# design 1

===== src/rtl/modexp_pkg.sv =====
// modexp_pkg: shared state/op enums and default parameters for the modexp sequencer
package modexp_pkg;
  typedef enum logic [1:0] {IDLE, ISSUE, WAIT, DONE} state_e;
  typedef enum logic [1:0] {REDUCE, SQR, MUL} op_e;
  localparam int DEF_W = 16;
  localparam int DEF_TIMEOUT = 1023;
endpackage


===== src/rtl/modexp_sequencer_if.sv =====
// modexp_sequencer_if: request/response and modular-multiplier handshake bundle
interface modexp_sequencer_if #(parameter int W = 16);
  logic req_valid;
  logic req_ready;
  logic [W-1:0] req_base;
  logic [W-1:0] req_exp;
  logic [W-1:0] req_mod;
  logic rsp_valid;
  logic rsp_ready;
  logic [W-1:0] rsp_result;
  logic rsp_err;
  logic busy;
  logic mm_start;
  logic [W-1:0] mm_a;
  logic [W-1:0] mm_b;
  logic [W-1:0] mm_n;
  logic mm_done;
  logic [W-1:0] mm_result;
  modport slave (
    input req_valid, req_base, req_exp, req_mod, rsp_ready, mm_done, mm_result,
    output req_ready, rsp_valid, rsp_result, rsp_err, busy, mm_start, mm_a, mm_b, mm_n
  );
  modport master (
    output req_valid, req_base, req_exp, req_mod, rsp_ready, mm_done, mm_result,
    input req_ready, rsp_valid, rsp_result, rsp_err, busy, mm_start, mm_a, mm_b, mm_n
  );
endinterface


===== src/rtl/modexp_msb_find.sv =====
// modexp_msb_find: priority encoder returning the index of the highest set bit of exp_i
module modexp_msb_find #(
  parameter int W = 16,
  localparam int IW = $clog2(W)
) (
  input  logic [W-1:0]  exp_i,
  output logic [IW-1:0] msb_o
);
  // lowest-to-highest scan so the last set bit seen wins
  always_comb begin
    msb_o = '0;
    for (int i = 0; i < W; i++) if (exp_i[i]) msb_o = IW'(i);
  end
endmodule


===== src/rtl/modexp_sequencer.sv =====
// modexp_sequencer: square-and-multiply base^exp mod n over a shared multiplier; MODEXP_SKIP_LEADING_ZEROS_EN starts at the exponent MSB
module modexp_sequencer
  import modexp_pkg::*;
#(
  parameter int W = DEF_W,
  parameter int TIMEOUT = DEF_TIMEOUT
) (
  input logic clk,
  input logic reset,
  modexp_sequencer_if.slave bus
);
  localparam int IW = $clog2(W);
  localparam int CW = $clog2(TIMEOUT + 1);
  state_e state_q, state_d;
  op_e op_q, op_d;
  logic [W-1:0] base_q, base_d, exp_q, exp_d, mod_q, mod_d;
  logic [W-1:0] b_q, b_d, acc_q, acc_d, res_q, res_d;
  logic [IW-1:0] idx_q, idx_d, start_bit;
  logic [CW-1:0] cnt_q, cnt_d;
  logic err_q, err_d, active;
`ifdef MODEXP_SKIP_LEADING_ZEROS_EN
  modexp_msb_find #(.W(W)) u_msb (.exp_i(bus.req_exp), .msb_o(start_bit));
`else
  assign start_bit = IW'(W - 1);
`endif
  assign active = (state_q == ISSUE) || (state_q == WAIT);
  assign bus.req_ready = state_q == IDLE;
  assign bus.busy = state_q != IDLE;
  assign bus.rsp_valid = state_q == DONE;
  assign bus.rsp_result = res_q;
  assign bus.rsp_err = err_q;
  assign bus.mm_start = state_q == ISSUE;
  assign bus.mm_a = active ? (op_q == REDUCE ? base_q : acc_q) : '0;
  assign bus.mm_b = active ? (op_q == REDUCE ? W'(1) : op_q == SQR ? acc_q : b_q) : '0;
  assign bus.mm_n = active ? mod_q : '0;
  // next-state: accept/short-circuit requests, issue products, fold results back and walk the exponent bits
  always_comb begin
    state_d = state_q;
    op_d = op_q;
    base_d = base_q;
    exp_d = exp_q;
    mod_d = mod_q;
    b_d = b_q;
    acc_d = acc_q;
    res_d = res_q;
    idx_d = idx_q;
    cnt_d = cnt_q;
    err_d = err_q;
    case (state_q)
      IDLE: if (bus.req_valid) begin
        base_d = bus.req_base;
        exp_d = bus.req_exp;
        mod_d = bus.req_mod;
        acc_d = W'(1);
        res_d = '0;
        err_d = 1'b0;
        idx_d = start_bit;
        op_d = REDUCE;
        cnt_d = '0;
        if (bus.req_mod == '0) begin
          state_d = DONE;
          err_d = 1'b1;
        end else if (bus.req_mod == W'(1)) state_d = DONE;
        else if (bus.req_exp == '0) begin
          state_d = DONE;
          res_d = W'(1);
        end else state_d = ISSUE;
      end
      ISSUE: begin
        state_d = WAIT;
        cnt_d = '0;
      end
      WAIT: if (bus.mm_done) begin
        state_d = ISSUE;
        if (op_q == REDUCE) begin
          b_d = bus.mm_result;
          op_d = SQR;
        end else begin
          acc_d = bus.mm_result;
          if (op_q == SQR && exp_q[idx_q]) op_d = MUL;
          else if (idx_q == '0) begin
            state_d = DONE;
            res_d = bus.mm_result;
          end else begin
            idx_d = idx_q - IW'(1);
            op_d = SQR;
          end
        end
      end else if (cnt_q == CW'(TIMEOUT)) begin
        state_d = DONE;
        err_d = 1'b1;
        res_d = '0;
      end else cnt_d = cnt_q + CW'(1);
      DONE: if (bus.rsp_ready) state_d = IDLE;
      default: state_d = IDLE;
    endcase
  end
  // state and datapath registers
  always_ff @(posedge clk) begin
    if (reset) begin
      state_q <= IDLE;
      op_q <= REDUCE;
      base_q <= '0;
      exp_q <= '0;
      mod_q <= '0;
      b_q <= '0;
      acc_q <= '0;
      res_q <= '0;
      idx_q <= '0;
      cnt_q <= '0;
      err_q <= 1'b0;
    end else begin
      state_q <= state_d;
      op_q <= op_d;
      base_q <= base_d;
      exp_q <= exp_d;
      mod_q <= mod_d;
      b_q <= b_d;
      acc_q <= acc_d;
      res_q <= res_d;
      idx_q <= idx_d;
      cnt_q <= cnt_d;
      err_q <= err_d;
    end
  end
endmodule


===== src/flat_wrapper.sv =====
// flat-port wrapper written by rule: the top's interface ports become plain ports
module modexp_sequencer_flat import modexp_pkg::*;
#(
  parameter int W = DEF_W,
  parameter int TIMEOUT = DEF_TIMEOUT
)
  (clk, reset, bus_req_valid, bus_req_base, bus_req_exp, bus_req_mod, bus_rsp_ready, bus_mm_done, bus_mm_result, bus_req_ready, bus_rsp_valid, bus_rsp_result, bus_rsp_err, bus_busy, bus_mm_start, bus_mm_a, bus_mm_b, bus_mm_n);
  modexp_sequencer_if #(.W(W)) bus_i ();
  input logic clk;
  input logic reset;
  input wire logic [$bits(bus_i.req_valid)-1:0] bus_req_valid;
  input wire logic [$bits(bus_i.req_base)-1:0] bus_req_base;
  input wire logic [$bits(bus_i.req_exp)-1:0] bus_req_exp;
  input wire logic [$bits(bus_i.req_mod)-1:0] bus_req_mod;
  input wire logic [$bits(bus_i.rsp_ready)-1:0] bus_rsp_ready;
  input wire logic [$bits(bus_i.mm_done)-1:0] bus_mm_done;
  input wire logic [$bits(bus_i.mm_result)-1:0] bus_mm_result;
  output wire logic [$bits(bus_i.req_ready)-1:0] bus_req_ready;
  output wire logic [$bits(bus_i.rsp_valid)-1:0] bus_rsp_valid;
  output wire logic [$bits(bus_i.rsp_result)-1:0] bus_rsp_result;
  output wire logic [$bits(bus_i.rsp_err)-1:0] bus_rsp_err;
  output wire logic [$bits(bus_i.busy)-1:0] bus_busy;
  output wire logic [$bits(bus_i.mm_start)-1:0] bus_mm_start;
  output wire logic [$bits(bus_i.mm_a)-1:0] bus_mm_a;
  output wire logic [$bits(bus_i.mm_b)-1:0] bus_mm_b;
  output wire logic [$bits(bus_i.mm_n)-1:0] bus_mm_n;
  assign bus_i.req_valid = bus_req_valid;
  assign bus_i.req_base = bus_req_base;
  assign bus_i.req_exp = bus_req_exp;
  assign bus_i.req_mod = bus_req_mod;
  assign bus_i.rsp_ready = bus_rsp_ready;
  assign bus_i.mm_done = bus_mm_done;
  assign bus_i.mm_result = bus_mm_result;
  assign bus_req_ready = bus_i.req_ready;
  assign bus_rsp_valid = bus_i.rsp_valid;
  assign bus_rsp_result = bus_i.rsp_result;
  assign bus_rsp_err = bus_i.rsp_err;
  assign bus_busy = bus_i.busy;
  assign bus_mm_start = bus_i.mm_start;
  assign bus_mm_a = bus_i.mm_a;
  assign bus_mm_b = bus_i.mm_b;
  assign bus_mm_n = bus_i.mm_n;
  modexp_sequencer #(.W(W), .TIMEOUT(TIMEOUT)) u_core (.clk(clk), .reset(reset), .bus(bus_i));
endmodule

===== config.mk =====
export PLATFORM = sky130hd
export DESIGN_NAME = modexp_sequencer_flat
export DESIGN_NICKNAME = d
export VERILOG_FILES = /design/src/rtl/modexp_pkg.sv /design/src/rtl/modexp_sequencer_if.sv /design/src/rtl/modexp_msb_find.sv /design/src/rtl/modexp_sequencer.sv /design/src/flat_wrapper.sv
export SDC_FILE = /design/constraint.sdc
export NUM_CORES = 1
export LEC_CHECK = 0
export CORE_MARGIN = 2
export CORE_UTILIZATION = 50
export CTS_BUF_LIST = sky130_fd_sc_hd__clkbuf_4 sky130_fd_sc_hd__clkbuf_8
export DETAILED_ROUTE_END_ITERATION = 7
export GPL_TIMING_DRIVEN = 0
export HOLD_SLACK_MARGIN = 0.12
export PLACE_DENSITY = 0.88
export SKIP_CTS_REPAIR_TIMING = 1
export SLEW_MARGIN = 30
export SYNTH_ARGS = -nofsm -noshare
export SYNTH_HDL_FRONTEND = slang
export SYNTH_SLANG_ARGS = --single-unit

===== constraint.sdc =====
create_clock -name clk -period 2.2 [get_ports clk]
set_input_delay 0.44 -clock clk [delete_from_list [all_inputs] [get_ports clk]]
set_output_delay 0.44 -clock clk [all_outputs]
set_load 0.01 [all_outputs]

==> design_1/layer_met1.png <==
Scale: 4 px per µm. Supply wires on this layer in gray.
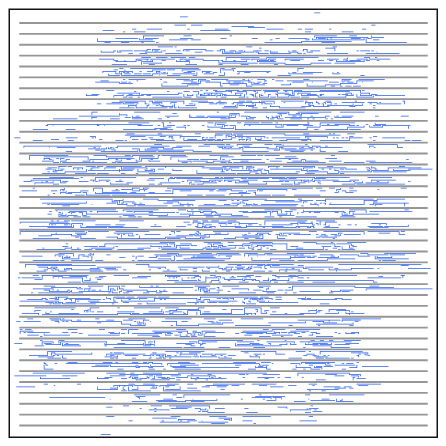
main direction: horizontal
longest straight run: 36.3 µm
nets with wire on the layer: 843
wire length on this layer: 6720 µm
share of all routed wire: 38%
drt total wl: 17800 µm
met1 Usage GRT: 35.6%
Vias: 5911

==> design_1/layer_met2.png <==
Scale: 2 px per µm.
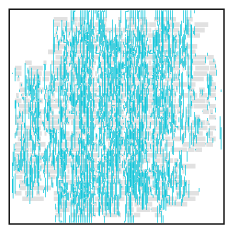
main direction: vertical
longest straight run: 42.8 µm
share of all routed wire: 48%
nets with wire on the layer: 824

==> impl_metrics.tcl <==
# metrics dict for downstream scripts
set metrics [dict create \
    switching_share_pct 39.0 \
    grt_max_degree 17 \
    violations "negative setup slack" \
    r2r-start "u_core.idx_q[0]" \
    synthArstFlopShare_pct 0 \
    num-nets-final 936 \
    dp.cells 965 \
    rsz0062_at_grt "yes" \
    maxSlewHeadroom_pct 50.0 \
    min_from "u_core.b_q[3]" \
    outcome "finished with violations" \
    max_freq_mhz 438 \
    synthesis.nets 768 \
    maxPowerGroup "combinational logic" \
    max_stage_delay_ns 0.38 \
    ys_seq_elements 115 \
    drt_pass1_iterations 5 \
    cts-root-buf "clkbuf_8" \
    ys_seq_share_pct 43.7 \
    fin_ws_ns -0.0816 \
    setup_viol 8 \
    adder_share_pct 1.66 \
]

# design 2

`src/rtl/gmii_rx_frame_check.sv`:
```
// GMII receive front end: strips preamble/SFD, forwards frame bytes, checks FCS/length/rx_er
// and issues one good/bad verdict per frame. Define RX_FCS_STRIP_EN to withhold the 4 FCS bytes.
module gmii_rx_frame_check #(
  parameter int MIN_LEN = 64,
  parameter int MAX_LEN = 1518,
  parameter int MAX_PRE = 15
) (
  input  logic        rx_clk,
  input  logic        rx_rst,
  input  logic [7:0]  gmii_rxd,
  input  logic        gmii_rx_dv,
  input  logic        gmii_rx_er,
  output logic [7:0]  rx_data,
  output logic        rx_data_valid,
  output logic        rx_good,
  output logic        rx_bad,
  output logic [15:0] good_cnt,
  output logic [15:0] bad_cnt
);

  localparam logic [2:0] ST_IDLE  = 3'd0;
  localparam logic [2:0] ST_PRE   = 3'd1;
  localparam logic [2:0] ST_DATA  = 3'd2;
  localparam logic [2:0] ST_TRUNC = 3'd3;
  localparam logic [2:0] ST_CHECK = 3'd4;
  localparam logic [2:0] ST_DROP  = 3'd5;

  localparam logic [7:0]  MAX_PRE_C   = 8'(MAX_PRE);
  localparam logic [10:0] MIN_LEN_C   = 11'(MIN_LEN);
  localparam logic [10:0] MAX_LEN_C   = 11'(MAX_LEN);
  localparam logic [31:0] CRC_RESIDUE = 32'hDEBB20E3;

  // input capture stage
  logic [7:0]  rxd_q;
  logic        dv_q, er_q;

  logic [2:0]  state_q, state_d;
  logic [7:0]  pre_cnt_q, pre_cnt_d;
  logic [10:0] len_q, len_d;
  logic [31:0] crc_q, crc_d;
  logic        err_q, err_d;
  logic        sent_q, sent_d;

  logic [7:0]  data_q, data_d;
  logic        valid_q, valid_d;
  logic        good_q, good_d;
  logic        bad_q, bad_d;
  logic [15:0] good_cnt_q, good_cnt_d;
  logic [15:0] bad_cnt_q, bad_cnt_d;

`ifdef RX_FCS_STRIP_EN
  logic [3:0][7:0] dly_q, dly_d;
  logic [2:0]      fill_q, fill_d;
`endif

  logic frame_bad;

  function automatic logic [31:0] crc_step(input logic [31:0] c, input logic [7:0] b);
    logic [31:0] r;
    r = c ^ {24'h0, b};
    for (int i = 0; i < 8; i++) begin
      r = r[0] ? ((r >> 1) ^ 32'hEDB88320) : (r >> 1);
    end
    return r;
  endfunction

  assign frame_bad = (crc_q != CRC_RESIDUE) || (len_q < MIN_LEN_C) || err_q;

  always_comb begin
    state_d   = state_q;
    pre_cnt_d = pre_cnt_q;
    len_d     = len_q;
    crc_d     = crc_q;
    err_d     = err_q;
    sent_d    = sent_q;
    data_d    = 8'h00;
    valid_d   = 1'b0;
    good_d    = 1'b0;
    bad_d     = 1'b0;
`ifdef RX_FCS_STRIP_EN
    dly_d     = dly_q;
    fill_d    = fill_q;
`endif

    case (state_q)
      ST_IDLE, ST_CHECK: begin
        // CHECK doubles as IDLE so a frame after a 1-cycle gap keeps its first preamble byte
        if (state_q == ST_CHECK && !sent_q) begin
          bad_d  = frame_bad;
          good_d = !frame_bad;
        end
        sent_d  = 1'b0;
        state_d = ST_IDLE;
        if (dv_q) begin
          if (rxd_q == 8'h55) begin
            state_d   = ST_PRE;
            pre_cnt_d = 8'd1;
          end else begin
            state_d = ST_DROP;
          end
        end
      end

      ST_PRE: begin
        if (!dv_q) begin
          state_d = ST_DROP;
        end else if (rxd_q == 8'hD5) begin
          state_d = ST_DATA;
          len_d   = 11'd0;
          crc_d   = 32'hFFFFFFFF;
          err_d   = 1'b0;
          sent_d  = 1'b0;
`ifdef RX_FCS_STRIP_EN
          fill_d  = 3'd0;
`endif
        end else if (rxd_q == 8'h55) begin
          if (pre_cnt_q >= MAX_PRE_C) begin
            state_d = ST_DROP;
          end else begin
            pre_cnt_d = pre_cnt_q + 8'd1;
          end
        end else begin
          state_d = ST_DROP;
        end
      end

      ST_DATA: begin
        if (!dv_q) begin
          state_d = ST_CHECK;
        end else if (len_q == MAX_LEN_C) begin
          // a byte beyond MAX_LEN: stop forwarding, verdict comes from TRUNC
          state_d = ST_TRUNC;
        end else begin
          crc_d = crc_step(crc_q, rxd_q);
          len_d = (len_q == 11'h7FF) ? len_q : len_q + 11'd1;
          if (er_q) begin
            err_d = 1'b1;
          end
`ifdef RX_FCS_STRIP_EN
          dly_d = {rxd_q, dly_q[3:1]};
          if (fill_q == 3'd4) begin
            data_d  = dly_q[0];
            valid_d = 1'b1;
          end else begin
            fill_d = fill_q + 3'd1;
          end
`else
          data_d  = rxd_q;
          valid_d = 1'b1;
`endif
        end
      end

      ST_TRUNC: begin
        // first TRUNC cycle is one cycle after the last forwarded byte, same as CHECK
        if (!sent_q) begin
          bad_d  = 1'b1;
          sent_d = 1'b1;
        end
        if (!dv_q) begin
          state_d = ST_CHECK;
        end
      end

      ST_DROP: begin
        if (!dv_q) begin
          state_d = ST_IDLE;
        end
      end

      default: state_d = ST_IDLE;
    endcase

    good_cnt_d = (good_d && good_cnt_q != 16'hFFFF) ? good_cnt_q + 16'd1 : good_cnt_q;
    bad_cnt_d  = (bad_d && bad_cnt_q != 16'hFFFF) ? bad_cnt_q + 16'd1 : bad_cnt_q;
  end

  always_ff @(posedge rx_clk or posedge rx_rst) begin
    if (rx_rst) begin
      rxd_q      <= 8'h00;
      dv_q       <= 1'b0;
      er_q       <= 1'b0;
      state_q    <= ST_IDLE;
      pre_cnt_q  <= 8'd0;
      len_q      <= 11'd0;
      crc_q      <= 32'hFFFFFFFF;
      err_q      <= 1'b0;
      sent_q     <= 1'b0;
      data_q     <= 8'h00;
      valid_q    <= 1'b0;
      good_q     <= 1'b0;
      bad_q      <= 1'b0;
      good_cnt_q <= 16'd0;
      bad_cnt_q  <= 16'd0;
`ifdef RX_FCS_STRIP_EN
      dly_q      <= '0;
      fill_q     <= 3'd0;
`endif
    end else begin
      rxd_q      <= gmii_rxd;
      dv_q       <= gmii_rx_dv;
      er_q       <= gmii_rx_er;
      state_q    <= state_d;
      pre_cnt_q  <= pre_cnt_d;
      len_q      <= len_d;
      crc_q      <= crc_d;
      err_q      <= err_d;
      sent_q     <= sent_d;
      data_q     <= data_d;
      valid_q    <= valid_d;
      good_q     <= good_d;
      bad_q      <= bad_d;
      good_cnt_q <= good_cnt_d;
      bad_cnt_q  <= bad_cnt_d;
`ifdef RX_FCS_STRIP_EN
      dly_q      <= dly_d;
      fill_q     <= fill_d;
`endif
    end
  end

  assign rx_data       = data_q;
  assign rx_data_valid = valid_q;
  assign rx_good       = good_q;
  assign rx_bad        = bad_q;
  assign good_cnt      = good_cnt_q;
  assign bad_cnt       = bad_cnt_q;

endmodule

```
`config.mk`:
```
export PLATFORM = sky130hd
export DESIGN_NAME = gmii_rx_frame_check
export DESIGN_NICKNAME = d
export VERILOG_FILES = /design/src/rtl/gmii_rx_frame_check.sv
export SDC_FILE = /design/constraint.sdc
export NUM_CORES = 1
export LEC_CHECK = 0
export ABC_AREA = 1
export CAP_MARGIN = 20
export CORE_ASPECT_RATIO = 1.25
export CORE_MARGIN = 3
export CORE_UTILIZATION = 48
export DETAILED_ROUTE_END_ITERATION = 6
export HOLD_SLACK_MARGIN = 0.05
export PLACE_DENSITY = 0.74
export SKIP_LAST_GASP = 1
export SLEW_MARGIN = 40
export SYNTH_ARGS = -nofsm -noshare
export SYNTH_HDL_FRONTEND = slang
export SYNTH_SLANG_ARGS = --single-unit
```
`constraint.sdc`:
```
create_clock -name rx_clk -period 3.8 [get_ports rx_clk]
set_input_delay 0.76 -clock rx_clk [delete_from_list [all_inputs] [get_ports rx_clk]]
set_output_delay 0.76 -clock rx_clk [all_outputs]
set_load 0.03 [all_outputs]
```
==> design_2/layer_met1.png <==
Scale: 3 px per µm. Supply wires on this layer in gray.
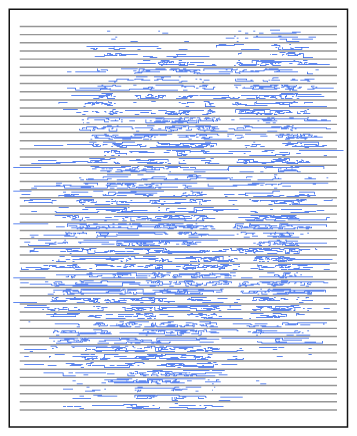
longest straight run: 44.6 µm
wire length on this layer: 7020 µm
share of all routed wire: 45%

==> design_2/layer_met2.png <==
Scale: 2 px per µm.
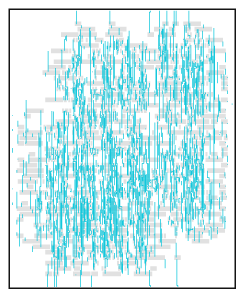
wire length on this layer: 7730 µm
share of all routed wire: 49%

==> design_2/layer_met3.png <==
Scale: 3 px per µm.
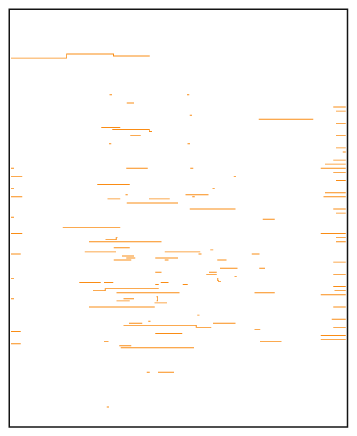
main direction: horizontal
longest straight run: 24.1 µm

==> impl_metrics.tcl <==
# metrics dict for downstream scripts
set metrics [dict create \
    switching_share_pct 36.1 \
    outcome "completed" \
    holdPathStages 2 \
    rrSetupSlack_ns 1.26 \
    cts_sinks 109 \
    synthCells 939 \
    die_y_um 139 \
    max_stage_delay_ns 0.70 \
    startpoint "state_q[2]" \
    synthesis.nets 956 \
    placed_cell_area_um2 7440 \
    nClkBuffers 9 \
    inv_count 108 \
    ys_seq_elements 109 \
    r2r_end "crc_q[16]" \
    met1_usage_pct 27.3 \
    cp.arrival_ns 2.82 \
    fin_util_pct 57.6 \
    core-area_um2 13500 \
    max_freq_mhz 393 \
    io_buffers 54 \
    maxUsedRoutingLayer "met4" \
    ctsHtreeMaxLevel 3 \
    postCtsSetupRepairBufs 0 \
    lay_top_count "nand2_1" \
    critPathBufInv 3 \
    clock_area_share_pct 4.47 \
    maxPowerGroup "sequential cells" \
    die_w_um 112 \
    synth_warnings 0 \
    path_depth 8 \
    r2r-start "state_q[2]" \
    synth_top_area_share_pct 28.5 \
    min_from "crc_q[14]" \
    avgSynthCellArea_um2 7.21 \
    ys_area_um2 6770 \
    vias_per_cell 5.26 \
    cts-resized-gates 0 \
    grt_pass1_vias 5682 \
    wl_met2_um 7730 \
    drc_errors 0 \
    areaGrowthSynthToFinish_pct 15.1 \
]

# design 3

==> design_3/layer_met1.png <==
Scale: 2 px per µm. Supply wires on this layer in gray.
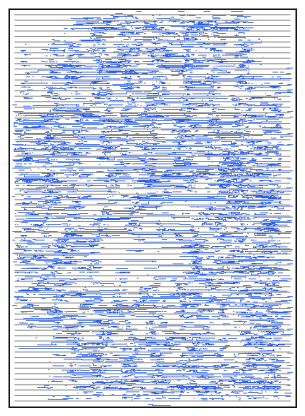
==> design_3/layer_met2.png <==
Scale: 1.5 px per µm.
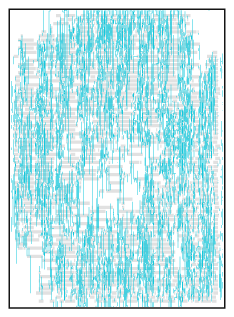
`config.mk`:
```
export PLATFORM = sky130hd
export DESIGN_NAME = falco_lsu_requester
export DESIGN_NICKNAME = d
export VERILOG_FILES = /design/src/rtl/falco_pkg.sv /design/src/rtl/falco_lsu_op_fifo.sv /design/src/rtl/falco_lsu_requester.sv
export SDC_FILE = /design/constraint.sdc
export NUM_CORES = 1
export LEC_CHECK = 0
export ABC_AREA = 1
export CORE_ASPECT_RATIO = 1.4
export CORE_MARGIN = 2
export CORE_UTILIZATION = 59
export CTS_BUF_LIST = sky130_fd_sc_hd__clkbuf_2
export CTS_CLUSTER_SIZE = 24
export DETAILED_ROUTE_END_ITERATION = 12
export PLACE_DENSITY = 0.88
export SYNTH_ARGS = -nofsm -noshare
export SYNTH_HDL_FRONTEND = slang
export SYNTH_SLANG_ARGS = --single-unit
```
`constraint.sdc`:
```
create_clock -name clk -period 14.5 [get_ports clk]
set_input_delay 4.35 -clock clk [delete_from_list [all_inputs] [get_ports clk]]
set_output_delay 4.35 -clock clk [all_outputs]
set_load 0.1 [all_outputs]
```
`src/rtl/falco_pkg.sv`:
```
// Shared Falco core memory-interface types plus the load/store requester's state,
// error and op types.
`ifndef SIZE_OF_THE_BUS
`define SIZE_OF_THE_BUS 32
`endif

package falco_pkg;

  localparam int unsigned BusW       = `SIZE_OF_THE_BUS;
  // Widest op tag the queued op record can carry; the requester's TAG_W must not exceed it.
  localparam int unsigned LsuTagMaxW = 8;

  typedef struct packed {
    logic            store_req;
    logic [BusW-1:0] store_addr;
    logic [BusW-1:0] store_data;
  } core_store_req_t;

  typedef struct packed {
    logic            load_req;
    logic [BusW-1:0] load_addr;
  } core_load_ck_hit_req_t;

  typedef struct packed {
    logic            load_req;
    logic [BusW-1:0] load_addr;
  } core_load_data_req_t;

  typedef struct packed {
    logic store_finished;
    logic store_miss;
  } core_store_resp_t;

  typedef struct packed {
    logic load_hit;
    logic load_miss;
  } core_load_hit_resp_t;

  typedef struct packed {
    logic [BusW-1:0] load_data;
    logic            load_finished;
    logic            load_miss;
  } core_load_data_resp_t;

  typedef enum logic [3:0] {
    StIdle,
    StCheckAlign,
    StStReq,
    StStWait,
    StHitReq,
    StHitWait,
    StLdReq,
    StLdWait,
    StDone
  } lsu_state_e;

  typedef enum logic [1:0] {
    LSU_OK       = 2'd0,
    LSU_MISALIGN = 2'd1,
    LSU_RETRY    = 2'd2,
    LSU_TIMEOUT  = 2'd3
  } lsu_err_e;

  typedef struct packed {
    logic                  is_store;
    logic [BusW-1:0]       addr;
    logic [BusW-1:0]       wdata;
    logic [LsuTagMaxW-1:0] tag;
  } lsu_op_t;

endpackage

```
`src/rtl/falco_lsu_op_fifo.sv`:
```
// Synchronous FIFO of pending load/store ops; an extra pointer bit separates full from empty.
module falco_lsu_op_fifo
  import falco_pkg::*;
#(
  parameter int unsigned Depth = 4
) (
  input  logic    clk_i,
  input  logic    rst_i,
  input  logic    push_i,
  input  lsu_op_t wdata_i,
  input  logic    pop_i,
  output lsu_op_t rdata_o,
  output logic    full_o,
  output logic    empty_o
);

  localparam int unsigned PtrW = $clog2(Depth);
  localparam logic [PtrW:0] PtrOne = {{PtrW{1'b0}}, 1'b1};

  logic [PtrW:0] wptr_q, wptr_d;
  logic [PtrW:0] rptr_q, rptr_d;
  lsu_op_t       mem_q [Depth];

  always_comb begin
    wptr_d = wptr_q;
    rptr_d = rptr_q;
    if (push_i && !full_o) wptr_d = wptr_q + PtrOne;
    if (pop_i && !empty_o) rptr_d = rptr_q + PtrOne;
  end

  always_ff @(posedge clk_i) begin
    if (rst_i) begin
      wptr_q <= '0;
      rptr_q <= '0;
    end else begin
      wptr_q <= wptr_d;
      rptr_q <= rptr_d;
    end
  end

  always_ff @(posedge clk_i) begin
    if (push_i && !full_o) mem_q[wptr_q[PtrW-1:0]] <= wdata_i;
  end

  assign empty_o = (wptr_q == rptr_q);
  assign full_o  = (wptr_q[PtrW] != rptr_q[PtrW]) &&
                   (wptr_q[PtrW-1:0] == rptr_q[PtrW-1:0]);
  assign rdata_o = mem_q[rptr_q[PtrW-1:0]];

endmodule

```
`src/rtl/falco_lsu_requester.sv`:
```
// Load/store requester: queues core memory ops and walks each one through a
// request/response handshake with retry and timeout, emitting one tagged completion per op.
`ifndef SIZE_OF_THE_BUS
`define SIZE_OF_THE_BUS 32
`endif

module falco_lsu_requester
  import falco_pkg::*;
#(
  parameter int unsigned FIFO_DEPTH = 4,
  parameter int unsigned TAG_W      = 4,
  parameter int unsigned MAX_RETRY  = 3,
  parameter int unsigned TIMEOUT    = 16
) (
  input  logic                        clk,
  input  logic                        rst,
  input  logic                        op_valid,
  output logic                        op_ready,
  input  logic                        op_is_store,
  input  logic [`SIZE_OF_THE_BUS-1:0] op_addr,
  input  logic [`SIZE_OF_THE_BUS-1:0] op_wdata,
  input  logic [TAG_W-1:0]            op_tag,
  output core_store_req_t             store_req,
  output core_load_ck_hit_req_t       load_ck_hit_req,
  output core_load_data_req_t         load_data_req,
  input  core_store_resp_t            store_resp,
  input  core_load_hit_resp_t         load_hit_resp,
  input  core_load_data_resp_t        load_data_resp,
  output logic                        done_valid,
  output logic [TAG_W-1:0]            done_tag,
  output logic [`SIZE_OF_THE_BUS-1:0] done_rdata,
  output logic [1:0]                  done_err
);

  localparam int unsigned RetryW = $clog2(MAX_RETRY + 1);
  localparam int unsigned WaitW  = (TIMEOUT > 2) ? $clog2(TIMEOUT) : 1;
  localparam logic [RetryW-1:0] RetryOne  = {{(RetryW-1){1'b0}}, 1'b1};
  localparam logic [RetryW-1:0] RetryLast = RetryW'(MAX_RETRY - 1);
  localparam logic [WaitW-1:0]  WaitOne   = {{(WaitW-1){1'b0}}, 1'b1};
  localparam logic [WaitW-1:0]  WaitLast  = WaitW'(TIMEOUT - 1);

  lsu_state_e              state_q, state_d;
  lsu_op_t                 op_q, op_d;
  lsu_err_e                err_q, err_d;
  logic [BusW-1:0]         rdata_q, rdata_d;
  logic [RetryW-1:0]       retry_cnt_q, retry_cnt_d;
  logic [WaitW-1:0]        wait_cnt_q, wait_cnt_d;

  logic    fifo_full, fifo_empty, fifo_pop, fifo_push;
  lsu_op_t fifo_wdata, fifo_rdata;

  assign op_ready   = !fifo_full;
  assign fifo_push  = op_valid && op_ready;
  assign fifo_wdata = '{is_store: op_is_store, addr: op_addr, wdata: op_wdata,
                        tag: LsuTagMaxW'(op_tag)};

  falco_lsu_op_fifo #(
    .Depth (FIFO_DEPTH)
  ) u_op_fifo (
    .clk_i   (clk),
    .rst_i   (rst),
    .push_i  (fifo_push),
    .wdata_i (fifo_wdata),
    .pop_i   (fifo_pop),
    .rdata_o (fifo_rdata),
    .full_o  (fifo_full),
    .empty_o (fifo_empty)
  );

  always_comb begin
    state_d         = state_q;
    op_d            = op_q;
    err_d           = err_q;
    rdata_d         = rdata_q;
    retry_cnt_d     = retry_cnt_q;
    wait_cnt_d      = wait_cnt_q;
    fifo_pop        = 1'b0;
    store_req       = '0;
    load_ck_hit_req = '0;
    load_data_req   = '0;
    done_valid      = 1'b0;
    done_tag        = '0;
    done_rdata      = '0;
    done_err        = LSU_OK;

    unique case (state_q)
      StIdle: begin
        if (!fifo_empty) begin
          fifo_pop = 1'b1;
          op_d     = fifo_rdata;
          err_d    = LSU_OK;
          rdata_d  = '0;
          state_d  = StCheckAlign;
        end
      end
      StCheckAlign: begin
        if (op_q.addr[1:0] != 2'b00) begin
          err_d   = LSU_MISALIGN;
          state_d = StDone;
        end else begin
          state_d = op_q.is_store ? StStReq : StHitReq;
        end
      end
      StStReq: begin
        store_req  = '{store_req: 1'b1, store_addr: op_q.addr, store_data: op_q.wdata};
        wait_cnt_d = '0;
        state_d    = StStWait;
      end
      StStWait: begin
        // Store misses re-issue without consuming the hit-check retry budget.
        if (store_resp.store_finished && !store_resp.store_miss) begin
          state_d = StDone;
        end else if (store_resp.store_miss) begin
          state_d = StStReq;
        end else if (wait_cnt_q == WaitLast) begin
          err_d   = LSU_TIMEOUT;
          state_d = StDone;
        end else begin
          wait_cnt_d = wait_cnt_q + WaitOne;
        end
      end
      StHitReq: begin
        load_ck_hit_req = '{load_req: 1'b1, load_addr: op_q.addr};
        wait_cnt_d      = '0;
        state_d         = StHitWait;
      end
      StHitWait: begin
        if (load_hit_resp.load_hit) begin
          state_d = StLdReq;
        end else if (load_hit_resp.load_miss) begin
          retry_cnt_d = retry_cnt_q + RetryOne;
          if (retry_cnt_q == RetryLast) begin
            err_d   = LSU_RETRY;
            state_d = StDone;
          end else begin
            state_d = StHitReq;
          end
        end else if (wait_cnt_q == WaitLast) begin
          err_d   = LSU_TIMEOUT;
          state_d = StDone;
        end else begin
          wait_cnt_d = wait_cnt_q + WaitOne;
        end
      end
      StLdReq: begin
        load_data_req = '{load_req: 1'b1, load_addr: op_q.addr};
        wait_cnt_d    = '0;
        state_d       = StLdWait;
      end
      StLdWait: begin
        if (load_data_resp.load_finished && !load_data_resp.load_miss) begin
          rdata_d = load_data_resp.load_data;
          state_d = StDone;
        end else if (load_data_resp.load_miss) begin
          state_d = StLdReq;
        end else if (wait_cnt_q == WaitLast) begin
          err_d   = LSU_TIMEOUT;
          state_d = StDone;
        end else begin
          wait_cnt_d = wait_cnt_q + WaitOne;
        end
      end
      StDone: begin
        done_valid  = 1'b1;
        done_tag    = op_q.tag[TAG_W-1:0];
        done_rdata  = rdata_q;
        done_err    = err_q;
        retry_cnt_d = '0;
        state_d     = StIdle;
      end
      default: state_d = StIdle;
    endcase
  end

  always_ff @(posedge clk) begin
    if (rst) begin
      state_q     <= StIdle;
      op_q        <= '0;
      err_q       <= LSU_OK;
      rdata_q     <= '0;
      retry_cnt_q <= '0;
      wait_cnt_q  <= '0;
    end else begin
      state_q     <= state_d;
      op_q        <= op_d;
      err_q       <= err_d;
      rdata_q     <= rdata_d;
      retry_cnt_q <= retry_cnt_d;
      wait_cnt_q  <= wait_cnt_d;
    end
  end

endmodule

```
==> impl_metrics.tcl <==
# metrics dict for downstream scripts
set metrics [dict create \
    outcome "completed" \
    synthArstFlopShare_pct 0 \
    max_stage_delay_ns 1.20 \
    gp_congestion 1.03 \
    r2r_end "op_q[27]" \
    net-switching-power_uw 1260 \
    fill_cells 1833 \
    rsz0062_at_grt "no" \
    power_frac_clock_pct 22.2 \
    vias_per_cell 5.64 \
    period_used_pct 57.4 \
    io_pins 281 \
    critPathKind "flop to primary output" \
    routedWlPerCell_um 17.8 \
    powerDensity_nw_per_um2 162 \
    die_w_um 143 \
    synth_top_area_share_pct 52.1 \
    cts_sinks 395 \
    power_leakage_uw 0.00701 \
    grt-ovfl-total 0 \
    pg_seq_uw 1410 \
    grt_pass1_vias 12114 \
    comb_cells 911 \
    grtUsageTotal_pct 27.5 \
    synthDistinctLibCells 36 \
    cts-resized-gates 0 \
    fin_util_pct 73.8 \
    maxPowerGroup "sequential cells" \
    areaGrowthSynthToFinish_pct 23.8 \
    internal-power_uw 1930 \
    area_leaders "edfxtp_1, dfxtp_1, nor2_1, o21ai_0, a21oi_1" \
    drive_gt1_share_pct 10.6 \
]
## Picture notes: design_3/layer_met1.png
main direction: horizontal
longest straight run: 73.6 µm
wire length on this layer: 14600 µm
met1 Usage GRT: 31.1%
drt total wl: 39600 µm
Vias: 12.5k

## Picture notes: design_3/layer_met2.png
wire length on this layer: 20.6 mm
nets with wire on the layer: 1643
longest straight run: 62.9 µm
share of all routed wire: 52%
main direction: vertical


# design 4

==> design_4/layer_met1.png <==
Scale: 2 px per µm. Supply wires on this layer in gray.
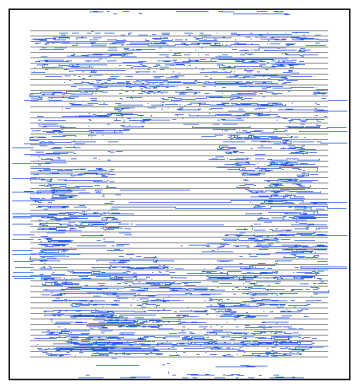
==> design_4/layer_met2.png <==
Scale: 1.5 px per µm.
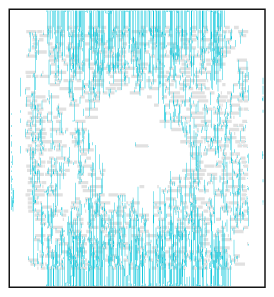
### src/rtl/enc3_scheduler.sv
// -----------------------------------------------------------------------------
// enc3_scheduler
//
// Purpose:
//   Front-end scheduler for the shared encrypt_function_3 datapath. Two
//   plaintext requesters are arbitrated round-robin. The winning 60-bit word
//   and two random operands taken from an internal 17-bit LFSR are presented
//   to the datapath. The scheduler waits out the datapath's one-cycle
//   registered latency, captures the 78-bit ciphertext, and holds it with the
//   source requester ID until the consumer accepts it.
//
// Ports:
//   Clk, Rst               clock; synchronous active-high reset
//   req0_valid/data/ready  requester 0 handshake (60-bit plaintext)
//   req1_valid/data/ready  requester 1 handshake (60-bit plaintext)
//   enc_data/rand_11/rand_6  operands driven to the datapath
//   enc_out                datapath result (78 bits, bit 77 = sum carry)
//   out_valid/ready        result handshake
//   out_word/out_id        ciphertext and the requester it came from
//   busy                   high whenever the FSM is not idle
//   err                    sticky self-check flag
//
// Configuration:
//   ENC3_SCHED_CHECK_EN    when defined, the low 17 bits of the datapath result
//                          are compared against the issued random operands in
//                          CAPTURE. A mismatch sets err until reset, and the
//                          word is still forwarded. When undefined, err is tied
//                          low and no compare logic is built.
// -----------------------------------------------------------------------------
module enc3_scheduler #(
  parameter logic [16:0] SEED = 17'h1ACE5
) (
  input  logic        Clk,
  input  logic        Rst,
  input  logic        req0_valid,
  input  logic [59:0] req0_data,
  output logic        req0_ready,
  input  logic        req1_valid,
  input  logic [59:0] req1_data,
  output logic        req1_ready,
  output logic [59:0] enc_data,
  output logic [10:0] enc_rand_11,
  output logic [5:0]  enc_rand_6,
  input  logic [77:0] enc_out,
  output logic        out_valid,
  input  logic        out_ready,
  output logic [77:0] out_word,
  output logic        out_id,
  output logic        busy,
  output logic        err
);

  typedef enum logic [1:0] {
    S_IDLE,
    S_ISSUE,
    S_CAPTURE,
    S_HOLD
  } state_t;

  // An all-zero LFSR would lock up, so a zero seed is replaced by 1.
  localparam logic [16:0] LFSR_INIT = (SEED == 17'd0) ? 17'h00001 : SEED;

  state_t      r_state;
  logic [16:0] r_lfsr;
  logic        r_last_id;
  logic [59:0] r_enc_data;
  logic [10:0] r_enc_rand_11;
  logic [5:0]  r_enc_rand_6;
  logic [77:0] r_out_word;
  logic        r_out_id;
  logic        r_out_valid;

  logic        w_any_valid;
  logic        w_grant_id;
  logic        w_accept;
  logic [16:0] w_lfsr_next;

  // Round-robin grant. A lone requester always wins. On a tie, the requester
  // that did not win last time gets the grant.
  assign w_any_valid = req0_valid | req1_valid;
  assign w_grant_id  = (req0_valid & req1_valid) ? ~r_last_id : req1_valid;
  assign w_accept    = (r_state == S_IDLE) & w_any_valid;

  // A ready is raised only toward the granted requester, so a ready that is
  // high always means the request is accepted on this edge.
  assign req0_ready  = w_accept & ~w_grant_id;
  assign req1_ready  = w_accept &  w_grant_id;

  // Fibonacci LFSR, x^17 + x^14 + 1.
  assign w_lfsr_next = {r_lfsr[15:0], r_lfsr[16] ^ r_lfsr[13]};

  // NOTE: every state register below is assigned with <= so all of them
  // update together from pre-edge values. A blocking assignment here would
  // let later statements in the block see half-updated state.
  always_ff @(posedge Clk) begin
    if (Rst) begin
      r_state       <= S_IDLE;
      r_lfsr        <= LFSR_INIT;
      r_last_id     <= 1'b1;
      r_enc_data    <= '0;
      r_enc_rand_11 <= '0;
      r_enc_rand_6  <= '0;
      r_out_word    <= '0;
      r_out_id      <= 1'b0;
      r_out_valid   <= 1'b0;
    end else begin
      case (r_state)
        S_IDLE: begin
          if (w_accept) begin
            r_enc_data    <= w_grant_id ? req1_data : req0_data;
            r_out_id      <= w_grant_id;
            r_last_id     <= w_grant_id;
            r_enc_rand_11 <= r_lfsr[16:6];
            r_enc_rand_6  <= r_lfsr[5:0];
            r_lfsr        <= w_lfsr_next;
            r_state       <= S_ISSUE;
          end
        end
        // The datapath registers the operands at the end of this cycle.
        S_ISSUE: begin
          r_state <= S_CAPTURE;
        end
        S_CAPTURE: begin
          r_out_word  <= enc_out;
          r_out_valid <= 1'b1;
          r_state     <= S_HOLD;
        end
        S_HOLD: begin
          if (out_ready) begin
            r_out_valid <= 1'b0;
            r_state     <= S_IDLE;
          end
        end
        default: begin
          r_state <= S_IDLE;
        end
      endcase
    end
  end

`ifdef ENC3_SCHED_CHECK_EN
  logic r_err;

  // The datapath passes the random operands through in its low 17 bits, so
  // a difference there means the datapath or its wiring is faulty.
  always_ff @(posedge Clk) begin
    if (Rst) begin
      r_err <= 1'b0;
    end else if ((r_state == S_CAPTURE) &&
                 (enc_out[16:0] != {r_enc_rand_11, r_enc_rand_6})) begin
      r_err <= 1'b1;
    end
  end

  assign err = r_err;
`else
  assign err = 1'b0;
`endif

  assign enc_data    = r_enc_data;
  assign enc_rand_11 = r_enc_rand_11;
  assign enc_rand_6  = r_enc_rand_6;
  assign out_word    = r_out_word;
  assign out_id      = r_out_id;
  assign out_valid   = r_out_valid;
  assign busy        = (r_state != S_IDLE);

endmodule
### config.mk
export PLATFORM = sky130hd
export DESIGN_NAME = enc3_scheduler
export DESIGN_NICKNAME = d
export VERILOG_FILES = /design/src/rtl/enc3_scheduler.sv
export SDC_FILE = /design/constraint.sdc
export NUM_CORES = 1
export LEC_CHECK = 0
export CAP_MARGIN = 15
export CORE_ASPECT_RATIO = 1.1
export CORE_MARGIN = 10
export CORE_UTILIZATION = 28
export CTS_BUF_LIST = sky130_fd_sc_hd__clkbuf_8 sky130_fd_sc_hd__clkbuf_16
export DETAILED_ROUTE_END_ITERATION = 16
export PLACE_DENSITY = 0.58
export SYNTH_ARGS = -nofsm -noshare
export SYNTH_HDL_FRONTEND = slang
export SYNTH_SLANG_ARGS = --single-unit
export TNS_END_PERCENT = 50
### constraint.sdc
create_clock -name Clk -period 4.75 [get_ports Clk]
set_input_delay 0.475 -clock Clk [delete_from_list [all_inputs] [get_ports Clk]]
set_output_delay 0.475 -clock Clk [all_outputs]
set_load 0.005 [all_outputs]
==> impl_metrics.tcl <==
# metrics dict for downstream scripts
set metrics [dict create \
    gp_congestion 0.809 \
    synth_top_area_share_pct 49.5 \
    regArea_um2 3400 \
    pre_cts_slack_ns 1.96 \
    ys_cells 738 \
    switching_share_pct 34.4 \
    net-switching-power_uw 1990 \
    core-area_um2 24300 \
    met3_usage_pct 3.98 \
    slew_violations 0 \
    post-dp-hpwl_um 19400 \
    route.met3.wl_um 1330 \
    ys_area_um2 6880 \
    path_depth 5 \
    crit_path_max_fanout 7 \
    outcome "completed" \
    r2r_end "enc_data[47]" \
    setup_viol 0 \
    die_w_um 169 \
    synth.cell_area_um2 6880 \
    min_to "r_lfsr[1]" \
    pg_seq_uw 2020 \
    ant_nets 0 \
    maxUsedRoutingLayer "met4" \
    drt_pass1_iterations 5 \
    skew_ns 0.0180 \
    p_seq_share_pct 34.8 \
    dieArea_um2 31200 \
    r2r-start "r_state[0]" \
    worstPathCellList "inv_1, ha_1, o21ai_4, nor2_1, clkdlybuf4s50_1" \
    comb_area_um2 3110 \
    ys_seq_elements 170 \
    wl_met2_um 14200 \
    postCtsSetupRepairBufs 0 \
    top_cell "dfxtp_1" \
    num_antenna_cells 1 \
    rsz0062_at_grt "no" \
    seq_share_pct 30.3 \
    placed_cell_area_um2 10600 \
    adder_share_pct 0.728 \
]
## Picture notes: design_4/layer_met1.png
longest straight run: 59.3 µm
nets with wire on the layer: 1153
share of all routed wire: 40%
drt total wl: 26300 µm
Vias: 6269

## Picture notes: design_4/layer_met2.png
longest straight run: 62.0 µm
share of all routed wire: 54%


# design 5

$ cat src/rtl/dijkstra_relax_pkg.sv
// Shared definitions for the Dijkstra relaxation datapath.
// Cost width, INF cost, FSM encodings and the saturating add.
package dijkstra_relax_pkg;

    localparam int DIJ_W_D = 32;

    localparam logic [DIJ_W_D-1:0] INF_COST = '1;

    typedef enum logic [2:0] {
        ST_IDLE    = 3'd0,
        ST_FETCH   = 3'd1,
        ST_COMPARE = 3'd2,
        ST_PUSH    = 3'd3,
        ST_DONE    = 3'd4
    } relax_state_t;

    function automatic logic [DIJ_W_D-1:0] sat_add(
        input logic [DIJ_W_D-1:0] a,
        input logic [DIJ_W_D-1:0] b
    );
        logic [DIJ_W_D:0] s;
        s = {1'b0, a} + {1'b0, b};
        return s[DIJ_W_D] ? INF_COST : s[DIJ_W_D-1:0];
    endfunction

endpackage

$ cat src/rtl/dijkstra_relax.sv
// Edge relaxation for one popped source node: read dst cost,
// write back and push to the frontier on strict improvement.
module dijkstra_relax
    import dijkstra_relax_pkg::*;
#(
    parameter int W_D = DIJ_W_D
) (
    input  logic           CLK,
    input  logic           RST,
    input  logic           start,
    input  logic [W_D-1:0] src_cost,
    input  logic [W_D-1:0] src_num_edges,
    input  logic           edge_valid,
    output logic           edge_ready,
    input  logic [W_D-1:0] edge_dst_addr,
    input  logic [W_D-1:0] edge_weight,
    output logic           cost_rd_en,
    output logic [W_D-1:0] cost_rd_addr,
    input  logic [W_D-1:0] cost_rd_data,
    output logic           cost_wr_en,
    output logic [W_D-1:0] cost_wr_addr,
    output logic [W_D-1:0] cost_wr_data,
    output logic           fr_write_valid,
    input  logic           fr_write_ready,
    output logic [W_D-1:0] fr_node_addr,
    output logic [W_D-1:0] fr_cost,
    output logic           busy,
    output logic           done,
    output logic [W_D-1:0] push_count
);

    relax_state_t   state_q;
    relax_state_t   state_d;
    logic [W_D-1:0] src_cost_q;
    logic [W_D-1:0] remaining_q;
    logic [W_D-1:0] dst_q;
    logic [W_D-1:0] weight_q;
    logic [W_D-1:0] cand_q;
    logic [W_D-1:0] push_count_q;
    logic [W_D:0]   sum_c;
    logic [W_D-1:0] cand_c;
    logic           improve_c;
    logic           last_c;

    // Candidate cost saturates so an overflow never wraps below a real cost.
    always_comb begin
        sum_c     = {1'b0, src_cost_q} + {1'b0, weight_q};
        cand_c    = sum_c[W_D] ? '1 : sum_c[W_D-1:0];
        improve_c = (cand_c < cost_rd_data);
        last_c    = (remaining_q == W_D'(1));
    end

    // Next-state and state-decoded handshake/strobe outputs.
    always_comb begin
        state_d        = state_q;
        edge_ready     = 1'b0;
        cost_rd_en     = 1'b0;
        cost_rd_addr   = '0;
        cost_wr_en     = 1'b0;
        cost_wr_addr   = '0;
        cost_wr_data   = '0;
        fr_write_valid = 1'b0;
        fr_node_addr   = '0;
        fr_cost        = '0;
        done           = 1'b0;
        unique case (state_q)
            ST_IDLE: begin
                if (start) begin
                    if (src_num_edges == '0) begin
                        state_d = ST_DONE;
                    end else begin
                        state_d = ST_FETCH;
                    end
                end
            end
            ST_FETCH: begin
                edge_ready = 1'b1;
                if (edge_valid) begin
                    cost_rd_en   = 1'b1;
                    cost_rd_addr = edge_dst_addr;
                    state_d      = ST_COMPARE;
                end
            end
            ST_COMPARE: begin
                if (improve_c) begin
                    cost_wr_en   = 1'b1;
                    cost_wr_addr = dst_q;
                    cost_wr_data = cand_c;
                    state_d      = ST_PUSH;
                end else if (last_c) begin
                    state_d = ST_DONE;
                end else begin
                    state_d = ST_FETCH;
                end
            end
            ST_PUSH: begin
                fr_write_valid = 1'b1;
                fr_node_addr   = dst_q;
                fr_cost        = cand_q;
                if (fr_write_ready) begin
                    state_d = last_c ? ST_DONE : ST_FETCH;
                end
            end
            ST_DONE: begin
                done    = 1'b1;
                state_d = ST_IDLE;
            end
            default: begin
                state_d = ST_IDLE;
            end
        endcase
    end

    // State register plus per-node latches; start is only honoured in IDLE.
    always_ff @(posedge CLK) begin
        if (RST) begin
            state_q      <= ST_IDLE;
            src_cost_q   <= '0;
            remaining_q  <= '0;
            dst_q        <= '0;
            weight_q     <= '0;
            cand_q       <= '0;
            push_count_q <= '0;
        end else begin
            state_q <= state_d;
            unique case (state_q)
                ST_IDLE: begin
                    if (start) begin
                        src_cost_q   <= src_cost;
                        remaining_q  <= src_num_edges;
                        push_count_q <= '0;
                    end
                end
                ST_FETCH: begin
                    if (edge_valid) begin
                        dst_q    <= edge_dst_addr;
                        weight_q <= edge_weight;
                    end
                end
                ST_COMPARE: begin
                    if (improve_c) begin
                        cand_q <= cand_c;
                    end else begin
                        remaining_q <= remaining_q - W_D'(1);
                    end
                end
                ST_PUSH: begin
                    if (fr_write_ready) begin
                        push_count_q <= push_count_q + W_D'(1);
                        remaining_q  <= remaining_q - W_D'(1);
                    end
                end
                default: begin
                end
            endcase
        end
    end

    assign busy       = (state_q != ST_IDLE);
    assign push_count = push_count_q;

endmodule

$ cat config.mk
export PLATFORM = sky130hd
export DESIGN_NAME = dijkstra_relax
export DESIGN_NICKNAME = d
export VERILOG_FILES = /design/src/rtl/dijkstra_relax_pkg.sv /design/src/rtl/dijkstra_relax.sv
export SDC_FILE = /design/constraint.sdc
export NUM_CORES = 1
export LEC_CHECK = 0
export ABC_CLOCK_PERIOD_IN_PS = 6300
export CORE_UTILIZATION = 48
export DETAILED_ROUTE_END_ITERATION = 8
export GPL_ROUTABILITY_DRIVEN = 1
export PLACE_DENSITY = 0.82
export SYNTH_ARGS = -nofsm -noshare
export SYNTH_HDL_FRONTEND = slang
export SYNTH_SLANG_ARGS = --single-unit
$ cat constraint.sdc
create_clock -name CLK -period 6.3 [get_ports CLK]
set_clock_uncertainty 0.05 [all_clocks]
set_input_delay 0.63 -clock CLK [delete_from_list [all_inputs] [get_ports CLK]]
set_output_delay 0.63 -clock CLK [all_outputs]
set_load 0.05 [all_outputs]
==> design_5/layer_met3.png <==
Scale: 2 px per µm.
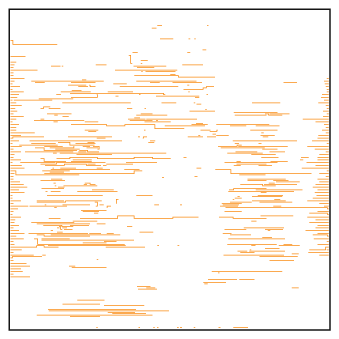
wire length on this layer: 4320 µm
longest straight run: 59.8 µm
share of all routed wire: 9.9%

==> design_5/placement.png <==
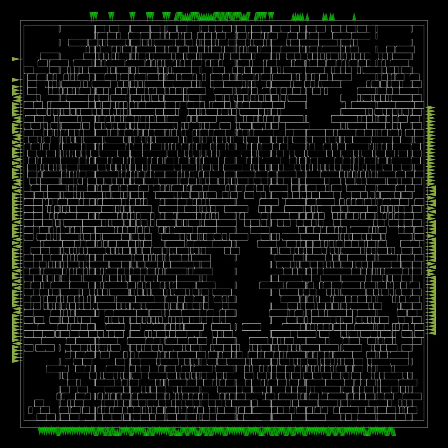
# fillers: 1982
fin util: 68.3%
Non-Filler Instances: 2269

==> design_5/layer_met1.png <==
Scale: 2 px per µm. Supply wires on this layer in gray.
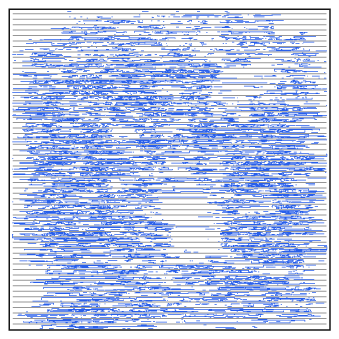
nets with wire on the layer: 1972
main direction: horizontal
share of all routed wire: 40%
met1 Usage GRT: 41.9%
Vias: 13.4k
drt total wl: 43700 µm

==> impl_metrics.tcl <==
# metrics dict for downstream scripts
set metrics [dict create \
    net-switching-power_uw 1510 \
    nClkBuffers 18 \
    rows 57 \
    comb_power_share_pct 35.2 \
    grt_pass1_wl_um 67100 \
    slew_violations 0 \
    adder_share_pct 7.09 \
    tool_warnings 27 \
    critPathBufInv 4 \
    avgSynthCellArea_um2 7.31 \
    xor_area_share_pct 3.74 \
    maxUsedRoutingLayer "met5" \
    clock_area_share_pct 3.59 \
    tightest_slew_ns 1.14 \
    met1_length_um 17600 \
    worstHoldPathType "flop to flop" \
    synth_warnings 0 \
    final_hold_viol_count 0 \
    top_usage_layer "met2" \
    die_w_um 160 \
    holdPathStages 2 \
    drt_pass1_iterations 8 \
    drc_errors 0 \
    vias_per_cell 5.89 \
    critPathKind "flop to primary output" \
    crit_path_max_fanout 45 \
    cts-resized-gates 3 \
    outcome "completed" \
    wl_met2_um 20500 \
    grt_max_degree 97 \
    startpoint "src_cost_q[9]" \
    ant_nets 0 \
    io_pins 363 \
    synth.cell_area_um2 11900 \
    clk_pin_slew_worst_paths_ns 0.07 \
    grt_pass1_vias 12460 \
    pg_seq_uw 1460 \
    comb_cell_power_uw 1400 \
    lay_top_count "clkdlybuf4s50_1" \
    holdBufCountCts 0 \
    num_antenna_cells 0 \
    r2r_end "remaining_q[13]" \
    grtUsageTotal_pct 32.9 \
    area_leaders "dfxtp_1, nand2_1, a21oi_1, ha_1, and3_1" \
]

# design 6

File: src/rtl/acc_cpu_core.sv
// Multi-cycle accumulator CPU (AC/E/PC/IR/AR/IEN) with a req/ack memory port that
// tolerates wait states, an interrupt cycle and a halt state.
module acc_cpu_core #(
  parameter int unsigned DWIDTH     = 16,
  parameter int unsigned ADDR_WIDTH = 12
) (
  input  logic                  clk,
  input  logic                  reset,
  output logic                  o_mem_req,
  output logic                  o_mem_we,
  output logic [ADDR_WIDTH-1:0] o_mem_addr,
  output logic [DWIDTH-1:0]     o_mem_wdata,
  input  logic [DWIDTH-1:0]     i_mem_rdata,
  input  logic                  i_mem_ack,
  input  logic                  i_irq,
  output logic [ADDR_WIDTH-1:0] o_pc,
  output logic [DWIDTH-1:0]     o_ac,
  output logic                  o_halted
);

  typedef enum logic [2:0] {
    StFetch, StDecode, StIndirect, StExec, StIszWr, StRegio, StIntr, StHalt
  } state_e;

  localparam logic [ADDR_WIDTH-1:0] AOne = ADDR_WIDTH'(1);
  localparam logic [DWIDTH-1:0]     DOne = DWIDTH'(1);

  state_e                  state_q, state_d;
  logic [ADDR_WIDTH-1:0]   pc_q, pc_d, ar_q, ar_d, addr_q, addr_d;
  logic [DWIDTH-1:0]       ac_q, ac_d, ir_q, ir_d, wdata_q, wdata_d;
  logic                    e_q, e_d, ien_q, ien_d, req_q, req_d, we_q, we_d;
  logic                    halted_q, halted_d;

  logic [2:0]              opcode;
  logic                    ind;
  logic [DWIDTH:0]         sum;
  logic [DWIDTH:0]         rot;
  logic [DWIDTH-1:0]       r_ac;
  logic                    r_e;
  logic                    skip;

  assign opcode = ir_q[DWIDTH-2 -: 3];
  assign ind    = ir_q[DWIDTH-1];
  assign sum    = {1'b0, ac_q} + {1'b0, i_mem_rdata};

  // Register-reference micro-ops, applied in priority order; skips use pre-instruction AC/E.
  always_comb begin
    r_ac = ac_q;
    r_e  = e_q;
    rot  = '0;
    if (ir_q[11]) r_ac = '0;
    if (ir_q[10]) r_e = 1'b0;
    if (ir_q[9])  r_ac = ~r_ac;
    if (ir_q[8])  r_e = ~r_e;
    rot = {r_ac, r_e};
    if (ir_q[7]) begin
      {r_ac, r_e} = {rot[0], rot[DWIDTH:1]};
    end else if (ir_q[6]) begin
      {r_ac, r_e} = {rot[DWIDTH-1:0], rot[DWIDTH]};
    end
    if (ir_q[5]) r_ac = r_ac + DOne;
    skip = (ir_q[4] & ~ac_q[DWIDTH-1]) | (ir_q[3] & ac_q[DWIDTH-1]) |
           (ir_q[2] & (ac_q == '0)) | (ir_q[1] & ~e_q);
  end

  // Each memory state spends its first cycle (req low) issuing the access, then waits for ack.
  always_comb begin
    state_d  = state_q;
    pc_d     = pc_q;
    ar_d     = ar_q;
    ac_d     = ac_q;
    ir_d     = ir_q;
    e_d      = e_q;
    ien_d    = ien_q;
    req_d    = req_q;
    we_d     = we_q;
    addr_d   = addr_q;
    wdata_d  = wdata_q;
    halted_d = halted_q;
    unique case (state_q)
      StFetch: begin
        if (!req_q) begin
          req_d = 1'b1;
          if (ien_q && i_irq) begin
            we_d    = 1'b1;
            addr_d  = '0;
            wdata_d = DWIDTH'(pc_q);
            state_d = StIntr;
          end else begin
            we_d   = 1'b0;
            addr_d = pc_q;
          end
        end else if (i_mem_ack) begin
          req_d   = 1'b0;
          ir_d    = i_mem_rdata;
          pc_d    = pc_q + AOne;
          state_d = StDecode;
        end
      end
      StDecode: begin
        ar_d = ir_q[ADDR_WIDTH-1:0];
        if (opcode == 3'd7)  state_d = StRegio;
        else if (ind)        state_d = StIndirect;
        else                 state_d = StExec;
      end
      StIndirect: begin
        if (!req_q) begin
          req_d  = 1'b1;
          we_d   = 1'b0;
          addr_d = ar_q;
        end else if (i_mem_ack) begin
          req_d   = 1'b0;
          ar_d    = i_mem_rdata[ADDR_WIDTH-1:0];
          state_d = StExec;
        end
      end
      StExec: begin
        if (opcode == 3'd4) begin
          pc_d    = ar_q;
          state_d = StFetch;
        end else if (!req_q) begin
          req_d   = 1'b1;
          we_d    = (opcode == 3'd3) || (opcode == 3'd5);
          addr_d  = ar_q;
          wdata_d = (opcode == 3'd5) ? DWIDTH'(pc_q) : ac_q;
        end else if (i_mem_ack) begin
          req_d   = 1'b0;
          state_d = StFetch;
          case (opcode)
            3'd0: ac_d = ac_q & i_mem_rdata;
            3'd1: {e_d, ac_d} = sum;
            3'd2: ac_d = i_mem_rdata;
            3'd5: pc_d = ar_q + AOne;
            3'd6: begin
              // Chain the write-back directly onto the read so req stays high.
              req_d   = 1'b1;
              we_d    = 1'b1;
              wdata_d = i_mem_rdata + DOne;
              state_d = StIszWr;
            end
            default: ;
          endcase
        end
      end
      StIszWr: begin
        if (i_mem_ack) begin
          req_d   = 1'b0;
          state_d = StFetch;
          if (wdata_q == '0) pc_d = pc_q + AOne;
        end
      end
      StRegio: begin
        state_d = StFetch;
        if (ind) begin
          if (ir_q[7]) ien_d = 1'b1;
          if (ir_q[6]) ien_d = 1'b0;
        end else begin
          ac_d = r_ac;
          e_d  = r_e;
          if (skip) pc_d = pc_q + AOne;
          if (ir_q[0]) begin
            state_d  = StHalt;
            halted_d = 1'b1;
          end
        end
      end
      StIntr: begin
        if (i_mem_ack) begin
          req_d   = 1'b0;
          pc_d    = AOne;
          ien_d   = 1'b0;
          state_d = StFetch;
        end
      end
      StHalt: ;
      default: state_d = StFetch;
    endcase
  end

  always_ff @(posedge clk) begin
    if (reset) begin
      state_q  <= StFetch;
      pc_q     <= '0;
      ar_q     <= '0;
      ac_q     <= '0;
      ir_q     <= '0;
      e_q      <= 1'b0;
      ien_q    <= 1'b0;
      req_q    <= 1'b0;
      we_q     <= 1'b0;
      addr_q   <= '0;
      wdata_q  <= '0;
      halted_q <= 1'b0;
    end else begin
      state_q  <= state_d;
      pc_q     <= pc_d;
      ar_q     <= ar_d;
      ac_q     <= ac_d;
      ir_q     <= ir_d;
      e_q      <= e_d;
      ien_q    <= ien_d;
      req_q    <= req_d;
      we_q     <= we_d;
      addr_q   <= addr_d;
      wdata_q  <= wdata_d;
      halted_q <= halted_d;
    end
  end

  assign o_mem_req   = req_q;
  assign o_mem_we    = we_q;
  assign o_mem_addr  = addr_q;
  assign o_mem_wdata = wdata_q;
  assign o_pc        = pc_q;
  assign o_ac        = ac_q;
  assign o_halted    = halted_q;

endmodule
File: config.mk
export PLATFORM = sky130hd
export DESIGN_NAME = acc_cpu_core
export DESIGN_NICKNAME = d
export VERILOG_FILES = /design/src/rtl/acc_cpu_core.sv
export SDC_FILE = /design/constraint.sdc
export NUM_CORES = 1
export LEC_CHECK = 0
export CORE_MARGIN = 2
export CORE_UTILIZATION = 40
export DETAILED_ROUTE_END_ITERATION = 16
export DONT_BUFFER_PORTS = 1
export GPL_ROUTABILITY_DRIVEN = 0
export PLACE_DENSITY = 0.57
export SLEW_MARGIN = 20
export SYNTH_ARGS = -nofsm -noshare
export SYNTH_HDL_FRONTEND = slang
export SYNTH_SLANG_ARGS = --single-unit
File: constraint.sdc
create_clock -name clk -period 4.3 [get_ports clk]
set_input_delay 0.86 -clock clk [delete_from_list [all_inputs] [get_ports clk]]
set_output_delay 0.86 -clock clk [all_outputs]
set_load 0.02 [all_outputs]
==> design_6/layer_met1.png <==
Scale: 3 px per µm. Supply wires on this layer in gray.
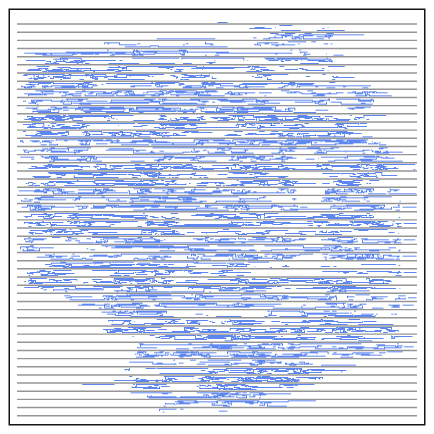
main direction: horizontal
longest straight run: 40.0 µm

==> design_6/layer_met2.png <==
Scale: 2 px per µm.
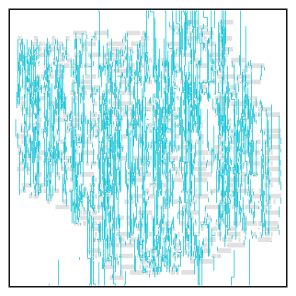
main direction: vertical
longest straight run: 70.9 µm
share of all routed wire: 46%
nets with wire on the layer: 696

==> impl_metrics.tcl <==
# metrics dict for downstream scripts
set metrics [dict create \
    drc_errors 0 \
    internal-power_uw 1940 \
    ant_nets 0 \
    final_hold_viol_count 0 \
    tool_warnings 26 \
    power_frac_clock_pct 23.2 \
    fin_util_pct 43.7 \
    crit_path_max_fanout 16 \
    lay_top_count "nand2_1" \
    holdPathStages 2 \
    pg_seq_uw 1350 \
    synthSimpleGateAreaFrac_pct 24.6 \
    min_from "ir_q[3]" \
    inv_count 17 \
    holdWs_ns 0.477 \
    fp_util_pct 41.2 \
    top_cell "nand2_1" \
    comb_cell_power_uw 1280 \
    grt-ovfl-total 0 \
    outcome "completed" \
    path_depth 9 \
    cp.required_ns 4.55 \
    met1_length_um 11100 \
    num_antenna_cells 0 \
    numCtsBuffers 9 \
    dp.cells 1164 \
    route.met3.wl_um 1360 \
    avgSynthCellArea_um2 7.22 \
    antenna_found_initial 0 \
    clockBufferDepth 2 \
    ys_area_um2 7180 \
    synthesis.nets 1035 \
    synth_area_leader_cell "dfxtp_1" \
]
==> design_6/layer_met3.png <==
Scale: 3 px per µm.
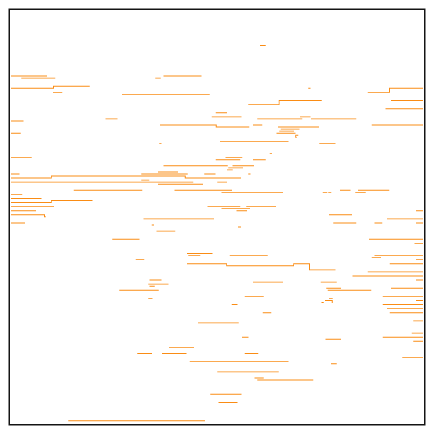
wire length on this layer: 1360 µm
longest straight run: 60.5 µm
share of all routed wire: 5.7%
nets with wire on the layer: 94
M3 GR Usage: 4.42%
Vias: 7148
drt total wl: 24000 µm


# design 7

**src/rtl/regfile_wb_arbiter_if.sv**
```systemverilog
// Write-port arbitration bundle: pipeline writeback (A), long-latency writeback (B),
// issue/hazard-check signals and the registered regfile write port.
interface regfile_wb_arbiter_if #(
    parameter int DATA_WIDTH     = 32,
    parameter int REG_DATA_WIDTH = 5
);
    logic                      wbA_valid;
    logic [REG_DATA_WIDTH-1:0] wbA_rd;
    logic [DATA_WIDTH-1:0]     wbA_data;
    logic                      wbB_valid;
    logic                      wbB_ready;
    logic [REG_DATA_WIDTH-1:0] wbB_rd;
    logic [DATA_WIDTH-1:0]     wbB_data;
    logic                      issue_valid;
    logic [REG_DATA_WIDTH-1:0] issue_rd;
    logic [REG_DATA_WIDTH-1:0] chk_rs1;
    logic [REG_DATA_WIDTH-1:0] chk_rs2;
    logic [REG_DATA_WIDTH-1:0] chk_rd;
    logic                      hazard;
    logic                      pipe_stall;
    logic                      RegWrite;
    logic [REG_DATA_WIDTH-1:0] rd;
    logic [DATA_WIDTH-1:0]     ResultW;

    modport master (
        output wbA_valid, wbA_rd, wbA_data,
        output wbB_valid, wbB_rd, wbB_data,
        output issue_valid, issue_rd, chk_rs1, chk_rs2, chk_rd,
        input  wbB_ready, hazard, pipe_stall, RegWrite, rd, ResultW
    );

    modport slave (
        input  wbA_valid, wbA_rd, wbA_data,
        input  wbB_valid, wbB_rd, wbB_data,
        input  issue_valid, issue_rd, chk_rs1, chk_rs2, chk_rd,
        output wbB_ready, hazard, pipe_stall, RegWrite, rd, ResultW
    );
endinterface

```
**src/rtl/regfile_wb_arbiter.sv**
```systemverilog
// Regfile write-port arbiter between pipeline writeback (A) and a long-latency unit (B),
// with a one-entry B buffer, anti-starvation stall and busy scoreboard.
// Optional perf counters (conflict_cnt, force_cnt) enabled by defining WB_ARB_PERF_EN.
module regfile_wb_arbiter #(
    parameter int DATA_WIDTH     = 32,
    parameter int REG_DATA_WIDTH = 5,
    parameter int STARVE_LIMIT   = 4
) (
    input  logic                 clk,
    input  logic                 rst,
    regfile_wb_arbiter_if.slave  bus
`ifdef WB_ARB_PERF_EN
    ,
    output logic [15:0]          conflict_cnt,
    output logic [15:0]          force_cnt
`endif
);

    localparam int NREG  = 1 << REG_DATA_WIDTH;
    localparam int CNT_W = $clog2(STARVE_LIMIT + 1);

    typedef enum logic [1:0] {IDLE, HOLD, FORCE} state_t;

    state_t                    state, state_nxt;
    logic [CNT_W-1:0]          wait_cnt, wait_nxt;
    logic [REG_DATA_WIDTH-1:0] buf_rd;
    logic [DATA_WIDTH-1:0]     buf_data;
    logic                      buf_load;
    logic                      b_hs;
    logic                      win_vld;
    logic [REG_DATA_WIDTH-1:0] win_rd;
    logic [DATA_WIDTH-1:0]     win_data;
    logic                      clr_vld;
    logic [REG_DATA_WIDTH-1:0] clr_rd;
    logic [NREG-1:0]           busy, busy_nxt;

    function automatic logic [15:0] sat_inc16(input logic [15:0] v);
        return (v == 16'hFFFF) ? v : v + 16'd1;
    endfunction

    assign b_hs           = bus.wbB_valid & (state == IDLE);
    assign bus.wbB_ready  = (state == IDLE);
    assign bus.pipe_stall = (state == FORCE);
    assign bus.hazard     = busy[bus.chk_rs1] | busy[bus.chk_rs2] | busy[bus.chk_rd];

    always_ff @(posedge clk) begin
        if (rst) begin
            state    <= IDLE;
            wait_cnt <= '0;
        end else begin
            state    <= state_nxt;
            wait_cnt <= wait_nxt;
        end
    end

    always_comb begin
        state_nxt = state;
        wait_nxt  = wait_cnt;
        win_vld   = 1'b0;
        win_rd    = '0;
        win_data  = '0;
        clr_vld   = 1'b0;
        clr_rd    = '0;
        buf_load  = 1'b0;
        case (state)
            IDLE: begin
                if (b_hs && !bus.wbA_valid) begin
                    win_vld  = 1'b1;
                    win_rd   = bus.wbB_rd;
                    win_data = bus.wbB_data;
                    clr_vld  = 1'b1;
                    clr_rd   = bus.wbB_rd;
                end else if (b_hs) begin
                    // A keeps the port; B parks in the buffer and starts aging
                    win_vld   = 1'b1;
                    win_rd    = bus.wbA_rd;
                    win_data  = bus.wbA_data;
                    buf_load  = 1'b1;
                    wait_nxt  = CNT_W'(1);
                    state_nxt = (STARVE_LIMIT == 1) ? FORCE : HOLD;
                end else if (bus.wbA_valid) begin
                    win_vld  = 1'b1;
                    win_rd   = bus.wbA_rd;
                    win_data = bus.wbA_data;
                end
            end
            HOLD: begin
                if (!bus.wbA_valid) begin
                    win_vld   = 1'b1;
                    win_rd    = buf_rd;
                    win_data  = buf_data;
                    clr_vld   = 1'b1;
                    clr_rd    = buf_rd;
                    wait_nxt  = '0;
                    state_nxt = IDLE;
                end else begin
                    win_vld  = 1'b1;
                    win_rd   = bus.wbA_rd;
                    win_data = bus.wbA_data;
                    wait_nxt = wait_cnt + CNT_W'(1);
                    if (wait_cnt == CNT_W'(STARVE_LIMIT - 1)) begin
                        state_nxt = FORCE;
                    end
                end
            end
            FORCE: begin
                // Pipeline is frozen, so the held A result is simply not written yet
                win_vld   = 1'b1;
                win_rd    = buf_rd;
                win_data  = buf_data;
                clr_vld   = 1'b1;
                clr_rd    = buf_rd;
                wait_nxt  = '0;
                state_nxt = IDLE;
            end
            default: begin
                state_nxt = IDLE;
                wait_nxt  = '0;
            end
        endcase
    end

    always_ff @(posedge clk) begin
        if (buf_load) begin
            buf_rd   <= bus.wbB_rd;
            buf_data <= bus.wbB_data;
        end
    end

    // Set is applied after clear so a same-cycle re-issue keeps the register busy
    always_comb begin
        busy_nxt = busy;
        if (clr_vld) begin
            busy_nxt[clr_rd] = 1'b0;
        end
        if (bus.issue_valid && (bus.issue_rd != '0)) begin
            busy_nxt[bus.issue_rd] = 1'b1;
        end
        busy_nxt[0] = 1'b0;
    end

    always_ff @(posedge clk) begin
        if (rst) begin
            busy <= '0;
        end else begin
            busy <= busy_nxt;
        end
    end

    always_ff @(posedge clk) begin
        if (rst) begin
            bus.RegWrite <= 1'b0;
            bus.rd       <= '0;
            bus.ResultW  <= '0;
        end else begin
            bus.RegWrite <= win_vld && (win_rd != '0);
            if (win_vld) begin
                bus.rd      <= win_rd;
                bus.ResultW <= win_data;
            end
        end
    end

`ifdef WB_ARB_PERF_EN
    logic conflict_ev;
    logic force_ev;

    assign conflict_ev = bus.wbA_valid && (b_hs || (state == HOLD));
    assign force_ev    = (state_nxt == FORCE) && (state != FORCE);

    always_ff @(posedge clk) begin
        if (rst) begin
            conflict_cnt <= '0;
            force_cnt    <= '0;
        end else begin
            if (conflict_ev) begin
                conflict_cnt <= sat_inc16(conflict_cnt);
            end
            if (force_ev) begin
                force_cnt <= sat_inc16(force_cnt);
            end
        end
    end
`endif

endmodule

```
**src/flat_wrapper.sv**
```systemverilog
// flat-port wrapper written by rule: the top's interface ports become plain ports
module regfile_wb_arbiter_flat 
#(
    parameter int DATA_WIDTH     = 32,
    parameter int REG_DATA_WIDTH = 5,
    parameter int STARVE_LIMIT   = 4
)
  (clk, rst, bus_wbA_valid, bus_wbA_rd, bus_wbA_data, bus_wbB_valid, bus_wbB_rd, bus_wbB_data, bus_issue_valid, bus_issue_rd, bus_chk_rs1, bus_chk_rs2, bus_chk_rd, bus_wbB_ready, bus_hazard, bus_pipe_stall, bus_RegWrite, bus_rd, bus_ResultW);
  regfile_wb_arbiter_if #(.DATA_WIDTH(DATA_WIDTH), .REG_DATA_WIDTH(REG_DATA_WIDTH)) bus_i ();
  input  logic clk;
  input  logic rst;
  input wire logic [$bits(bus_i.wbA_valid)-1:0] bus_wbA_valid;
  input wire logic [$bits(bus_i.wbA_rd)-1:0] bus_wbA_rd;
  input wire logic [$bits(bus_i.wbA_data)-1:0] bus_wbA_data;
  input wire logic [$bits(bus_i.wbB_valid)-1:0] bus_wbB_valid;
  input wire logic [$bits(bus_i.wbB_rd)-1:0] bus_wbB_rd;
  input wire logic [$bits(bus_i.wbB_data)-1:0] bus_wbB_data;
  input wire logic [$bits(bus_i.issue_valid)-1:0] bus_issue_valid;
  input wire logic [$bits(bus_i.issue_rd)-1:0] bus_issue_rd;
  input wire logic [$bits(bus_i.chk_rs1)-1:0] bus_chk_rs1;
  input wire logic [$bits(bus_i.chk_rs2)-1:0] bus_chk_rs2;
  input wire logic [$bits(bus_i.chk_rd)-1:0] bus_chk_rd;
  output wire logic [$bits(bus_i.wbB_ready)-1:0] bus_wbB_ready;
  output wire logic [$bits(bus_i.hazard)-1:0] bus_hazard;
  output wire logic [$bits(bus_i.pipe_stall)-1:0] bus_pipe_stall;
  output wire logic [$bits(bus_i.RegWrite)-1:0] bus_RegWrite;
  output wire logic [$bits(bus_i.rd)-1:0] bus_rd;
  output wire logic [$bits(bus_i.ResultW)-1:0] bus_ResultW;
  assign bus_i.wbA_valid = bus_wbA_valid;
  assign bus_i.wbA_rd = bus_wbA_rd;
  assign bus_i.wbA_data = bus_wbA_data;
  assign bus_i.wbB_valid = bus_wbB_valid;
  assign bus_i.wbB_rd = bus_wbB_rd;
  assign bus_i.wbB_data = bus_wbB_data;
  assign bus_i.issue_valid = bus_issue_valid;
  assign bus_i.issue_rd = bus_issue_rd;
  assign bus_i.chk_rs1 = bus_chk_rs1;
  assign bus_i.chk_rs2 = bus_chk_rs2;
  assign bus_i.chk_rd = bus_chk_rd;
  assign bus_wbB_ready = bus_i.wbB_ready;
  assign bus_hazard = bus_i.hazard;
  assign bus_pipe_stall = bus_i.pipe_stall;
  assign bus_RegWrite = bus_i.RegWrite;
  assign bus_rd = bus_i.rd;
  assign bus_ResultW = bus_i.ResultW;
  regfile_wb_arbiter #(.DATA_WIDTH(DATA_WIDTH), .REG_DATA_WIDTH(REG_DATA_WIDTH), .STARVE_LIMIT(STARVE_LIMIT)) u_core (.clk(clk), .rst(rst), .bus(bus_i));
endmodule
```
**config.mk**
```make
export PLATFORM = sky130hd
export DESIGN_NAME = regfile_wb_arbiter_flat
export DESIGN_NICKNAME = d
export VERILOG_FILES = /design/src/rtl/regfile_wb_arbiter_if.sv /design/src/rtl/regfile_wb_arbiter.sv /design/src/flat_wrapper.sv
export SDC_FILE = /design/constraint.sdc
export NUM_CORES = 1
export LEC_CHECK = 0
export ABC_AREA = 1
export CAP_MARGIN = 20
export CORE_MARGIN = 8
export CORE_UTILIZATION = 54
export DETAILED_ROUTE_END_ITERATION = 10
export GPL_ROUTABILITY_DRIVEN = 0
export PLACE_DENSITY = 0.84
export SYNTH_ARGS = -nofsm -noshare
export SYNTH_HDL_FRONTEND = slang
export SYNTH_SLANG_ARGS = --single-unit
export TNS_END_PERCENT = 20
```
**constraint.sdc**
```tcl
create_clock -name clk -period 8.1 [get_ports clk]
set_clock_uncertainty 0.2 [all_clocks]
set_input_delay 1.62 -clock clk [delete_from_list [all_inputs] [get_ports clk]]
set_output_delay 1.62 -clock clk [all_outputs]
set_load 0.01 [all_outputs]
```
==> design_7/layer_met1.png <==
Scale: 3 px per µm. Supply wires on this layer in gray.
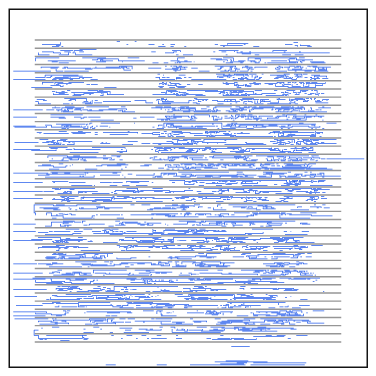
share of all routed wire: 38%
wire length on this layer: 7050 µm
main direction: horizontal

==> design_7/layer_met2.png <==
Scale: 2 px per µm.
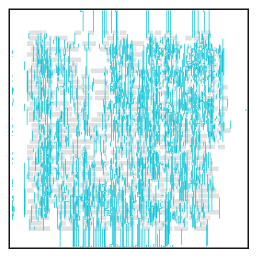
share of all routed wire: 46%
main direction: vertical
wire length on this layer: 8480 µm
nets with wire on the layer: 838

==> impl_metrics.tcl <==
# metrics dict for downstream scripts
set metrics [dict create \
    grtUsageMet2_pct 41.4 \
    regArea_um2 2590 \
    seq_share_pct 35.2 \
    routedWlPerCell_um 18.0 \
    buf_share_pct 19.8 \
    met1_usage_pct 29.7 \
    powerDensity_nw_per_um2 275 \
    synth_warnings 0 \
    cts_sinks 111 \
    pg_seq_uw 747 \
    internal-power_uw 1200 \
    logic_family "simple AND/OR/NAND/NOR gates" \
    p_clk_uw 349 \
    max_freq_mhz 171 \
    tightest_slew_ns 0.985 \
    holdWs_ns 0.273 \
    critPathKind "input pin to primary output" \
    synthesis.nets 880 \
    top_usage_layer "met2" \
    outcome "completed" \
    worstHoldPathType "flop to flop" \
    worstPathCellList "clkdlybuf4s50_1, inv_1, nand2_1, nand3_1, nand3_1, nand3_1, nand3b_1, nand2_1, nand3_1, clkdlybuf4s50_1" \
    dieArea_um2 14100 \
]

# design 8

--- src/rtl/i2c_pkg.sv ---
// Shared types and constants for the I2C target: FSM state encoding and bus-level constants.
package i2c_pkg;

    typedef enum logic [3:0] {
        StIdle,
        StDev,
        StDevAck,
        StPtr,
        StPtrAck,
        StWr,
        StWrAck,
        StRd,
        StRdAck,
        StIgnore
    } i2c_target_state_t;

    localparam logic        AckLevel    = 1'b0;
    localparam int unsigned RwBit       = 0;
    localparam logic [6:0]  GenCallAddr = 7'h00;

endpackage

--- src/rtl/i2c_line_filter.sv ---
// Two-flop synchronizer plus run-length glitch filter for one I2C line, with registered
// rise/fall pulses aligned to the cycle the filtered level changes.
module i2c_line_filter #(
    parameter int unsigned FILTER_LEN = 3
) (
    input  logic clk_i,
    input  logic srst_i,
    input  logic line_i,
    output logic level_o,
    output logic rise_o,
    output logic fall_o
);

    localparam int unsigned CntW = (FILTER_LEN > 1) ? $clog2(FILTER_LEN) : 1;

    logic            sync1_q, sync2_q;
    logic            level_q, level_d;
    logic            rise_q, fall_q;
    logic [CntW-1:0] cnt_q, cnt_d;

    // Level flips only after FILTER_LEN consecutive samples disagree with it.
    always_comb begin
        level_d = level_q;
        cnt_d   = '0;
        if (sync2_q != level_q) begin
            if (cnt_q == CntW'(FILTER_LEN - 1)) begin
                level_d = sync2_q;
            end else begin
                cnt_d = cnt_q + CntW'(1);
            end
        end
    end

    // Idle bus level is high, so reset to 1 to avoid a spurious edge.
    always_ff @(posedge clk_i) begin
        if (srst_i) begin
            sync1_q <= 1'b1;
            sync2_q <= 1'b1;
            level_q <= 1'b1;
            cnt_q   <= '0;
            rise_q  <= 1'b0;
            fall_q  <= 1'b0;
        end else begin
            sync1_q <= line_i;
            sync2_q <= sync1_q;
            level_q <= level_d;
            cnt_q   <= cnt_d;
            rise_q  <= level_d & ~level_q;
            fall_q  <= ~level_d & level_q;
        end
    end

    assign level_o = level_q;
    assign rise_o  = rise_q;
    assign fall_o  = fall_q;

endmodule

--- src/rtl/i2c_target.sv ---
// I2C target with register-file strobe port. Define I2C_TARGET_AUTOINC_EN to auto-increment
// the register pointer across consecutive words on writes and acknowledged reads.
module i2c_target
    import i2c_pkg::*;
#(
    parameter logic [6:0]  DEV_ADDR   = 7'h0A,
    parameter int unsigned ADDR_BYTES = 2,
    parameter int unsigned DATA_BYTES = 2,
    parameter int unsigned FILTER_LEN = 3
) (
    input  logic                    clk_i,
    input  logic                    srst_i,
    input  logic                    scl_i,
    input  logic                    sda_i,
    output logic                    sda_oe_o,
    output logic [8*ADDR_BYTES-1:0] reg_addr_o,
    output logic [8*DATA_BYTES-1:0] reg_wdata_o,
    output logic                    reg_we_o,
    output logic                    reg_re_o,
    input  logic [8*DATA_BYTES-1:0] reg_rdata_i,
    output logic                    busy_o
);

    localparam int unsigned AddrW    = 8 * ADDR_BYTES;
    localparam int unsigned DataW    = 8 * DATA_BYTES;
    localparam logic [1:0]  LastPtr  = 2'(ADDR_BYTES - 1);
    localparam logic [1:0]  LastData = 2'(DATA_BYTES - 1);

    logic scl_lvl, scl_rise, scl_fall;
    logic sda_lvl, sda_rise, sda_fall;
    logic start_c, stop_c;

    i2c_line_filter #(.FILTER_LEN(FILTER_LEN)) u_scl_filter (
        .clk_i  (clk_i),
        .srst_i (srst_i),
        .line_i (scl_i),
        .level_o(scl_lvl),
        .rise_o (scl_rise),
        .fall_o (scl_fall)
    );

    i2c_line_filter #(.FILTER_LEN(FILTER_LEN)) u_sda_filter (
        .clk_i  (clk_i),
        .srst_i (srst_i),
        .line_i (sda_i),
        .level_o(sda_lvl),
        .rise_o (sda_rise),
        .fall_o (sda_fall)
    );

    assign start_c = sda_fall & scl_lvl;
    assign stop_c  = sda_rise & scl_lvl;

    i2c_target_state_t state_q, state_d;
    logic [3:0]       bit_cnt_q, bit_cnt_d;
    logic [1:0]       byte_cnt_q, byte_cnt_d;
    logic [7:0]       shift_q, shift_d;
    logic [AddrW-1:0] ptr_q, ptr_d;
    logic [AddrW-1:0] addr_q, addr_d;
    logic [DataW-1:0] wdata_q, wdata_d;
    logic [DataW-1:0] tx_q, tx_d;
    logic [1:0]       re_dly_q, re_dly_d;
    logic             rw_q, rw_d;
    logic             ack_q, ack_d;
    logic             wr_full_q, wr_full_d;
    logic             sda_oe_q, sda_oe_d;
    logic             we_q, we_d;
    logic             re_q, re_d;
    logic             busy_q, busy_d;

    logic [7:0]       new_byte;
    logic [AddrW-1:0] ptr_next;
    logic [DataW-1:0] wdata_next;

    assign new_byte   = {shift_q[6:0], sda_lvl};
    assign ptr_next   = (ptr_q << 8) | AddrW'(shift_q);
    assign wdata_next = (wdata_q << 8) | DataW'(new_byte);

    always_comb begin
        state_d    = state_q;
        bit_cnt_d  = bit_cnt_q;
        byte_cnt_d = byte_cnt_q;
        shift_d    = shift_q;
        ptr_d      = ptr_q;
        addr_d     = addr_q;
        wdata_d    = wdata_q;
        tx_d       = tx_q;
        re_dly_d   = {re_dly_q[0], re_q};
        rw_d       = rw_q;
        ack_d      = ack_q;
        wr_full_d  = wr_full_q;
        sda_oe_d   = sda_oe_q;
        we_d       = 1'b0;
        re_d       = 1'b0;
        busy_d     = busy_q;

        unique case (state_q)
            StIdle, StIgnore: ;
            StDev: begin
                if (scl_rise) begin
                    shift_d   = new_byte;
                    bit_cnt_d = bit_cnt_q + 4'd1;
                end else if (scl_fall && bit_cnt_q == 4'd8) begin
                    bit_cnt_d = '0;
                    rw_d      = shift_q[RwBit];
                    if (shift_q[7:1] == DEV_ADDR && shift_q[7:1] != GenCallAddr) begin
                        state_d  = StDevAck;
                        sda_oe_d = 1'b1;
                    end else begin
                        state_d = StIgnore;
                    end
                end
            end
            StDevAck: begin
                if (scl_fall) begin
                    sda_oe_d   = 1'b0;
                    bit_cnt_d  = '0;
                    byte_cnt_d = '0;
                    if (rw_q) begin
                        state_d = StRd;
                        re_d    = 1'b1;
                    end else begin
                        state_d = StPtr;
                    end
                end
            end
            StPtr: begin
                if (scl_rise) begin
                    shift_d   = new_byte;
                    bit_cnt_d = bit_cnt_q + 4'd1;
                end else if (scl_fall && bit_cnt_q == 4'd8) begin
                    bit_cnt_d = '0;
                    ptr_d     = ptr_next;
                    // Pointer only becomes visible once all its bytes have arrived.
                    if (byte_cnt_q == LastPtr) begin
                        addr_d = ptr_next;
                    end
                    state_d  = StPtrAck;
                    sda_oe_d = 1'b1;
                end
            end
            StPtrAck: begin
                if (scl_fall) begin
                    sda_oe_d = 1'b0;
                    if (byte_cnt_q == LastPtr) begin
                        state_d    = StWr;
                        byte_cnt_d = '0;
                        wr_full_d  = 1'b0;
                    end else begin
                        state_d    = StPtr;
                        byte_cnt_d = byte_cnt_q + 2'd1;
                    end
                end
            end
            StWr: begin
                if (scl_rise) begin
                    shift_d   = new_byte;
                    bit_cnt_d = bit_cnt_q + 4'd1;
                    if (bit_cnt_q == 4'd7) begin
                        ack_d = ~wr_full_q;
                        if (!wr_full_q) begin
                            wdata_d = wdata_next;
                            if (byte_cnt_q == LastData) begin
                                we_d       = 1'b1;
                                byte_cnt_d = '0;
`ifndef I2C_TARGET_AUTOINC_EN
                                wr_full_d  = 1'b1;
`endif
                            end else begin
                                byte_cnt_d = byte_cnt_q + 2'd1;
                            end
                        end
                    end
                end else if (scl_fall && bit_cnt_q == 4'd8) begin
                    bit_cnt_d = '0;
                    state_d   = StWrAck;
                    sda_oe_d  = ack_q;
                end
            end
            StWrAck: begin
                if (scl_fall) begin
                    sda_oe_d = 1'b0;
                    state_d  = StWr;
                end
            end
            StRd: begin
                // Read data lands a few cycles after the ACK fall, so the first bit is driven
                // on load rather than on a falling edge; SCL is still low at that point.
                if (re_dly_q[1]) begin
                    tx_d      = reg_rdata_i;
                    sda_oe_d  = ~reg_rdata_i[DataW-1];
                    bit_cnt_d = '0;
                end else if (scl_fall) begin
                    tx_d      = {tx_q[DataW-2:0], 1'b1};
                    bit_cnt_d = bit_cnt_q + 4'd1;
                    if (bit_cnt_q == 4'd7) begin
                        sda_oe_d  = 1'b0;
                        bit_cnt_d = '0;
                        state_d   = StRdAck;
                    end else begin
                        sda_oe_d = ~tx_q[DataW-2];
                    end
                end
            end
            StRdAck: begin
                if (scl_rise) begin
                    ack_d = (sda_lvl == AckLevel);
                end else if (scl_fall) begin
                    if (!ack_q) begin
                        state_d = StIgnore;
                    end else begin
                        state_d   = StRd;
                        bit_cnt_d = '0;
                        if (byte_cnt_q != LastData) begin
                            byte_cnt_d = byte_cnt_q + 2'd1;
                            sda_oe_d   = ~tx_q[DataW-1];
                        end else begin
`ifdef I2C_TARGET_AUTOINC_EN
                            addr_d     = addr_q + AddrW'(1);
                            re_d       = 1'b1;
                            byte_cnt_d = '0;
`else
                            // Shift register is backfilled with ones: bus reads 0xFF.
                            sda_oe_d   = ~tx_q[DataW-1];
`endif
                        end
                    end
                end
            end
            default: state_d = StIdle;
        endcase

`ifdef I2C_TARGET_AUTOINC_EN
        if (we_q) begin
            addr_d = addr_q + AddrW'(1);
        end
`endif

        if (stop_c) begin
            state_d    = StIdle;
            sda_oe_d   = 1'b0;
            busy_d     = 1'b0;
            we_d       = 1'b0;
            re_d       = 1'b0;
            re_dly_d   = '0;
            bit_cnt_d  = '0;
            byte_cnt_d = '0;
        end else if (start_c) begin
            state_d    = StDev;
            sda_oe_d   = 1'b0;
            busy_d     = 1'b1;
            we_d       = 1'b0;
            re_d       = 1'b0;
            re_dly_d   = '0;
            bit_cnt_d  = '0;
            byte_cnt_d = '0;
            ptr_d      = '0;
        end
    end

    always_ff @(posedge clk_i) begin
        if (srst_i) begin
            state_q    <= StIdle;
            bit_cnt_q  <= '0;
            byte_cnt_q <= '0;
            shift_q    <= '0;
            ptr_q      <= '0;
            addr_q     <= '0;
            wdata_q    <= '0;
            tx_q       <= '0;
            re_dly_q   <= '0;
            rw_q       <= 1'b0;
            ack_q      <= 1'b0;
            wr_full_q  <= 1'b0;
            sda_oe_q   <= 1'b0;
            we_q       <= 1'b0;
            re_q       <= 1'b0;
            busy_q     <= 1'b0;
        end else begin
            state_q    <= state_d;
            bit_cnt_q  <= bit_cnt_d;
            byte_cnt_q <= byte_cnt_d;
            shift_q    <= shift_d;
            ptr_q      <= ptr_d;
            addr_q     <= addr_d;
            wdata_q    <= wdata_d;
            tx_q       <= tx_d;
            re_dly_q   <= re_dly_d;
            rw_q       <= rw_d;
            ack_q      <= ack_d;
            wr_full_q  <= wr_full_d;
            sda_oe_q   <= sda_oe_d;
            we_q       <= we_d;
            re_q       <= re_d;
            busy_q     <= busy_d;
        end
    end

    assign sda_oe_o    = sda_oe_q;
    assign reg_addr_o  = addr_q;
    assign reg_wdata_o = wdata_q;
    assign reg_we_o    = we_q;
    assign reg_re_o    = re_q;
    assign busy_o      = busy_q;

endmodule
--- config.mk ---
export PLATFORM = sky130hd
export DESIGN_NAME = i2c_target
export DESIGN_NICKNAME = d
export VERILOG_FILES = /design/src/rtl/i2c_pkg.sv /design/src/rtl/i2c_line_filter.sv /design/src/rtl/i2c_target.sv
export SDC_FILE = /design/constraint.sdc
export NUM_CORES = 1
export LEC_CHECK = 0
export ABC_AREA = 0
export CORE_MARGIN = 1.5
export CORE_UTILIZATION = 50
export CTS_CLUSTER_SIZE = 12
export DETAILED_ROUTE_END_ITERATION = 6
export PLACE_DENSITY = 0.85
export SLEW_MARGIN = 5
export SYNTH_ARGS = -nofsm -noshare
export SYNTH_HDL_FRONTEND = slang
export SYNTH_HIERARCHICAL = 1
export SYNTH_SLANG_ARGS = --single-unit
--- constraint.sdc ---
create_clock -name clk_i -period 2.2 [get_ports clk_i]
set_clock_uncertainty 0.1 [all_clocks]
set_input_delay 0.33 -clock clk_i [delete_from_list [all_inputs] [get_ports clk_i]]
set_output_delay 0.33 -clock clk_i [all_outputs]
set_load 0.1 [all_outputs]
==> design_8/layer_met2.png <==
Scale: 3 px per µm.
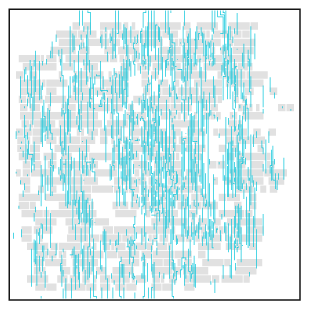
nets with wire on the layer: 481
main direction: vertical
wire length on this layer: 4810 µm

==> design_8/layer_met3.png <==
Scale: 4 px per µm.
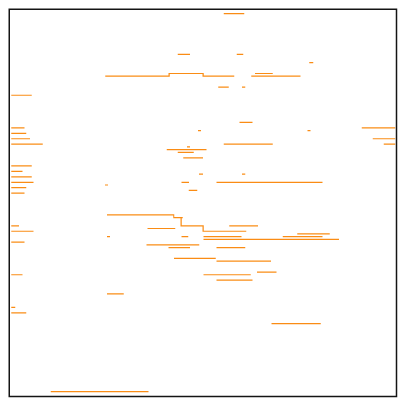
share of all routed wire: 4.1%
longest straight run: 33.6 µm
main direction: horizontal
Vias: 3750
drt total wl: 10500 µm

==> design_8/placement.png <==
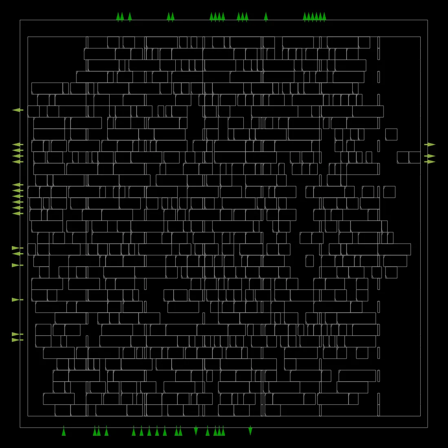
# fillers: 682
Taps Inserted: 105
Non-Filler Instances: 656
sequential cell area share: 35.9%
fin util: 65.3%

==> impl_metrics.tcl <==
# metrics dict for downstream scripts
set metrics [dict create \
    outcome "completed" \
    synthSimpleGateAreaFrac_pct 21.6 \
    ys_seq_elements 97 \
    io_buffers 55 \
    drv_cap 0 \
    power_leakage_uw 0.00196 \
    min_to "ack_q" \
    startpoint "bit_cnt_q[0]" \
    synthesis.nets 504 \
    synth-edff-count 0 \
    comb_cell_power_uw 79.0 \
    cts_tree "built" \
    critPathKind "flop to flop" \
    cts_sinks 97 \
    maxPowerGroup "sequential cells" \
    postCtsSetupRepairBufs 2 \
    ys_sh_mux_pct 12.2 \
    tool_warnings 29 \
    r2r_cells 6 \
    die_y_um 96.5 \
    met3_usage_pct 4.07 \
    adder_share_pct 1.72 \
    path_depth 6 \
    holdPathStages 2 \
    total_power_uw 3100 \
    lay_top_count "dfxtp_1" \
    setup_viol 0 \
    critPathBufInv 0 \
    synth_top_area_share_pct 44.5 \
    cp.arrival_ns 2.36 \
    critical_path.slowest_cell "or4_1" \
    grt_pass1_wl_um 16600 \
    maxSlewHeadroom_pct 54.3 \
    final.setup.tns_ns 0 \
    worstPathCellList "ha_4, nand3b_1, or4_1, a221o_1, or4_4, o31ai_4" \
    signal_buffers 92 \
    yosys.area_share.aoi_pct 14.8 \
    top_cell "dfxtp_1" \
    min_period_ns 2.17 \
]

# design 9

==> design_9/layer_met1.png <==
Scale: 4 px per µm. Supply wires on this layer in gray.
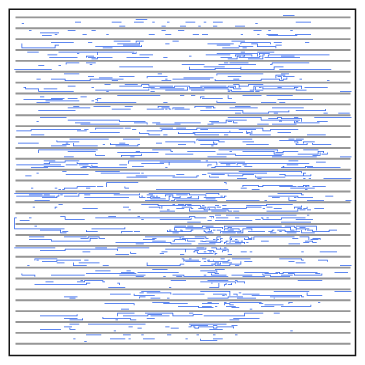
==> design_9/layer_met2.png <==
Scale: 3 px per µm.
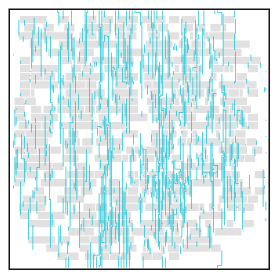
==> design_9/layer_met3.png <==
Scale: 4 px per µm.
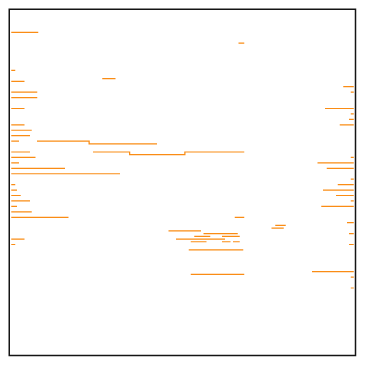
`config.mk`:
```
export PLATFORM = sky130hd
export DESIGN_NAME = alu_issue_ctrl_flat
export DESIGN_NICKNAME = d
export VERILOG_FILES = /design/src/rtl/alu_issue_ctrl_if.sv /design/src/rtl/alu_issue_ctrl.sv /design/src/flat_wrapper.sv
export SDC_FILE = /design/constraint.sdc
export NUM_CORES = 1
export LEC_CHECK = 0
export CAP_MARGIN = 20
export CORE_UTILIZATION = 49
export CTS_CLUSTER_SIZE = 40
export DETAILED_ROUTE_END_ITERATION = 10
export PLACE_DENSITY_LB_ADDON = 0.2
export SYNTH_ARGS = -nofsm -noshare
export SYNTH_HDL_FRONTEND = slang
export SYNTH_SLANG_ARGS = --single-unit
```
`constraint.sdc`:
```
create_clock -name clk -period 3.6 [get_ports clk]
set_input_delay 0.9 -clock clk [delete_from_list [all_inputs] [get_ports clk]]
set_output_delay 0.9 -clock clk [all_outputs]
set_load 0.01 [all_outputs]
```
`src/rtl/alu_issue_ctrl_if.sv`:
```
// Instruction fetch handshake between the fetch stage and alu_issue_ctrl.
//   instr       : 32-bit instruction word, sampled on handshake
//   instr_valid : fetch has an instruction present
//   instr_ready : issue controller can accept an instruction
// master = fetch side, slave = issue controller side.
interface alu_issue_ctrl_if;
  logic [31:0] instr;
  logic        instr_valid;
  logic        instr_ready;

  modport master (
    output instr,
    output instr_valid,
    input  instr_ready
  );

  modport slave (
    input  instr,
    input  instr_valid,
    output instr_ready
  );
endinterface

```
`src/rtl/alu_issue_ctrl.sv`:
```
// Multi-cycle decode/issue controller driving the datapath ALU control interface.
//
// One MIPS-style instruction is accepted per transaction and walked through
// IDLE -> DECODE -> EXEC -> WB. Handshake in cycle 0, ALU control stable in
// cycle 2 (EXEC), strobes and done in cycle 3 (WB); one instruction per 4 cycles.
//
// Ports:
//   clk, rst          : clock, asynchronous active-high reset
//   fetch_if (slave)  : instr / instr_valid / instr_ready handshake
//   alu_zero_i        : ALU zero flag, sampled at the end of EXEC
//   alu_control_o     : 6-bit ALU op code, NOP_CTRL when idle or illegal
//   alu_shamt_o       : instr[10:6]
//   alu_imm_o         : instr[15:0]
//   alu_b_imm_o       : ALU b operand taken from the immediate
//   imm_zext_o        : zero-extend the immediate (ANDI/ORI/XORI)
//   rs_addr_o/rt_addr_o : source register addresses
//   reg_we_o, reg_waddr_o : one-cycle register write strobe and address
//   mem_re_o, mem_we_o    : one-cycle load/store strobes
//   branch_taken_o    : one-cycle pulse, alu_zero sampled in EXEC
//   done_o            : one-cycle completion pulse
//   illegal_o         : one-cycle pulse in DECODE for undecodable instructions
//
// Build option: define ALU_ISSUE_EXT_CMP_EN to make the extended compare
// R-type functs (NOT, SEQ/SNE/SGT/SGTE/SLT/SLEQ/SLEU/SGTU) legal.
module alu_issue_ctrl #(
  parameter logic [5:0] NOP_CTRL = 6'b111111,
  parameter logic [4:0] LINK_REG = 5'd31
) (
  input  logic                  clk,
  input  logic                  rst,
  alu_issue_ctrl_if.slave       fetch_if,
  input  logic                  alu_zero_i,
  output logic [5:0]            alu_control_o,
  output logic [4:0]            alu_shamt_o,
  output logic [15:0]           alu_imm_o,
  output logic                  alu_b_imm_o,
  output logic                  imm_zext_o,
  output logic [4:0]            rs_addr_o,
  output logic [4:0]            rt_addr_o,
  output logic                  reg_we_o,
  output logic [4:0]            reg_waddr_o,
  output logic                  mem_re_o,
  output logic                  mem_we_o,
  output logic                  branch_taken_o,
  output logic                  done_o,
  output logic                  illegal_o
);

  localparam logic [1:0] StIdle   = 2'd0;
  localparam logic [1:0] StDecode = 2'd1;
  localparam logic [1:0] StExec   = 2'd2;
  localparam logic [1:0] StWb     = 2'd3;

  logic [1:0]  state_q, state_d;
  logic [31:0] instr_q;

  // Registered decode results, loaded at the end of DECODE.
  logic [5:0]  alu_control_q;
  logic [4:0]  alu_shamt_q;
  logic [15:0] alu_imm_q;
  logic        alu_b_imm_q;
  logic        imm_zext_q;
  logic [4:0]  rs_addr_q;
  logic [4:0]  rt_addr_q;
  logic [4:0]  reg_waddr_q;
  logic        reg_we_q;
  logic        mem_re_q;
  logic        mem_we_q;
  logic        branch_q;
  logic        zero_q;

  // Instruction fields.
  logic [5:0] opcode;
  logic [5:0] funct;
  logic [4:0] rs;
  logic [4:0] rt;
  logic [4:0] rd;

  assign opcode = instr_q[31:26];
  assign funct  = instr_q[5:0];
  assign rs     = instr_q[25:21];
  assign rt     = instr_q[20:16];
  assign rd     = instr_q[15:11];

  // Combinational decode of the latched instruction.
  logic [5:0] dec_ctrl;
  logic       dec_b_imm;
  logic       dec_zext;
  logic       dec_reg_we;
  logic       dec_mem_re;
  logic       dec_mem_we;
  logic       dec_branch;
  logic [4:0] dec_waddr;
  logic [4:0] dec_rt;
  logic       dec_illegal;

  always_comb begin
    dec_ctrl    = NOP_CTRL;
    dec_b_imm   = 1'b0;
    dec_zext    = 1'b0;
    dec_reg_we  = 1'b0;
    dec_mem_re  = 1'b0;
    dec_mem_we  = 1'b0;
    dec_branch  = 1'b0;
    dec_waddr   = rt;
    dec_rt      = rt;
    dec_illegal = 1'b0;

    unique case (opcode)
      6'b000000: begin
        dec_ctrl   = funct;
        dec_waddr  = rd;
        dec_reg_we = 1'b1;
        unique case (funct)
          6'b100000, 6'b100001, 6'b100010, 6'b100011,
          6'b100100, 6'b100101, 6'b100110, 6'b100111,
          6'b000000, 6'b000010, 6'b000011,
          6'b101010, 6'b101011,
          6'b010000, 6'b010010: ;
          // MULT/MULTU/MADD/MADDU only touch Hi/Lo; JR writes nothing.
          6'b011000, 6'b011001, 6'b011100, 6'b011101,
          6'b001000: dec_reg_we = 1'b0;
`ifdef ALU_ISSUE_EXT_CMP_EN
          6'b101000,
          6'b101100, 6'b101101, 6'b101110, 6'b101111,
          6'b110000, 6'b110001, 6'b110010, 6'b110011: ;
`endif
          default: dec_illegal = 1'b1;
        endcase
        // LINK_REG is reserved; an R-type that would write it is rejected.
        if (dec_reg_we && (rd == LINK_REG)) begin
          dec_illegal = 1'b1;
        end
      end
      6'b001000: begin dec_ctrl = 6'b100000; dec_b_imm = 1'b1; dec_reg_we = 1'b1; end
      6'b001001: begin dec_ctrl = 6'b100001; dec_b_imm = 1'b1; dec_reg_we = 1'b1; end
      6'b001010: begin dec_ctrl = 6'b101010; dec_b_imm = 1'b1; dec_reg_we = 1'b1; end
      6'b001011: begin dec_ctrl = 6'b101011; dec_b_imm = 1'b1; dec_reg_we = 1'b1; end
      6'b001100: begin
        dec_ctrl = 6'b100100; dec_b_imm = 1'b1; dec_zext = 1'b1; dec_reg_we = 1'b1;
      end
      6'b001101: begin
        dec_ctrl = 6'b100101; dec_b_imm = 1'b1; dec_zext = 1'b1; dec_reg_we = 1'b1;
      end
      6'b001110: begin
        dec_ctrl = 6'b100110; dec_b_imm = 1'b1; dec_zext = 1'b1; dec_reg_we = 1'b1;
      end
      6'b100011: begin
        dec_ctrl = 6'b100000; dec_b_imm = 1'b1; dec_mem_re = 1'b1; dec_reg_we = 1'b1;
      end
      6'b101011: begin
        dec_ctrl = 6'b100000; dec_b_imm = 1'b1; dec_mem_we = 1'b1;
      end
      6'b000100: begin dec_ctrl = 6'b101100; dec_branch = 1'b1; end
      6'b000101: begin dec_ctrl = 6'b101101; dec_branch = 1'b1; end
      // BLEZ/BGTZ compare rs against $0.
      6'b000110: begin dec_ctrl = 6'b110001; dec_branch = 1'b1; dec_rt = 5'd0; end
      6'b000111: begin dec_ctrl = 6'b101110; dec_branch = 1'b1; dec_rt = 5'd0; end
      default:   dec_illegal = 1'b1;
    endcase

    if (dec_illegal) begin
      dec_ctrl   = NOP_CTRL;
      dec_reg_we = 1'b0;
      dec_mem_re = 1'b0;
      dec_mem_we = 1'b0;
      dec_branch = 1'b0;
    end
  end

  logic handshake;
  assign handshake = fetch_if.instr_valid && (state_q == StIdle);

  always_comb begin
    state_d = state_q;
    unique case (state_q)
      StIdle:   if (handshake) state_d = StDecode;
      StDecode: state_d = dec_illegal ? StIdle : StExec;
      StExec:   state_d = StWb;
      StWb:     state_d = StIdle;
      default:  state_d = StIdle;
    endcase
  end

  always_ff @(posedge clk or posedge rst) begin
    if (rst) begin
      state_q <= StIdle;
      instr_q <= '0;
    end else begin
      state_q <= state_d;
      if (handshake) begin
        instr_q <= fetch_if.instr;
      end
    end
  end

  always_ff @(posedge clk or posedge rst) begin
    if (rst) begin
      alu_control_q <= NOP_CTRL;
      alu_shamt_q   <= '0;
      alu_imm_q     <= '0;
      alu_b_imm_q   <= 1'b0;
      imm_zext_q    <= 1'b0;
      rs_addr_q     <= '0;
      rt_addr_q     <= '0;
      reg_waddr_q   <= '0;
      reg_we_q      <= 1'b0;
      mem_re_q      <= 1'b0;
      mem_we_q      <= 1'b0;
      branch_q      <= 1'b0;
      zero_q        <= 1'b0;
    end else begin
      if ((state_q == StDecode) && !dec_illegal) begin
        alu_control_q <= dec_ctrl;
        alu_shamt_q   <= instr_q[10:6];
        alu_imm_q     <= instr_q[15:0];
        alu_b_imm_q   <= dec_b_imm;
        imm_zext_q    <= dec_zext;
        rs_addr_q     <= rs;
        rt_addr_q     <= dec_rt;
        reg_waddr_q   <= dec_waddr;
        reg_we_q      <= dec_reg_we;
        mem_re_q      <= dec_mem_re;
        mem_we_q      <= dec_mem_we;
        branch_q      <= dec_branch;
      end
      if (state_q == StExec) begin
        zero_q <= alu_zero_i;
      end
      if (state_q == StWb) begin
        alu_control_q <= NOP_CTRL;
      end
    end
  end

  logic in_wb;
  assign in_wb = (state_q == StWb);

  assign fetch_if.instr_ready = (state_q == StIdle);

  assign alu_control_o  = alu_control_q;
  assign alu_shamt_o    = alu_shamt_q;
  assign alu_imm_o      = alu_imm_q;
  assign alu_b_imm_o    = alu_b_imm_q;
  assign imm_zext_o     = imm_zext_q;
  assign rs_addr_o      = rs_addr_q;
  assign rt_addr_o      = rt_addr_q;
  assign reg_waddr_o    = reg_waddr_q;
  // Writes to $0 are dropped; the instruction still completes.
  assign reg_we_o       = in_wb && reg_we_q && (reg_waddr_q != 5'd0);
  assign mem_re_o       = in_wb && mem_re_q;
  assign mem_we_o       = in_wb && mem_we_q;
  assign branch_taken_o = in_wb && branch_q && zero_q;
  assign done_o         = in_wb;
  assign illegal_o      = (state_q == StDecode) && dec_illegal;

endmodule

```
`src/flat_wrapper.sv`:
```
// flat-port wrapper written by rule: the top's interface ports become plain ports
module alu_issue_ctrl_flat 
#(
  parameter logic [5:0] NOP_CTRL = 6'b111111,
  parameter logic [4:0] LINK_REG = 5'd31
)
  (clk, rst, alu_zero_i, alu_control_o, alu_shamt_o, alu_imm_o, alu_b_imm_o, imm_zext_o, rs_addr_o, rt_addr_o, reg_we_o, reg_waddr_o, mem_re_o, mem_we_o, branch_taken_o, done_o, illegal_o, fetch_if_instr, fetch_if_instr_valid, fetch_if_instr_ready);
  alu_issue_ctrl_if fetch_if_i ();
  input  logic clk;
  input  logic rst;
  input  logic alu_zero_i;
  output logic [5:0] alu_control_o;
  output logic [4:0] alu_shamt_o;
  output logic [15:0] alu_imm_o;
  output logic alu_b_imm_o;
  output logic imm_zext_o;
  output logic [4:0] rs_addr_o;
  output logic [4:0] rt_addr_o;
  output logic reg_we_o;
  output logic [4:0] reg_waddr_o;
  output logic mem_re_o;
  output logic mem_we_o;
  output logic branch_taken_o;
  output logic done_o;
  output logic illegal_o;
  input wire logic [$bits(fetch_if_i.instr)-1:0] fetch_if_instr;
  input wire logic [$bits(fetch_if_i.instr_valid)-1:0] fetch_if_instr_valid;
  output wire logic [$bits(fetch_if_i.instr_ready)-1:0] fetch_if_instr_ready;
  assign fetch_if_i.instr = fetch_if_instr;
  assign fetch_if_i.instr_valid = fetch_if_instr_valid;
  assign fetch_if_instr_ready = fetch_if_i.instr_ready;
  alu_issue_ctrl #(.NOP_CTRL(NOP_CTRL), .LINK_REG(LINK_REG)) u_core (.clk(clk), .rst(rst), .fetch_if(fetch_if_i), .alu_zero_i(alu_zero_i), .alu_control_o(alu_control_o), .alu_shamt_o(alu_shamt_o), .alu_imm_o(alu_imm_o), .alu_b_imm_o(alu_b_imm_o), .imm_zext_o(imm_zext_o), .rs_addr_o(rs_addr_o), .rt_addr_o(rt_addr_o), .reg_we_o(reg_we_o), .reg_waddr_o(reg_waddr_o), .mem_re_o(mem_re_o), .mem_we_o(mem_we_o), .branch_taken_o(branch_taken_o), .done_o(done_o), .illegal_o(illegal_o));
endmodule
```
==> impl_metrics.tcl <==
# metrics dict for downstream scripts
set metrics [dict create \
    outcome "completed" \
    tightest_slew_ns 0.447 \
    r2r_cells 6 \
    rows 30 \
    switching_share_pct 35.1 \
    core-area_um2 6830 \
    path_depth 6 \
    nWellTaps 96 \
    synth-edff-count 0 \
    p_seq_share_pct 42.2 \
    max_freq_mhz 291 \
    clkLatencyLatePin_ns 0.35 \
    maxSlewHeadroom_pct 70.2 \
    cp-end-kind "primary output" \
    inv_count 10 \
    period_used_pct 95.5 \
    maxUsedRoutingLayer "met4" \
    synthCells 288 \
    comb_power_share_pct 42.1 \
    comb_area_um2 1370 \
    startpoint "u_core.instr_q[29]" \
    fin_ws_ns 0.160 \
    final_hold_viol_count 0 \
    pg_seq_uw 1740 \
    biggestCellCategory "sequential cells" \
    fp_util_pct 50.8 \
    internal-power_uw 2670 \
    cts_tree "built" \
    final.setup.tns_ns 0 \
    crit_path_start_kind "flop" \
    synthSimpleGateAreaFrac_pct 10.9 \
    synth_warnings 0 \
    post-dp-hpwl_um 4900 \
    ys_area_um2 3470 \
    signal_buffers 91 \
    crit_path_max_fanout 15 \
    synth.cell_area_um2 3470 \
    worstHoldPathType "flop to flop" \
    comb_cells 180 \
    vias_per_cell 5.22 \
    lay_top_count "clkdlybuf4s50_1" \
    critPathBufInv 1 \
]
## Picture notes: design_9/layer_met1.png
nets with wire on the layer: 353
wire length on this layer: 3230 µm
main direction: horizontal
drt total wl: 6970 µm
Vias: 2457
met1 Usage GRT: 28.4%

## Picture notes: design_9/layer_met2.png
longest straight run: 34.8 µm
wire length on this layer: 3300 µm
share of all routed wire: 47%
nets with wire on the layer: 351
main direction: vertical

## Picture notes: design_9/layer_met3.png
wire length on this layer: 340 µm
main direction: horizontal
share of all routed wire: 4.9%
nets with wire on the layer: 56
longest straight run: 26.9 µm


# design 10

==> design_10/layer_met1.png <==
Scale: 3 px per µm. Supply wires on this layer in gray.
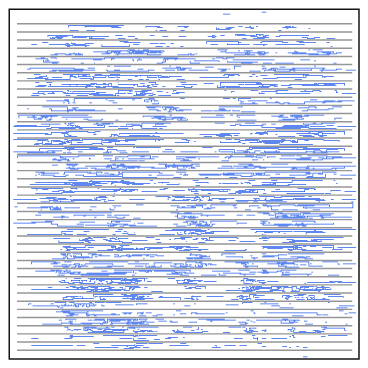
==> design_10/layer_met2.png <==
Scale: 2 px per µm.
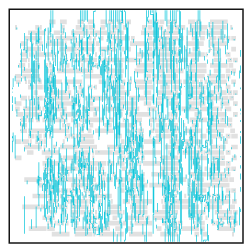
==> design_10/layer_met3.png <==
Scale: 3 px per µm.
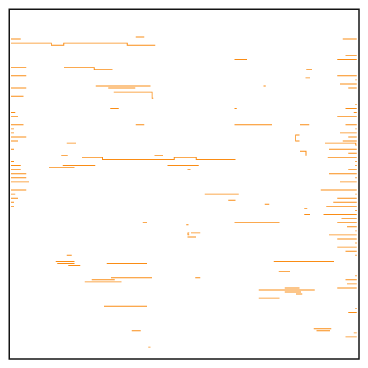
--- src/rtl/collatz_host_ctrl_pkg.sv ---
// Shared definitions for the Collatz tile host sequencer: state encoding,
// tile pin bit positions and helpers that build the uio_in control byte.
package collatz_host_ctrl_pkg;

  typedef enum logic [2:0] {
    ST_IDLE       = 3'd0,
    ST_WRITE      = 3'd1,
    ST_GO         = 3'd2,
    ST_WAIT_ENTER = 3'd3,
    ST_WAIT_DONE  = 3'd4,
    ST_READ       = 3'd5,
    ST_DONE       = 3'd6
  } state_e;

  // uio_in / uio_out bit positions on the tile
  localparam int unsigned UIO_WE       = 7;
  localparam int unsigned UIO_GO       = 6;
  localparam int unsigned UIO_SEL      = 4;
  localparam int unsigned UIO_ADDR_MSB = 3;
  localparam int unsigned UIO_ADDR_LSB = 0;
  localparam int unsigned UIO_BUSY     = 7;

  // uio_oe patterns: compute phase drives bit 7, IO phase drives nothing
  localparam logic [7:0] OE_COMPUTE = 8'h80;
  localparam logic [7:0] OE_IO      = 8'h00;

  // Control byte for writing input byte k
  function automatic logic [7:0] write_uio(input logic [1:0] k);
    logic [7:0] v;
    v = 8'h00;
    v[UIO_WE] = 1'b1;
    v[UIO_ADDR_MSB:UIO_ADDR_LSB] = {2'b00, k};
    return v;
  endfunction

  // Control byte for the compute request pulse (write enable kept low)
  function automatic logic [7:0] go_uio();
    logic [7:0] v;
    v = 8'h00;
    v[UIO_GO] = 1'b1;
    return v;
  endfunction

  // Control byte for reading byte addr of orbit (sel=0) or record (sel=1)
  function automatic logic [7:0] read_uio(input logic sel, input logic [1:0] addr);
    logic [7:0] v;
    v = 8'h00;
    v[UIO_SEL] = sel;
    v[UIO_ADDR_MSB:UIO_ADDR_LSB] = {2'b00, addr};
    return v;
  endfunction

endpackage

--- src/rtl/collatz_host_ctrl_if.sv ---
// Bundle of host-side request/result signals and tile pin signals.
// slave: the sequencer; master: the host plus the tile it talks to.
interface collatz_host_ctrl_if;
  logic        start;
  logic [31:0] number;
  logic        busy;
  logic        done;
  logic        timeout;
  logic [31:0] orbit_len;
  logic [31:0] path_record;
  logic [7:0]  dev_ui;
  logic [7:0]  dev_uio;
  logic [7:0]  dev_uo;
  logic [7:0]  dev_uio_out;
  logic [7:0]  dev_uio_oe;

  modport master (
    output start, number, dev_uo, dev_uio_out, dev_uio_oe,
    input  busy, done, timeout, orbit_len, path_record, dev_ui, dev_uio
  );

  modport slave (
    input  start, number, dev_uo, dev_uio_out, dev_uio_oe,
    output busy, done, timeout, orbit_len, path_record, dev_ui, dev_uio
  );
endinterface

--- src/rtl/collatz_watchdog.sv ---
// Loadable down-counter guarding the wait states; expired once it hits zero.
module collatz_watchdog #(
  parameter int unsigned WIDTH = 17
) (
  input  logic             clk,
  input  logic             rst_n,
  input  logic             clear,
  input  logic             load,
  input  logic [WIDTH-1:0] load_value,
  input  logic             en,
  output logic             expired
);

  logic [WIDTH-1:0] count_r;

  // Count down while enabled; load/clear take priority
  always_ff @(posedge clk or negedge rst_n) begin
    if (!rst_n) begin
      count_r <= {WIDTH{1'b0}};
    end else if (clear) begin
      count_r <= {WIDTH{1'b0}};
    end else if (load) begin
      count_r <= load_value;
    end else if (en && (count_r != {WIDTH{1'b0}})) begin
      count_r <= count_r - WIDTH'(1);
    end
  end

  assign expired = (count_r == {WIDTH{1'b0}});

endmodule

--- src/rtl/collatz_host_ctrl.sv ---
// Host sequencer for the Collatz tile: writes a 32-bit start value,
// pulses go, follows the tile's compute phase via uio_oe[7], then reads
// orbit length and path record back byte by byte.
module collatz_host_ctrl
  import collatz_host_ctrl_pkg::*;
#(
  parameter int unsigned TIMEOUT_CYCLES = 65536,
  parameter int unsigned BITS           = 32
) (
  input  logic               clk,
  input  logic               rst_n,
  collatz_host_ctrl_if.slave bus
);

  localparam int unsigned WD_W = $clog2(TIMEOUT_CYCLES + 1);
  // GO cycle itself counts as the first watched cycle
  localparam logic [WD_W-1:0] WD_LOAD = WD_W'(TIMEOUT_CYCLES - 1);

  state_e           state_r, state_nx;
  logic [3:0]       cnt_r, cnt_nx;        // write byte k, or read {j, phase}
  logic [BITS-1:0]  number_r, number_nx;
  logic             timeout_r, timeout_nx;
  logic             busy_r, done_r;
  logic [31:0]      orbit_r, path_r;
  logic [7:0]       dev_ui_r, dev_uio_r, dev_ui_nx, dev_uio_nx;
  logic             capture_s;
  logic             in_compute_s;
  logic             wd_clear_s, wd_load_s, wd_en_s, wd_expired_s;
  logic             unused_s;

  assign in_compute_s = ((bus.dev_uio_oe & OE_COMPUTE) != OE_IO);
  assign unused_s     = ^{bus.dev_uio_out, bus.dev_uio_oe[6:0]};

  collatz_watchdog #(.WIDTH(WD_W)) u_watchdog (
    .clk        (clk),
    .rst_n      (rst_n),
    .clear      (wd_clear_s),
    .load       (wd_load_s),
    .load_value (WD_LOAD),
    .en         (wd_en_s),
    .expired    (wd_expired_s)
  );

  // Next-state, counter and watchdog control
  always_comb begin
    state_nx   = state_r;
    cnt_nx     = cnt_r;
    number_nx  = number_r;
    timeout_nx = timeout_r;
    capture_s  = 1'b0;
    wd_clear_s = 1'b0;
    wd_load_s  = 1'b0;
    wd_en_s    = 1'b0;
    case (state_r)
      ST_IDLE: begin
        if (bus.start) begin
          number_nx  = bus.number;
          timeout_nx = 1'b0;
          cnt_nx     = 4'd0;
          wd_clear_s = 1'b1;
          state_nx   = ST_WRITE;
        end else begin
          state_nx = ST_IDLE;
        end
      end
      ST_WRITE: begin
        if (cnt_r == 4'd3) begin
          cnt_nx    = 4'd0;
          wd_load_s = 1'b1;
          state_nx  = ST_GO;
        end else begin
          cnt_nx = cnt_r + 4'd1;
        end
      end
      ST_GO: begin
        wd_en_s  = 1'b1;
        state_nx = ST_WAIT_ENTER;
      end
      ST_WAIT_ENTER: begin
        wd_en_s = 1'b1;
        if (wd_expired_s) begin
          timeout_nx = 1'b1;
          state_nx   = ST_DONE;
        end else if (in_compute_s) begin
          state_nx = ST_WAIT_DONE;
        end else begin
          state_nx = ST_WAIT_ENTER;
        end
      end
      ST_WAIT_DONE: begin
        wd_en_s = 1'b1;
        if (wd_expired_s) begin
          timeout_nx = 1'b1;
          state_nx   = ST_DONE;
        end else if (!in_compute_s) begin
          cnt_nx   = 4'd0;
          state_nx = ST_READ;
        end else begin
          state_nx = ST_WAIT_DONE;
        end
      end
      ST_READ: begin
        capture_s = cnt_r[0];
        if (cnt_r == 4'd15) begin
          state_nx = ST_DONE;
        end else begin
          cnt_nx = cnt_r + 4'd1;
        end
      end
      ST_DONE: begin
        state_nx = ST_IDLE;
      end
      default: begin
        state_nx = ST_IDLE;
      end
    endcase
  end

  // Pin values for the coming cycle, derived from where the FSM is going
  always_comb begin
    dev_ui_nx  = 8'h00;
    dev_uio_nx = 8'h00;
    case (state_nx)
      ST_WRITE: begin
        dev_uio_nx = write_uio(cnt_nx[1:0]);
        dev_ui_nx  = number_nx[{cnt_nx[1:0], 3'b000} +: 8];
      end
      ST_GO: begin
        dev_uio_nx = go_uio();
      end
      ST_READ: begin
        dev_uio_nx = read_uio(cnt_nx[3], cnt_nx[2:1]);
      end
      default: begin
        dev_uio_nx = 8'h00;
      end
    endcase
  end

  // State, pins, status and captured results
  always_ff @(posedge clk or negedge rst_n) begin
    if (!rst_n) begin
      state_r   <= ST_IDLE;
      cnt_r     <= 4'd0;
      number_r  <= {BITS{1'b0}};
      timeout_r <= 1'b0;
      busy_r    <= 1'b0;
      done_r    <= 1'b0;
      orbit_r   <= 32'd0;
      path_r    <= 32'd0;
      dev_ui_r  <= 8'h00;
      dev_uio_r <= 8'h00;
    end else begin
      state_r   <= state_nx;
      cnt_r     <= cnt_nx;
      number_r  <= number_nx;
      timeout_r <= timeout_nx;
      busy_r    <= (state_nx != ST_IDLE) && (state_nx != ST_DONE);
      done_r    <= (state_nx == ST_DONE);
      dev_ui_r  <= dev_ui_nx;
      dev_uio_r <= dev_uio_nx;
      if (capture_s) begin
        if (cnt_r[3]) begin
          path_r[{cnt_r[2:1], 3'b000} +: 8] <= bus.dev_uo;
        end else begin
          orbit_r[{cnt_r[2:1], 3'b000} +: 8] <= bus.dev_uo;
        end
      end
    end
  end

  assign bus.busy        = busy_r;
  assign bus.done        = done_r;
  assign bus.timeout     = timeout_r;
  assign bus.orbit_len   = orbit_r;
  assign bus.path_record = path_r;
  assign bus.dev_ui      = dev_ui_r;
  assign bus.dev_uio     = dev_uio_r;

endmodule

--- src/flat_wrapper.sv ---
// flat-port wrapper written by rule: the top's interface ports become plain ports
module collatz_host_ctrl_flat import collatz_host_ctrl_pkg::*;
#(
  parameter int unsigned TIMEOUT_CYCLES = 65536,
  parameter int unsigned BITS           = 32
)
  (clk, rst_n, bus_start, bus_number, bus_dev_uo, bus_dev_uio_out, bus_dev_uio_oe, bus_busy, bus_done, bus_timeout, bus_orbit_len, bus_path_record, bus_dev_ui, bus_dev_uio);
  collatz_host_ctrl_if bus_i ();
  input  logic clk;
  input  logic rst_n;
  input wire logic [$bits(bus_i.start)-1:0] bus_start;
  input wire logic [$bits(bus_i.number)-1:0] bus_number;
  input wire logic [$bits(bus_i.dev_uo)-1:0] bus_dev_uo;
  input wire logic [$bits(bus_i.dev_uio_out)-1:0] bus_dev_uio_out;
  input wire logic [$bits(bus_i.dev_uio_oe)-1:0] bus_dev_uio_oe;
  output wire logic [$bits(bus_i.busy)-1:0] bus_busy;
  output wire logic [$bits(bus_i.done)-1:0] bus_done;
  output wire logic [$bits(bus_i.timeout)-1:0] bus_timeout;
  output wire logic [$bits(bus_i.orbit_len)-1:0] bus_orbit_len;
  output wire logic [$bits(bus_i.path_record)-1:0] bus_path_record;
  output wire logic [$bits(bus_i.dev_ui)-1:0] bus_dev_ui;
  output wire logic [$bits(bus_i.dev_uio)-1:0] bus_dev_uio;
  assign bus_i.start = bus_start;
  assign bus_i.number = bus_number;
  assign bus_i.dev_uo = bus_dev_uo;
  assign bus_i.dev_uio_out = bus_dev_uio_out;
  assign bus_i.dev_uio_oe = bus_dev_uio_oe;
  assign bus_busy = bus_i.busy;
  assign bus_done = bus_i.done;
  assign bus_timeout = bus_i.timeout;
  assign bus_orbit_len = bus_i.orbit_len;
  assign bus_path_record = bus_i.path_record;
  assign bus_dev_ui = bus_i.dev_ui;
  assign bus_dev_uio = bus_i.dev_uio;
  collatz_host_ctrl #(.TIMEOUT_CYCLES(TIMEOUT_CYCLES), .BITS(BITS)) u_core (.clk(clk), .rst_n(rst_n), .bus(bus_i));
endmodule
--- config.mk ---
export PLATFORM = sky130hd
export DESIGN_NAME = collatz_host_ctrl_flat
export DESIGN_NICKNAME = d
export VERILOG_FILES = /design/src/rtl/collatz_host_ctrl_pkg.sv /design/src/rtl/collatz_host_ctrl_if.sv /design/src/rtl/collatz_watchdog.sv /design/src/rtl/collatz_host_ctrl.sv /design/src/flat_wrapper.sv
export SDC_FILE = /design/constraint.sdc
export NUM_CORES = 1
export LEC_CHECK = 0
export ABC_AREA = 1
export CAP_MARGIN = 20
export CORE_MARGIN = 2
export CORE_UTILIZATION = 51
export CTS_CLUSTER_DIAMETER = 60
export DETAILED_ROUTE_END_ITERATION = 8
export PLACE_DENSITY_LB_ADDON = 0.08
export SKIP_LAST_GASP = 1
export SYNTH_ARGS = -nofsm -noshare
export SYNTH_HDL_FRONTEND = slang
export SYNTH_SLANG_ARGS = --single-unit
--- constraint.sdc ---
create_clock -name clk -period 2.2 [get_ports clk]
set_input_delay 0.22 -clock clk [delete_from_list [all_inputs] [get_ports clk]]
set_output_delay 0.22 -clock clk [all_outputs]
set_load 0.1 [all_outputs]
==> impl_metrics.tcl <==
# metrics dict for downstream scripts
set metrics [dict create \
    outcome "completed" \
    clockBufferDepth 2 \
    nWellTaps 168 \
    critPathBufInv 0 \
    ys_cells 679 \
    xor_area_share_pct 0.410 \
    cts_tree "built" \
    pg_seq_uw 3520 \
    slew_violations 0 \
    worstPathCellList "ha_1, nand3_1, nand2_1, nand2_1, nand2_1, a21boi_2, nand3_1, a21oi_1" \
    synthArstFlopShare_pct 100 \
    final_hold_viol_count 0 \
    cts_sinks 136 \
    routedWlPerCell_um 15.3 \
    powerDensity_nw_per_um2 1470 \
    num_antenna_cells 0 \
    wl_met2_um 7420 \
    cts-resized-gates 0 \
    crit_path_start_kind "flop" \
    startpoint "u_core.cnt_r[1]" \
    antenna_found_initial 0 \
    max_freq_mhz 502 \
    num-nets-final 884 \
    postCtsSetupRepairBufs 0 \
    holdWs_ns 0.345 \
    signal_buffers 134 \
    die_y_um 116 \
    comb_cells 436 \
    gp_congestion 0.930 \
    drt_pass1_iterations 5 \
    vias_per_cell 5.15 \
    seq_share_pct 41.3 \
    met1_length_um 6660 \
    avgSynthCellArea_um2 9.44 \
    grt_max_degree 56 \
    grtUsageMet2_pct 38.7 \
    drv_cap 0 \
    synthTopCellsByCount "dfrtp_1, nand2_1, inv_1" \
    ys_sh_mux_pct 8.43 \
    clock_area_share_pct 6.03 \
    maxUsedRoutingLayer "met4" \
    cp.required_ns 2.54 \
    top_usage_layer "met2" \
    route.met3.wl_um 703 \
]
About design_10/layer_met1.png:
share of all routed wire: 44%
longest straight run: 35.0 µm

About design_10/layer_met2.png:
longest straight run: 38.4 µm
wire length on this layer: 7420 µm
main direction: vertical
share of all routed wire: 49%

About design_10/layer_met3.png:
wire length on this layer: 703 µm
main direction: horizontal
nets with wire on the layer: 108
longest straight run: 23.9 µm
Vias: 5121
M3 GR Usage: 4.62%
drt total wl: 15200 µm



==> notes/layouts.md <==
Pictures saved along the way, in no particular order.

Metal 4.
(a)
Scale: 3 px per µm. Supply wires on this layer in gray.
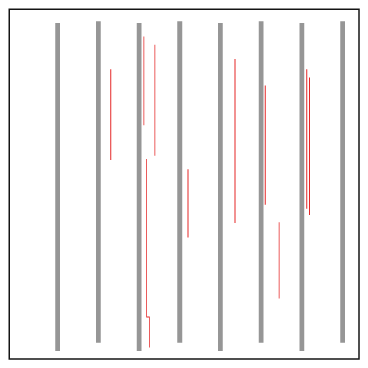
(b)
Scale: 4 px per µm. Supply wires on this layer in gray.
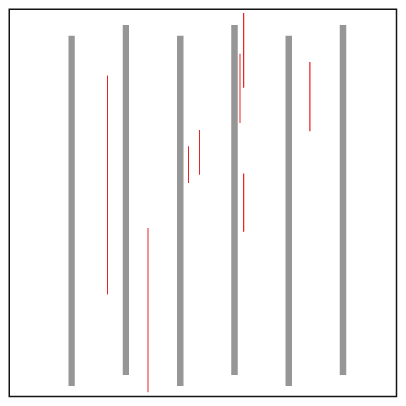
(c)
Scale: 3 px per µm. Supply wires on this layer in gray.
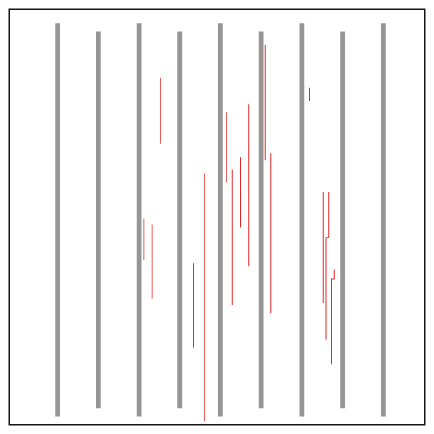
(d)
Scale: 4 px per µm. Supply wires on this layer in gray.
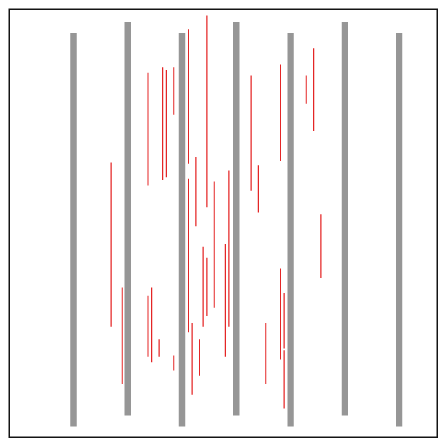
(e)
Scale: 2 px per µm. Supply wires on this layer in gray.
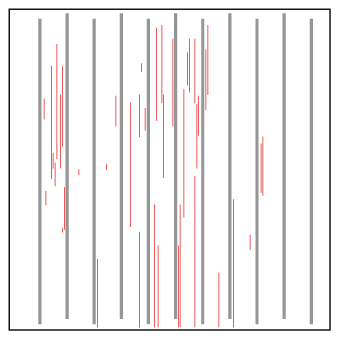
(f)
Scale: 3 px per µm. Supply wires on this layer in gray.
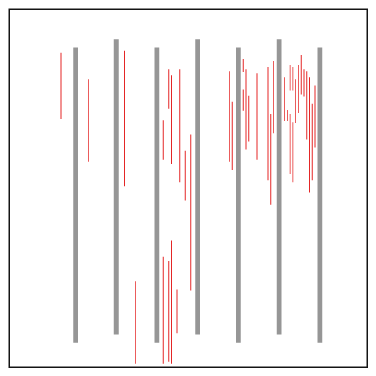
Design 8 is (b).
Design 5 is (e).
Design 10 is (a).
Design 6 is (c).
Design 1 is (d).
Design 7 is (f).
- smallest die: (b)


==> gallery <==
M3 wires.
image #1
Scale: 2 px per µm.
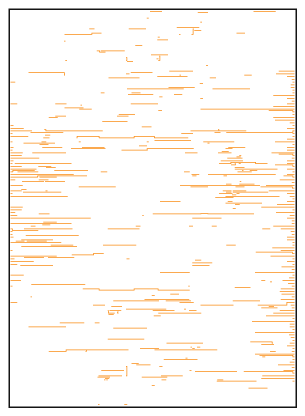
image #2
Scale: 4 px per µm.
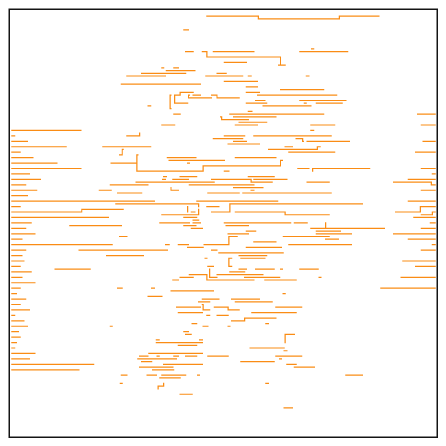
image #3
Scale: 3 px per µm.
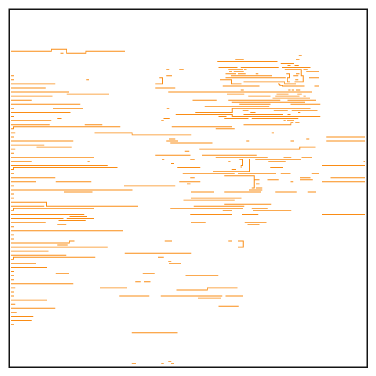
image #4
Scale: 2 px per µm.
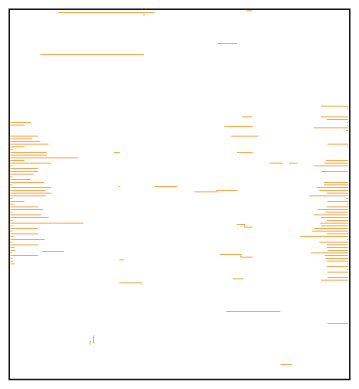
Image #1 is design 3.
Image #2 is design 1.
Image #4 is design 4.
Image #3 is design 7.
Of these, smallest die: image #2

Key to image #2:
main direction: horizontal
wire length on this layer: 1810 µm
longest straight run: 35.6 µm
nets with wire on the layer: 199

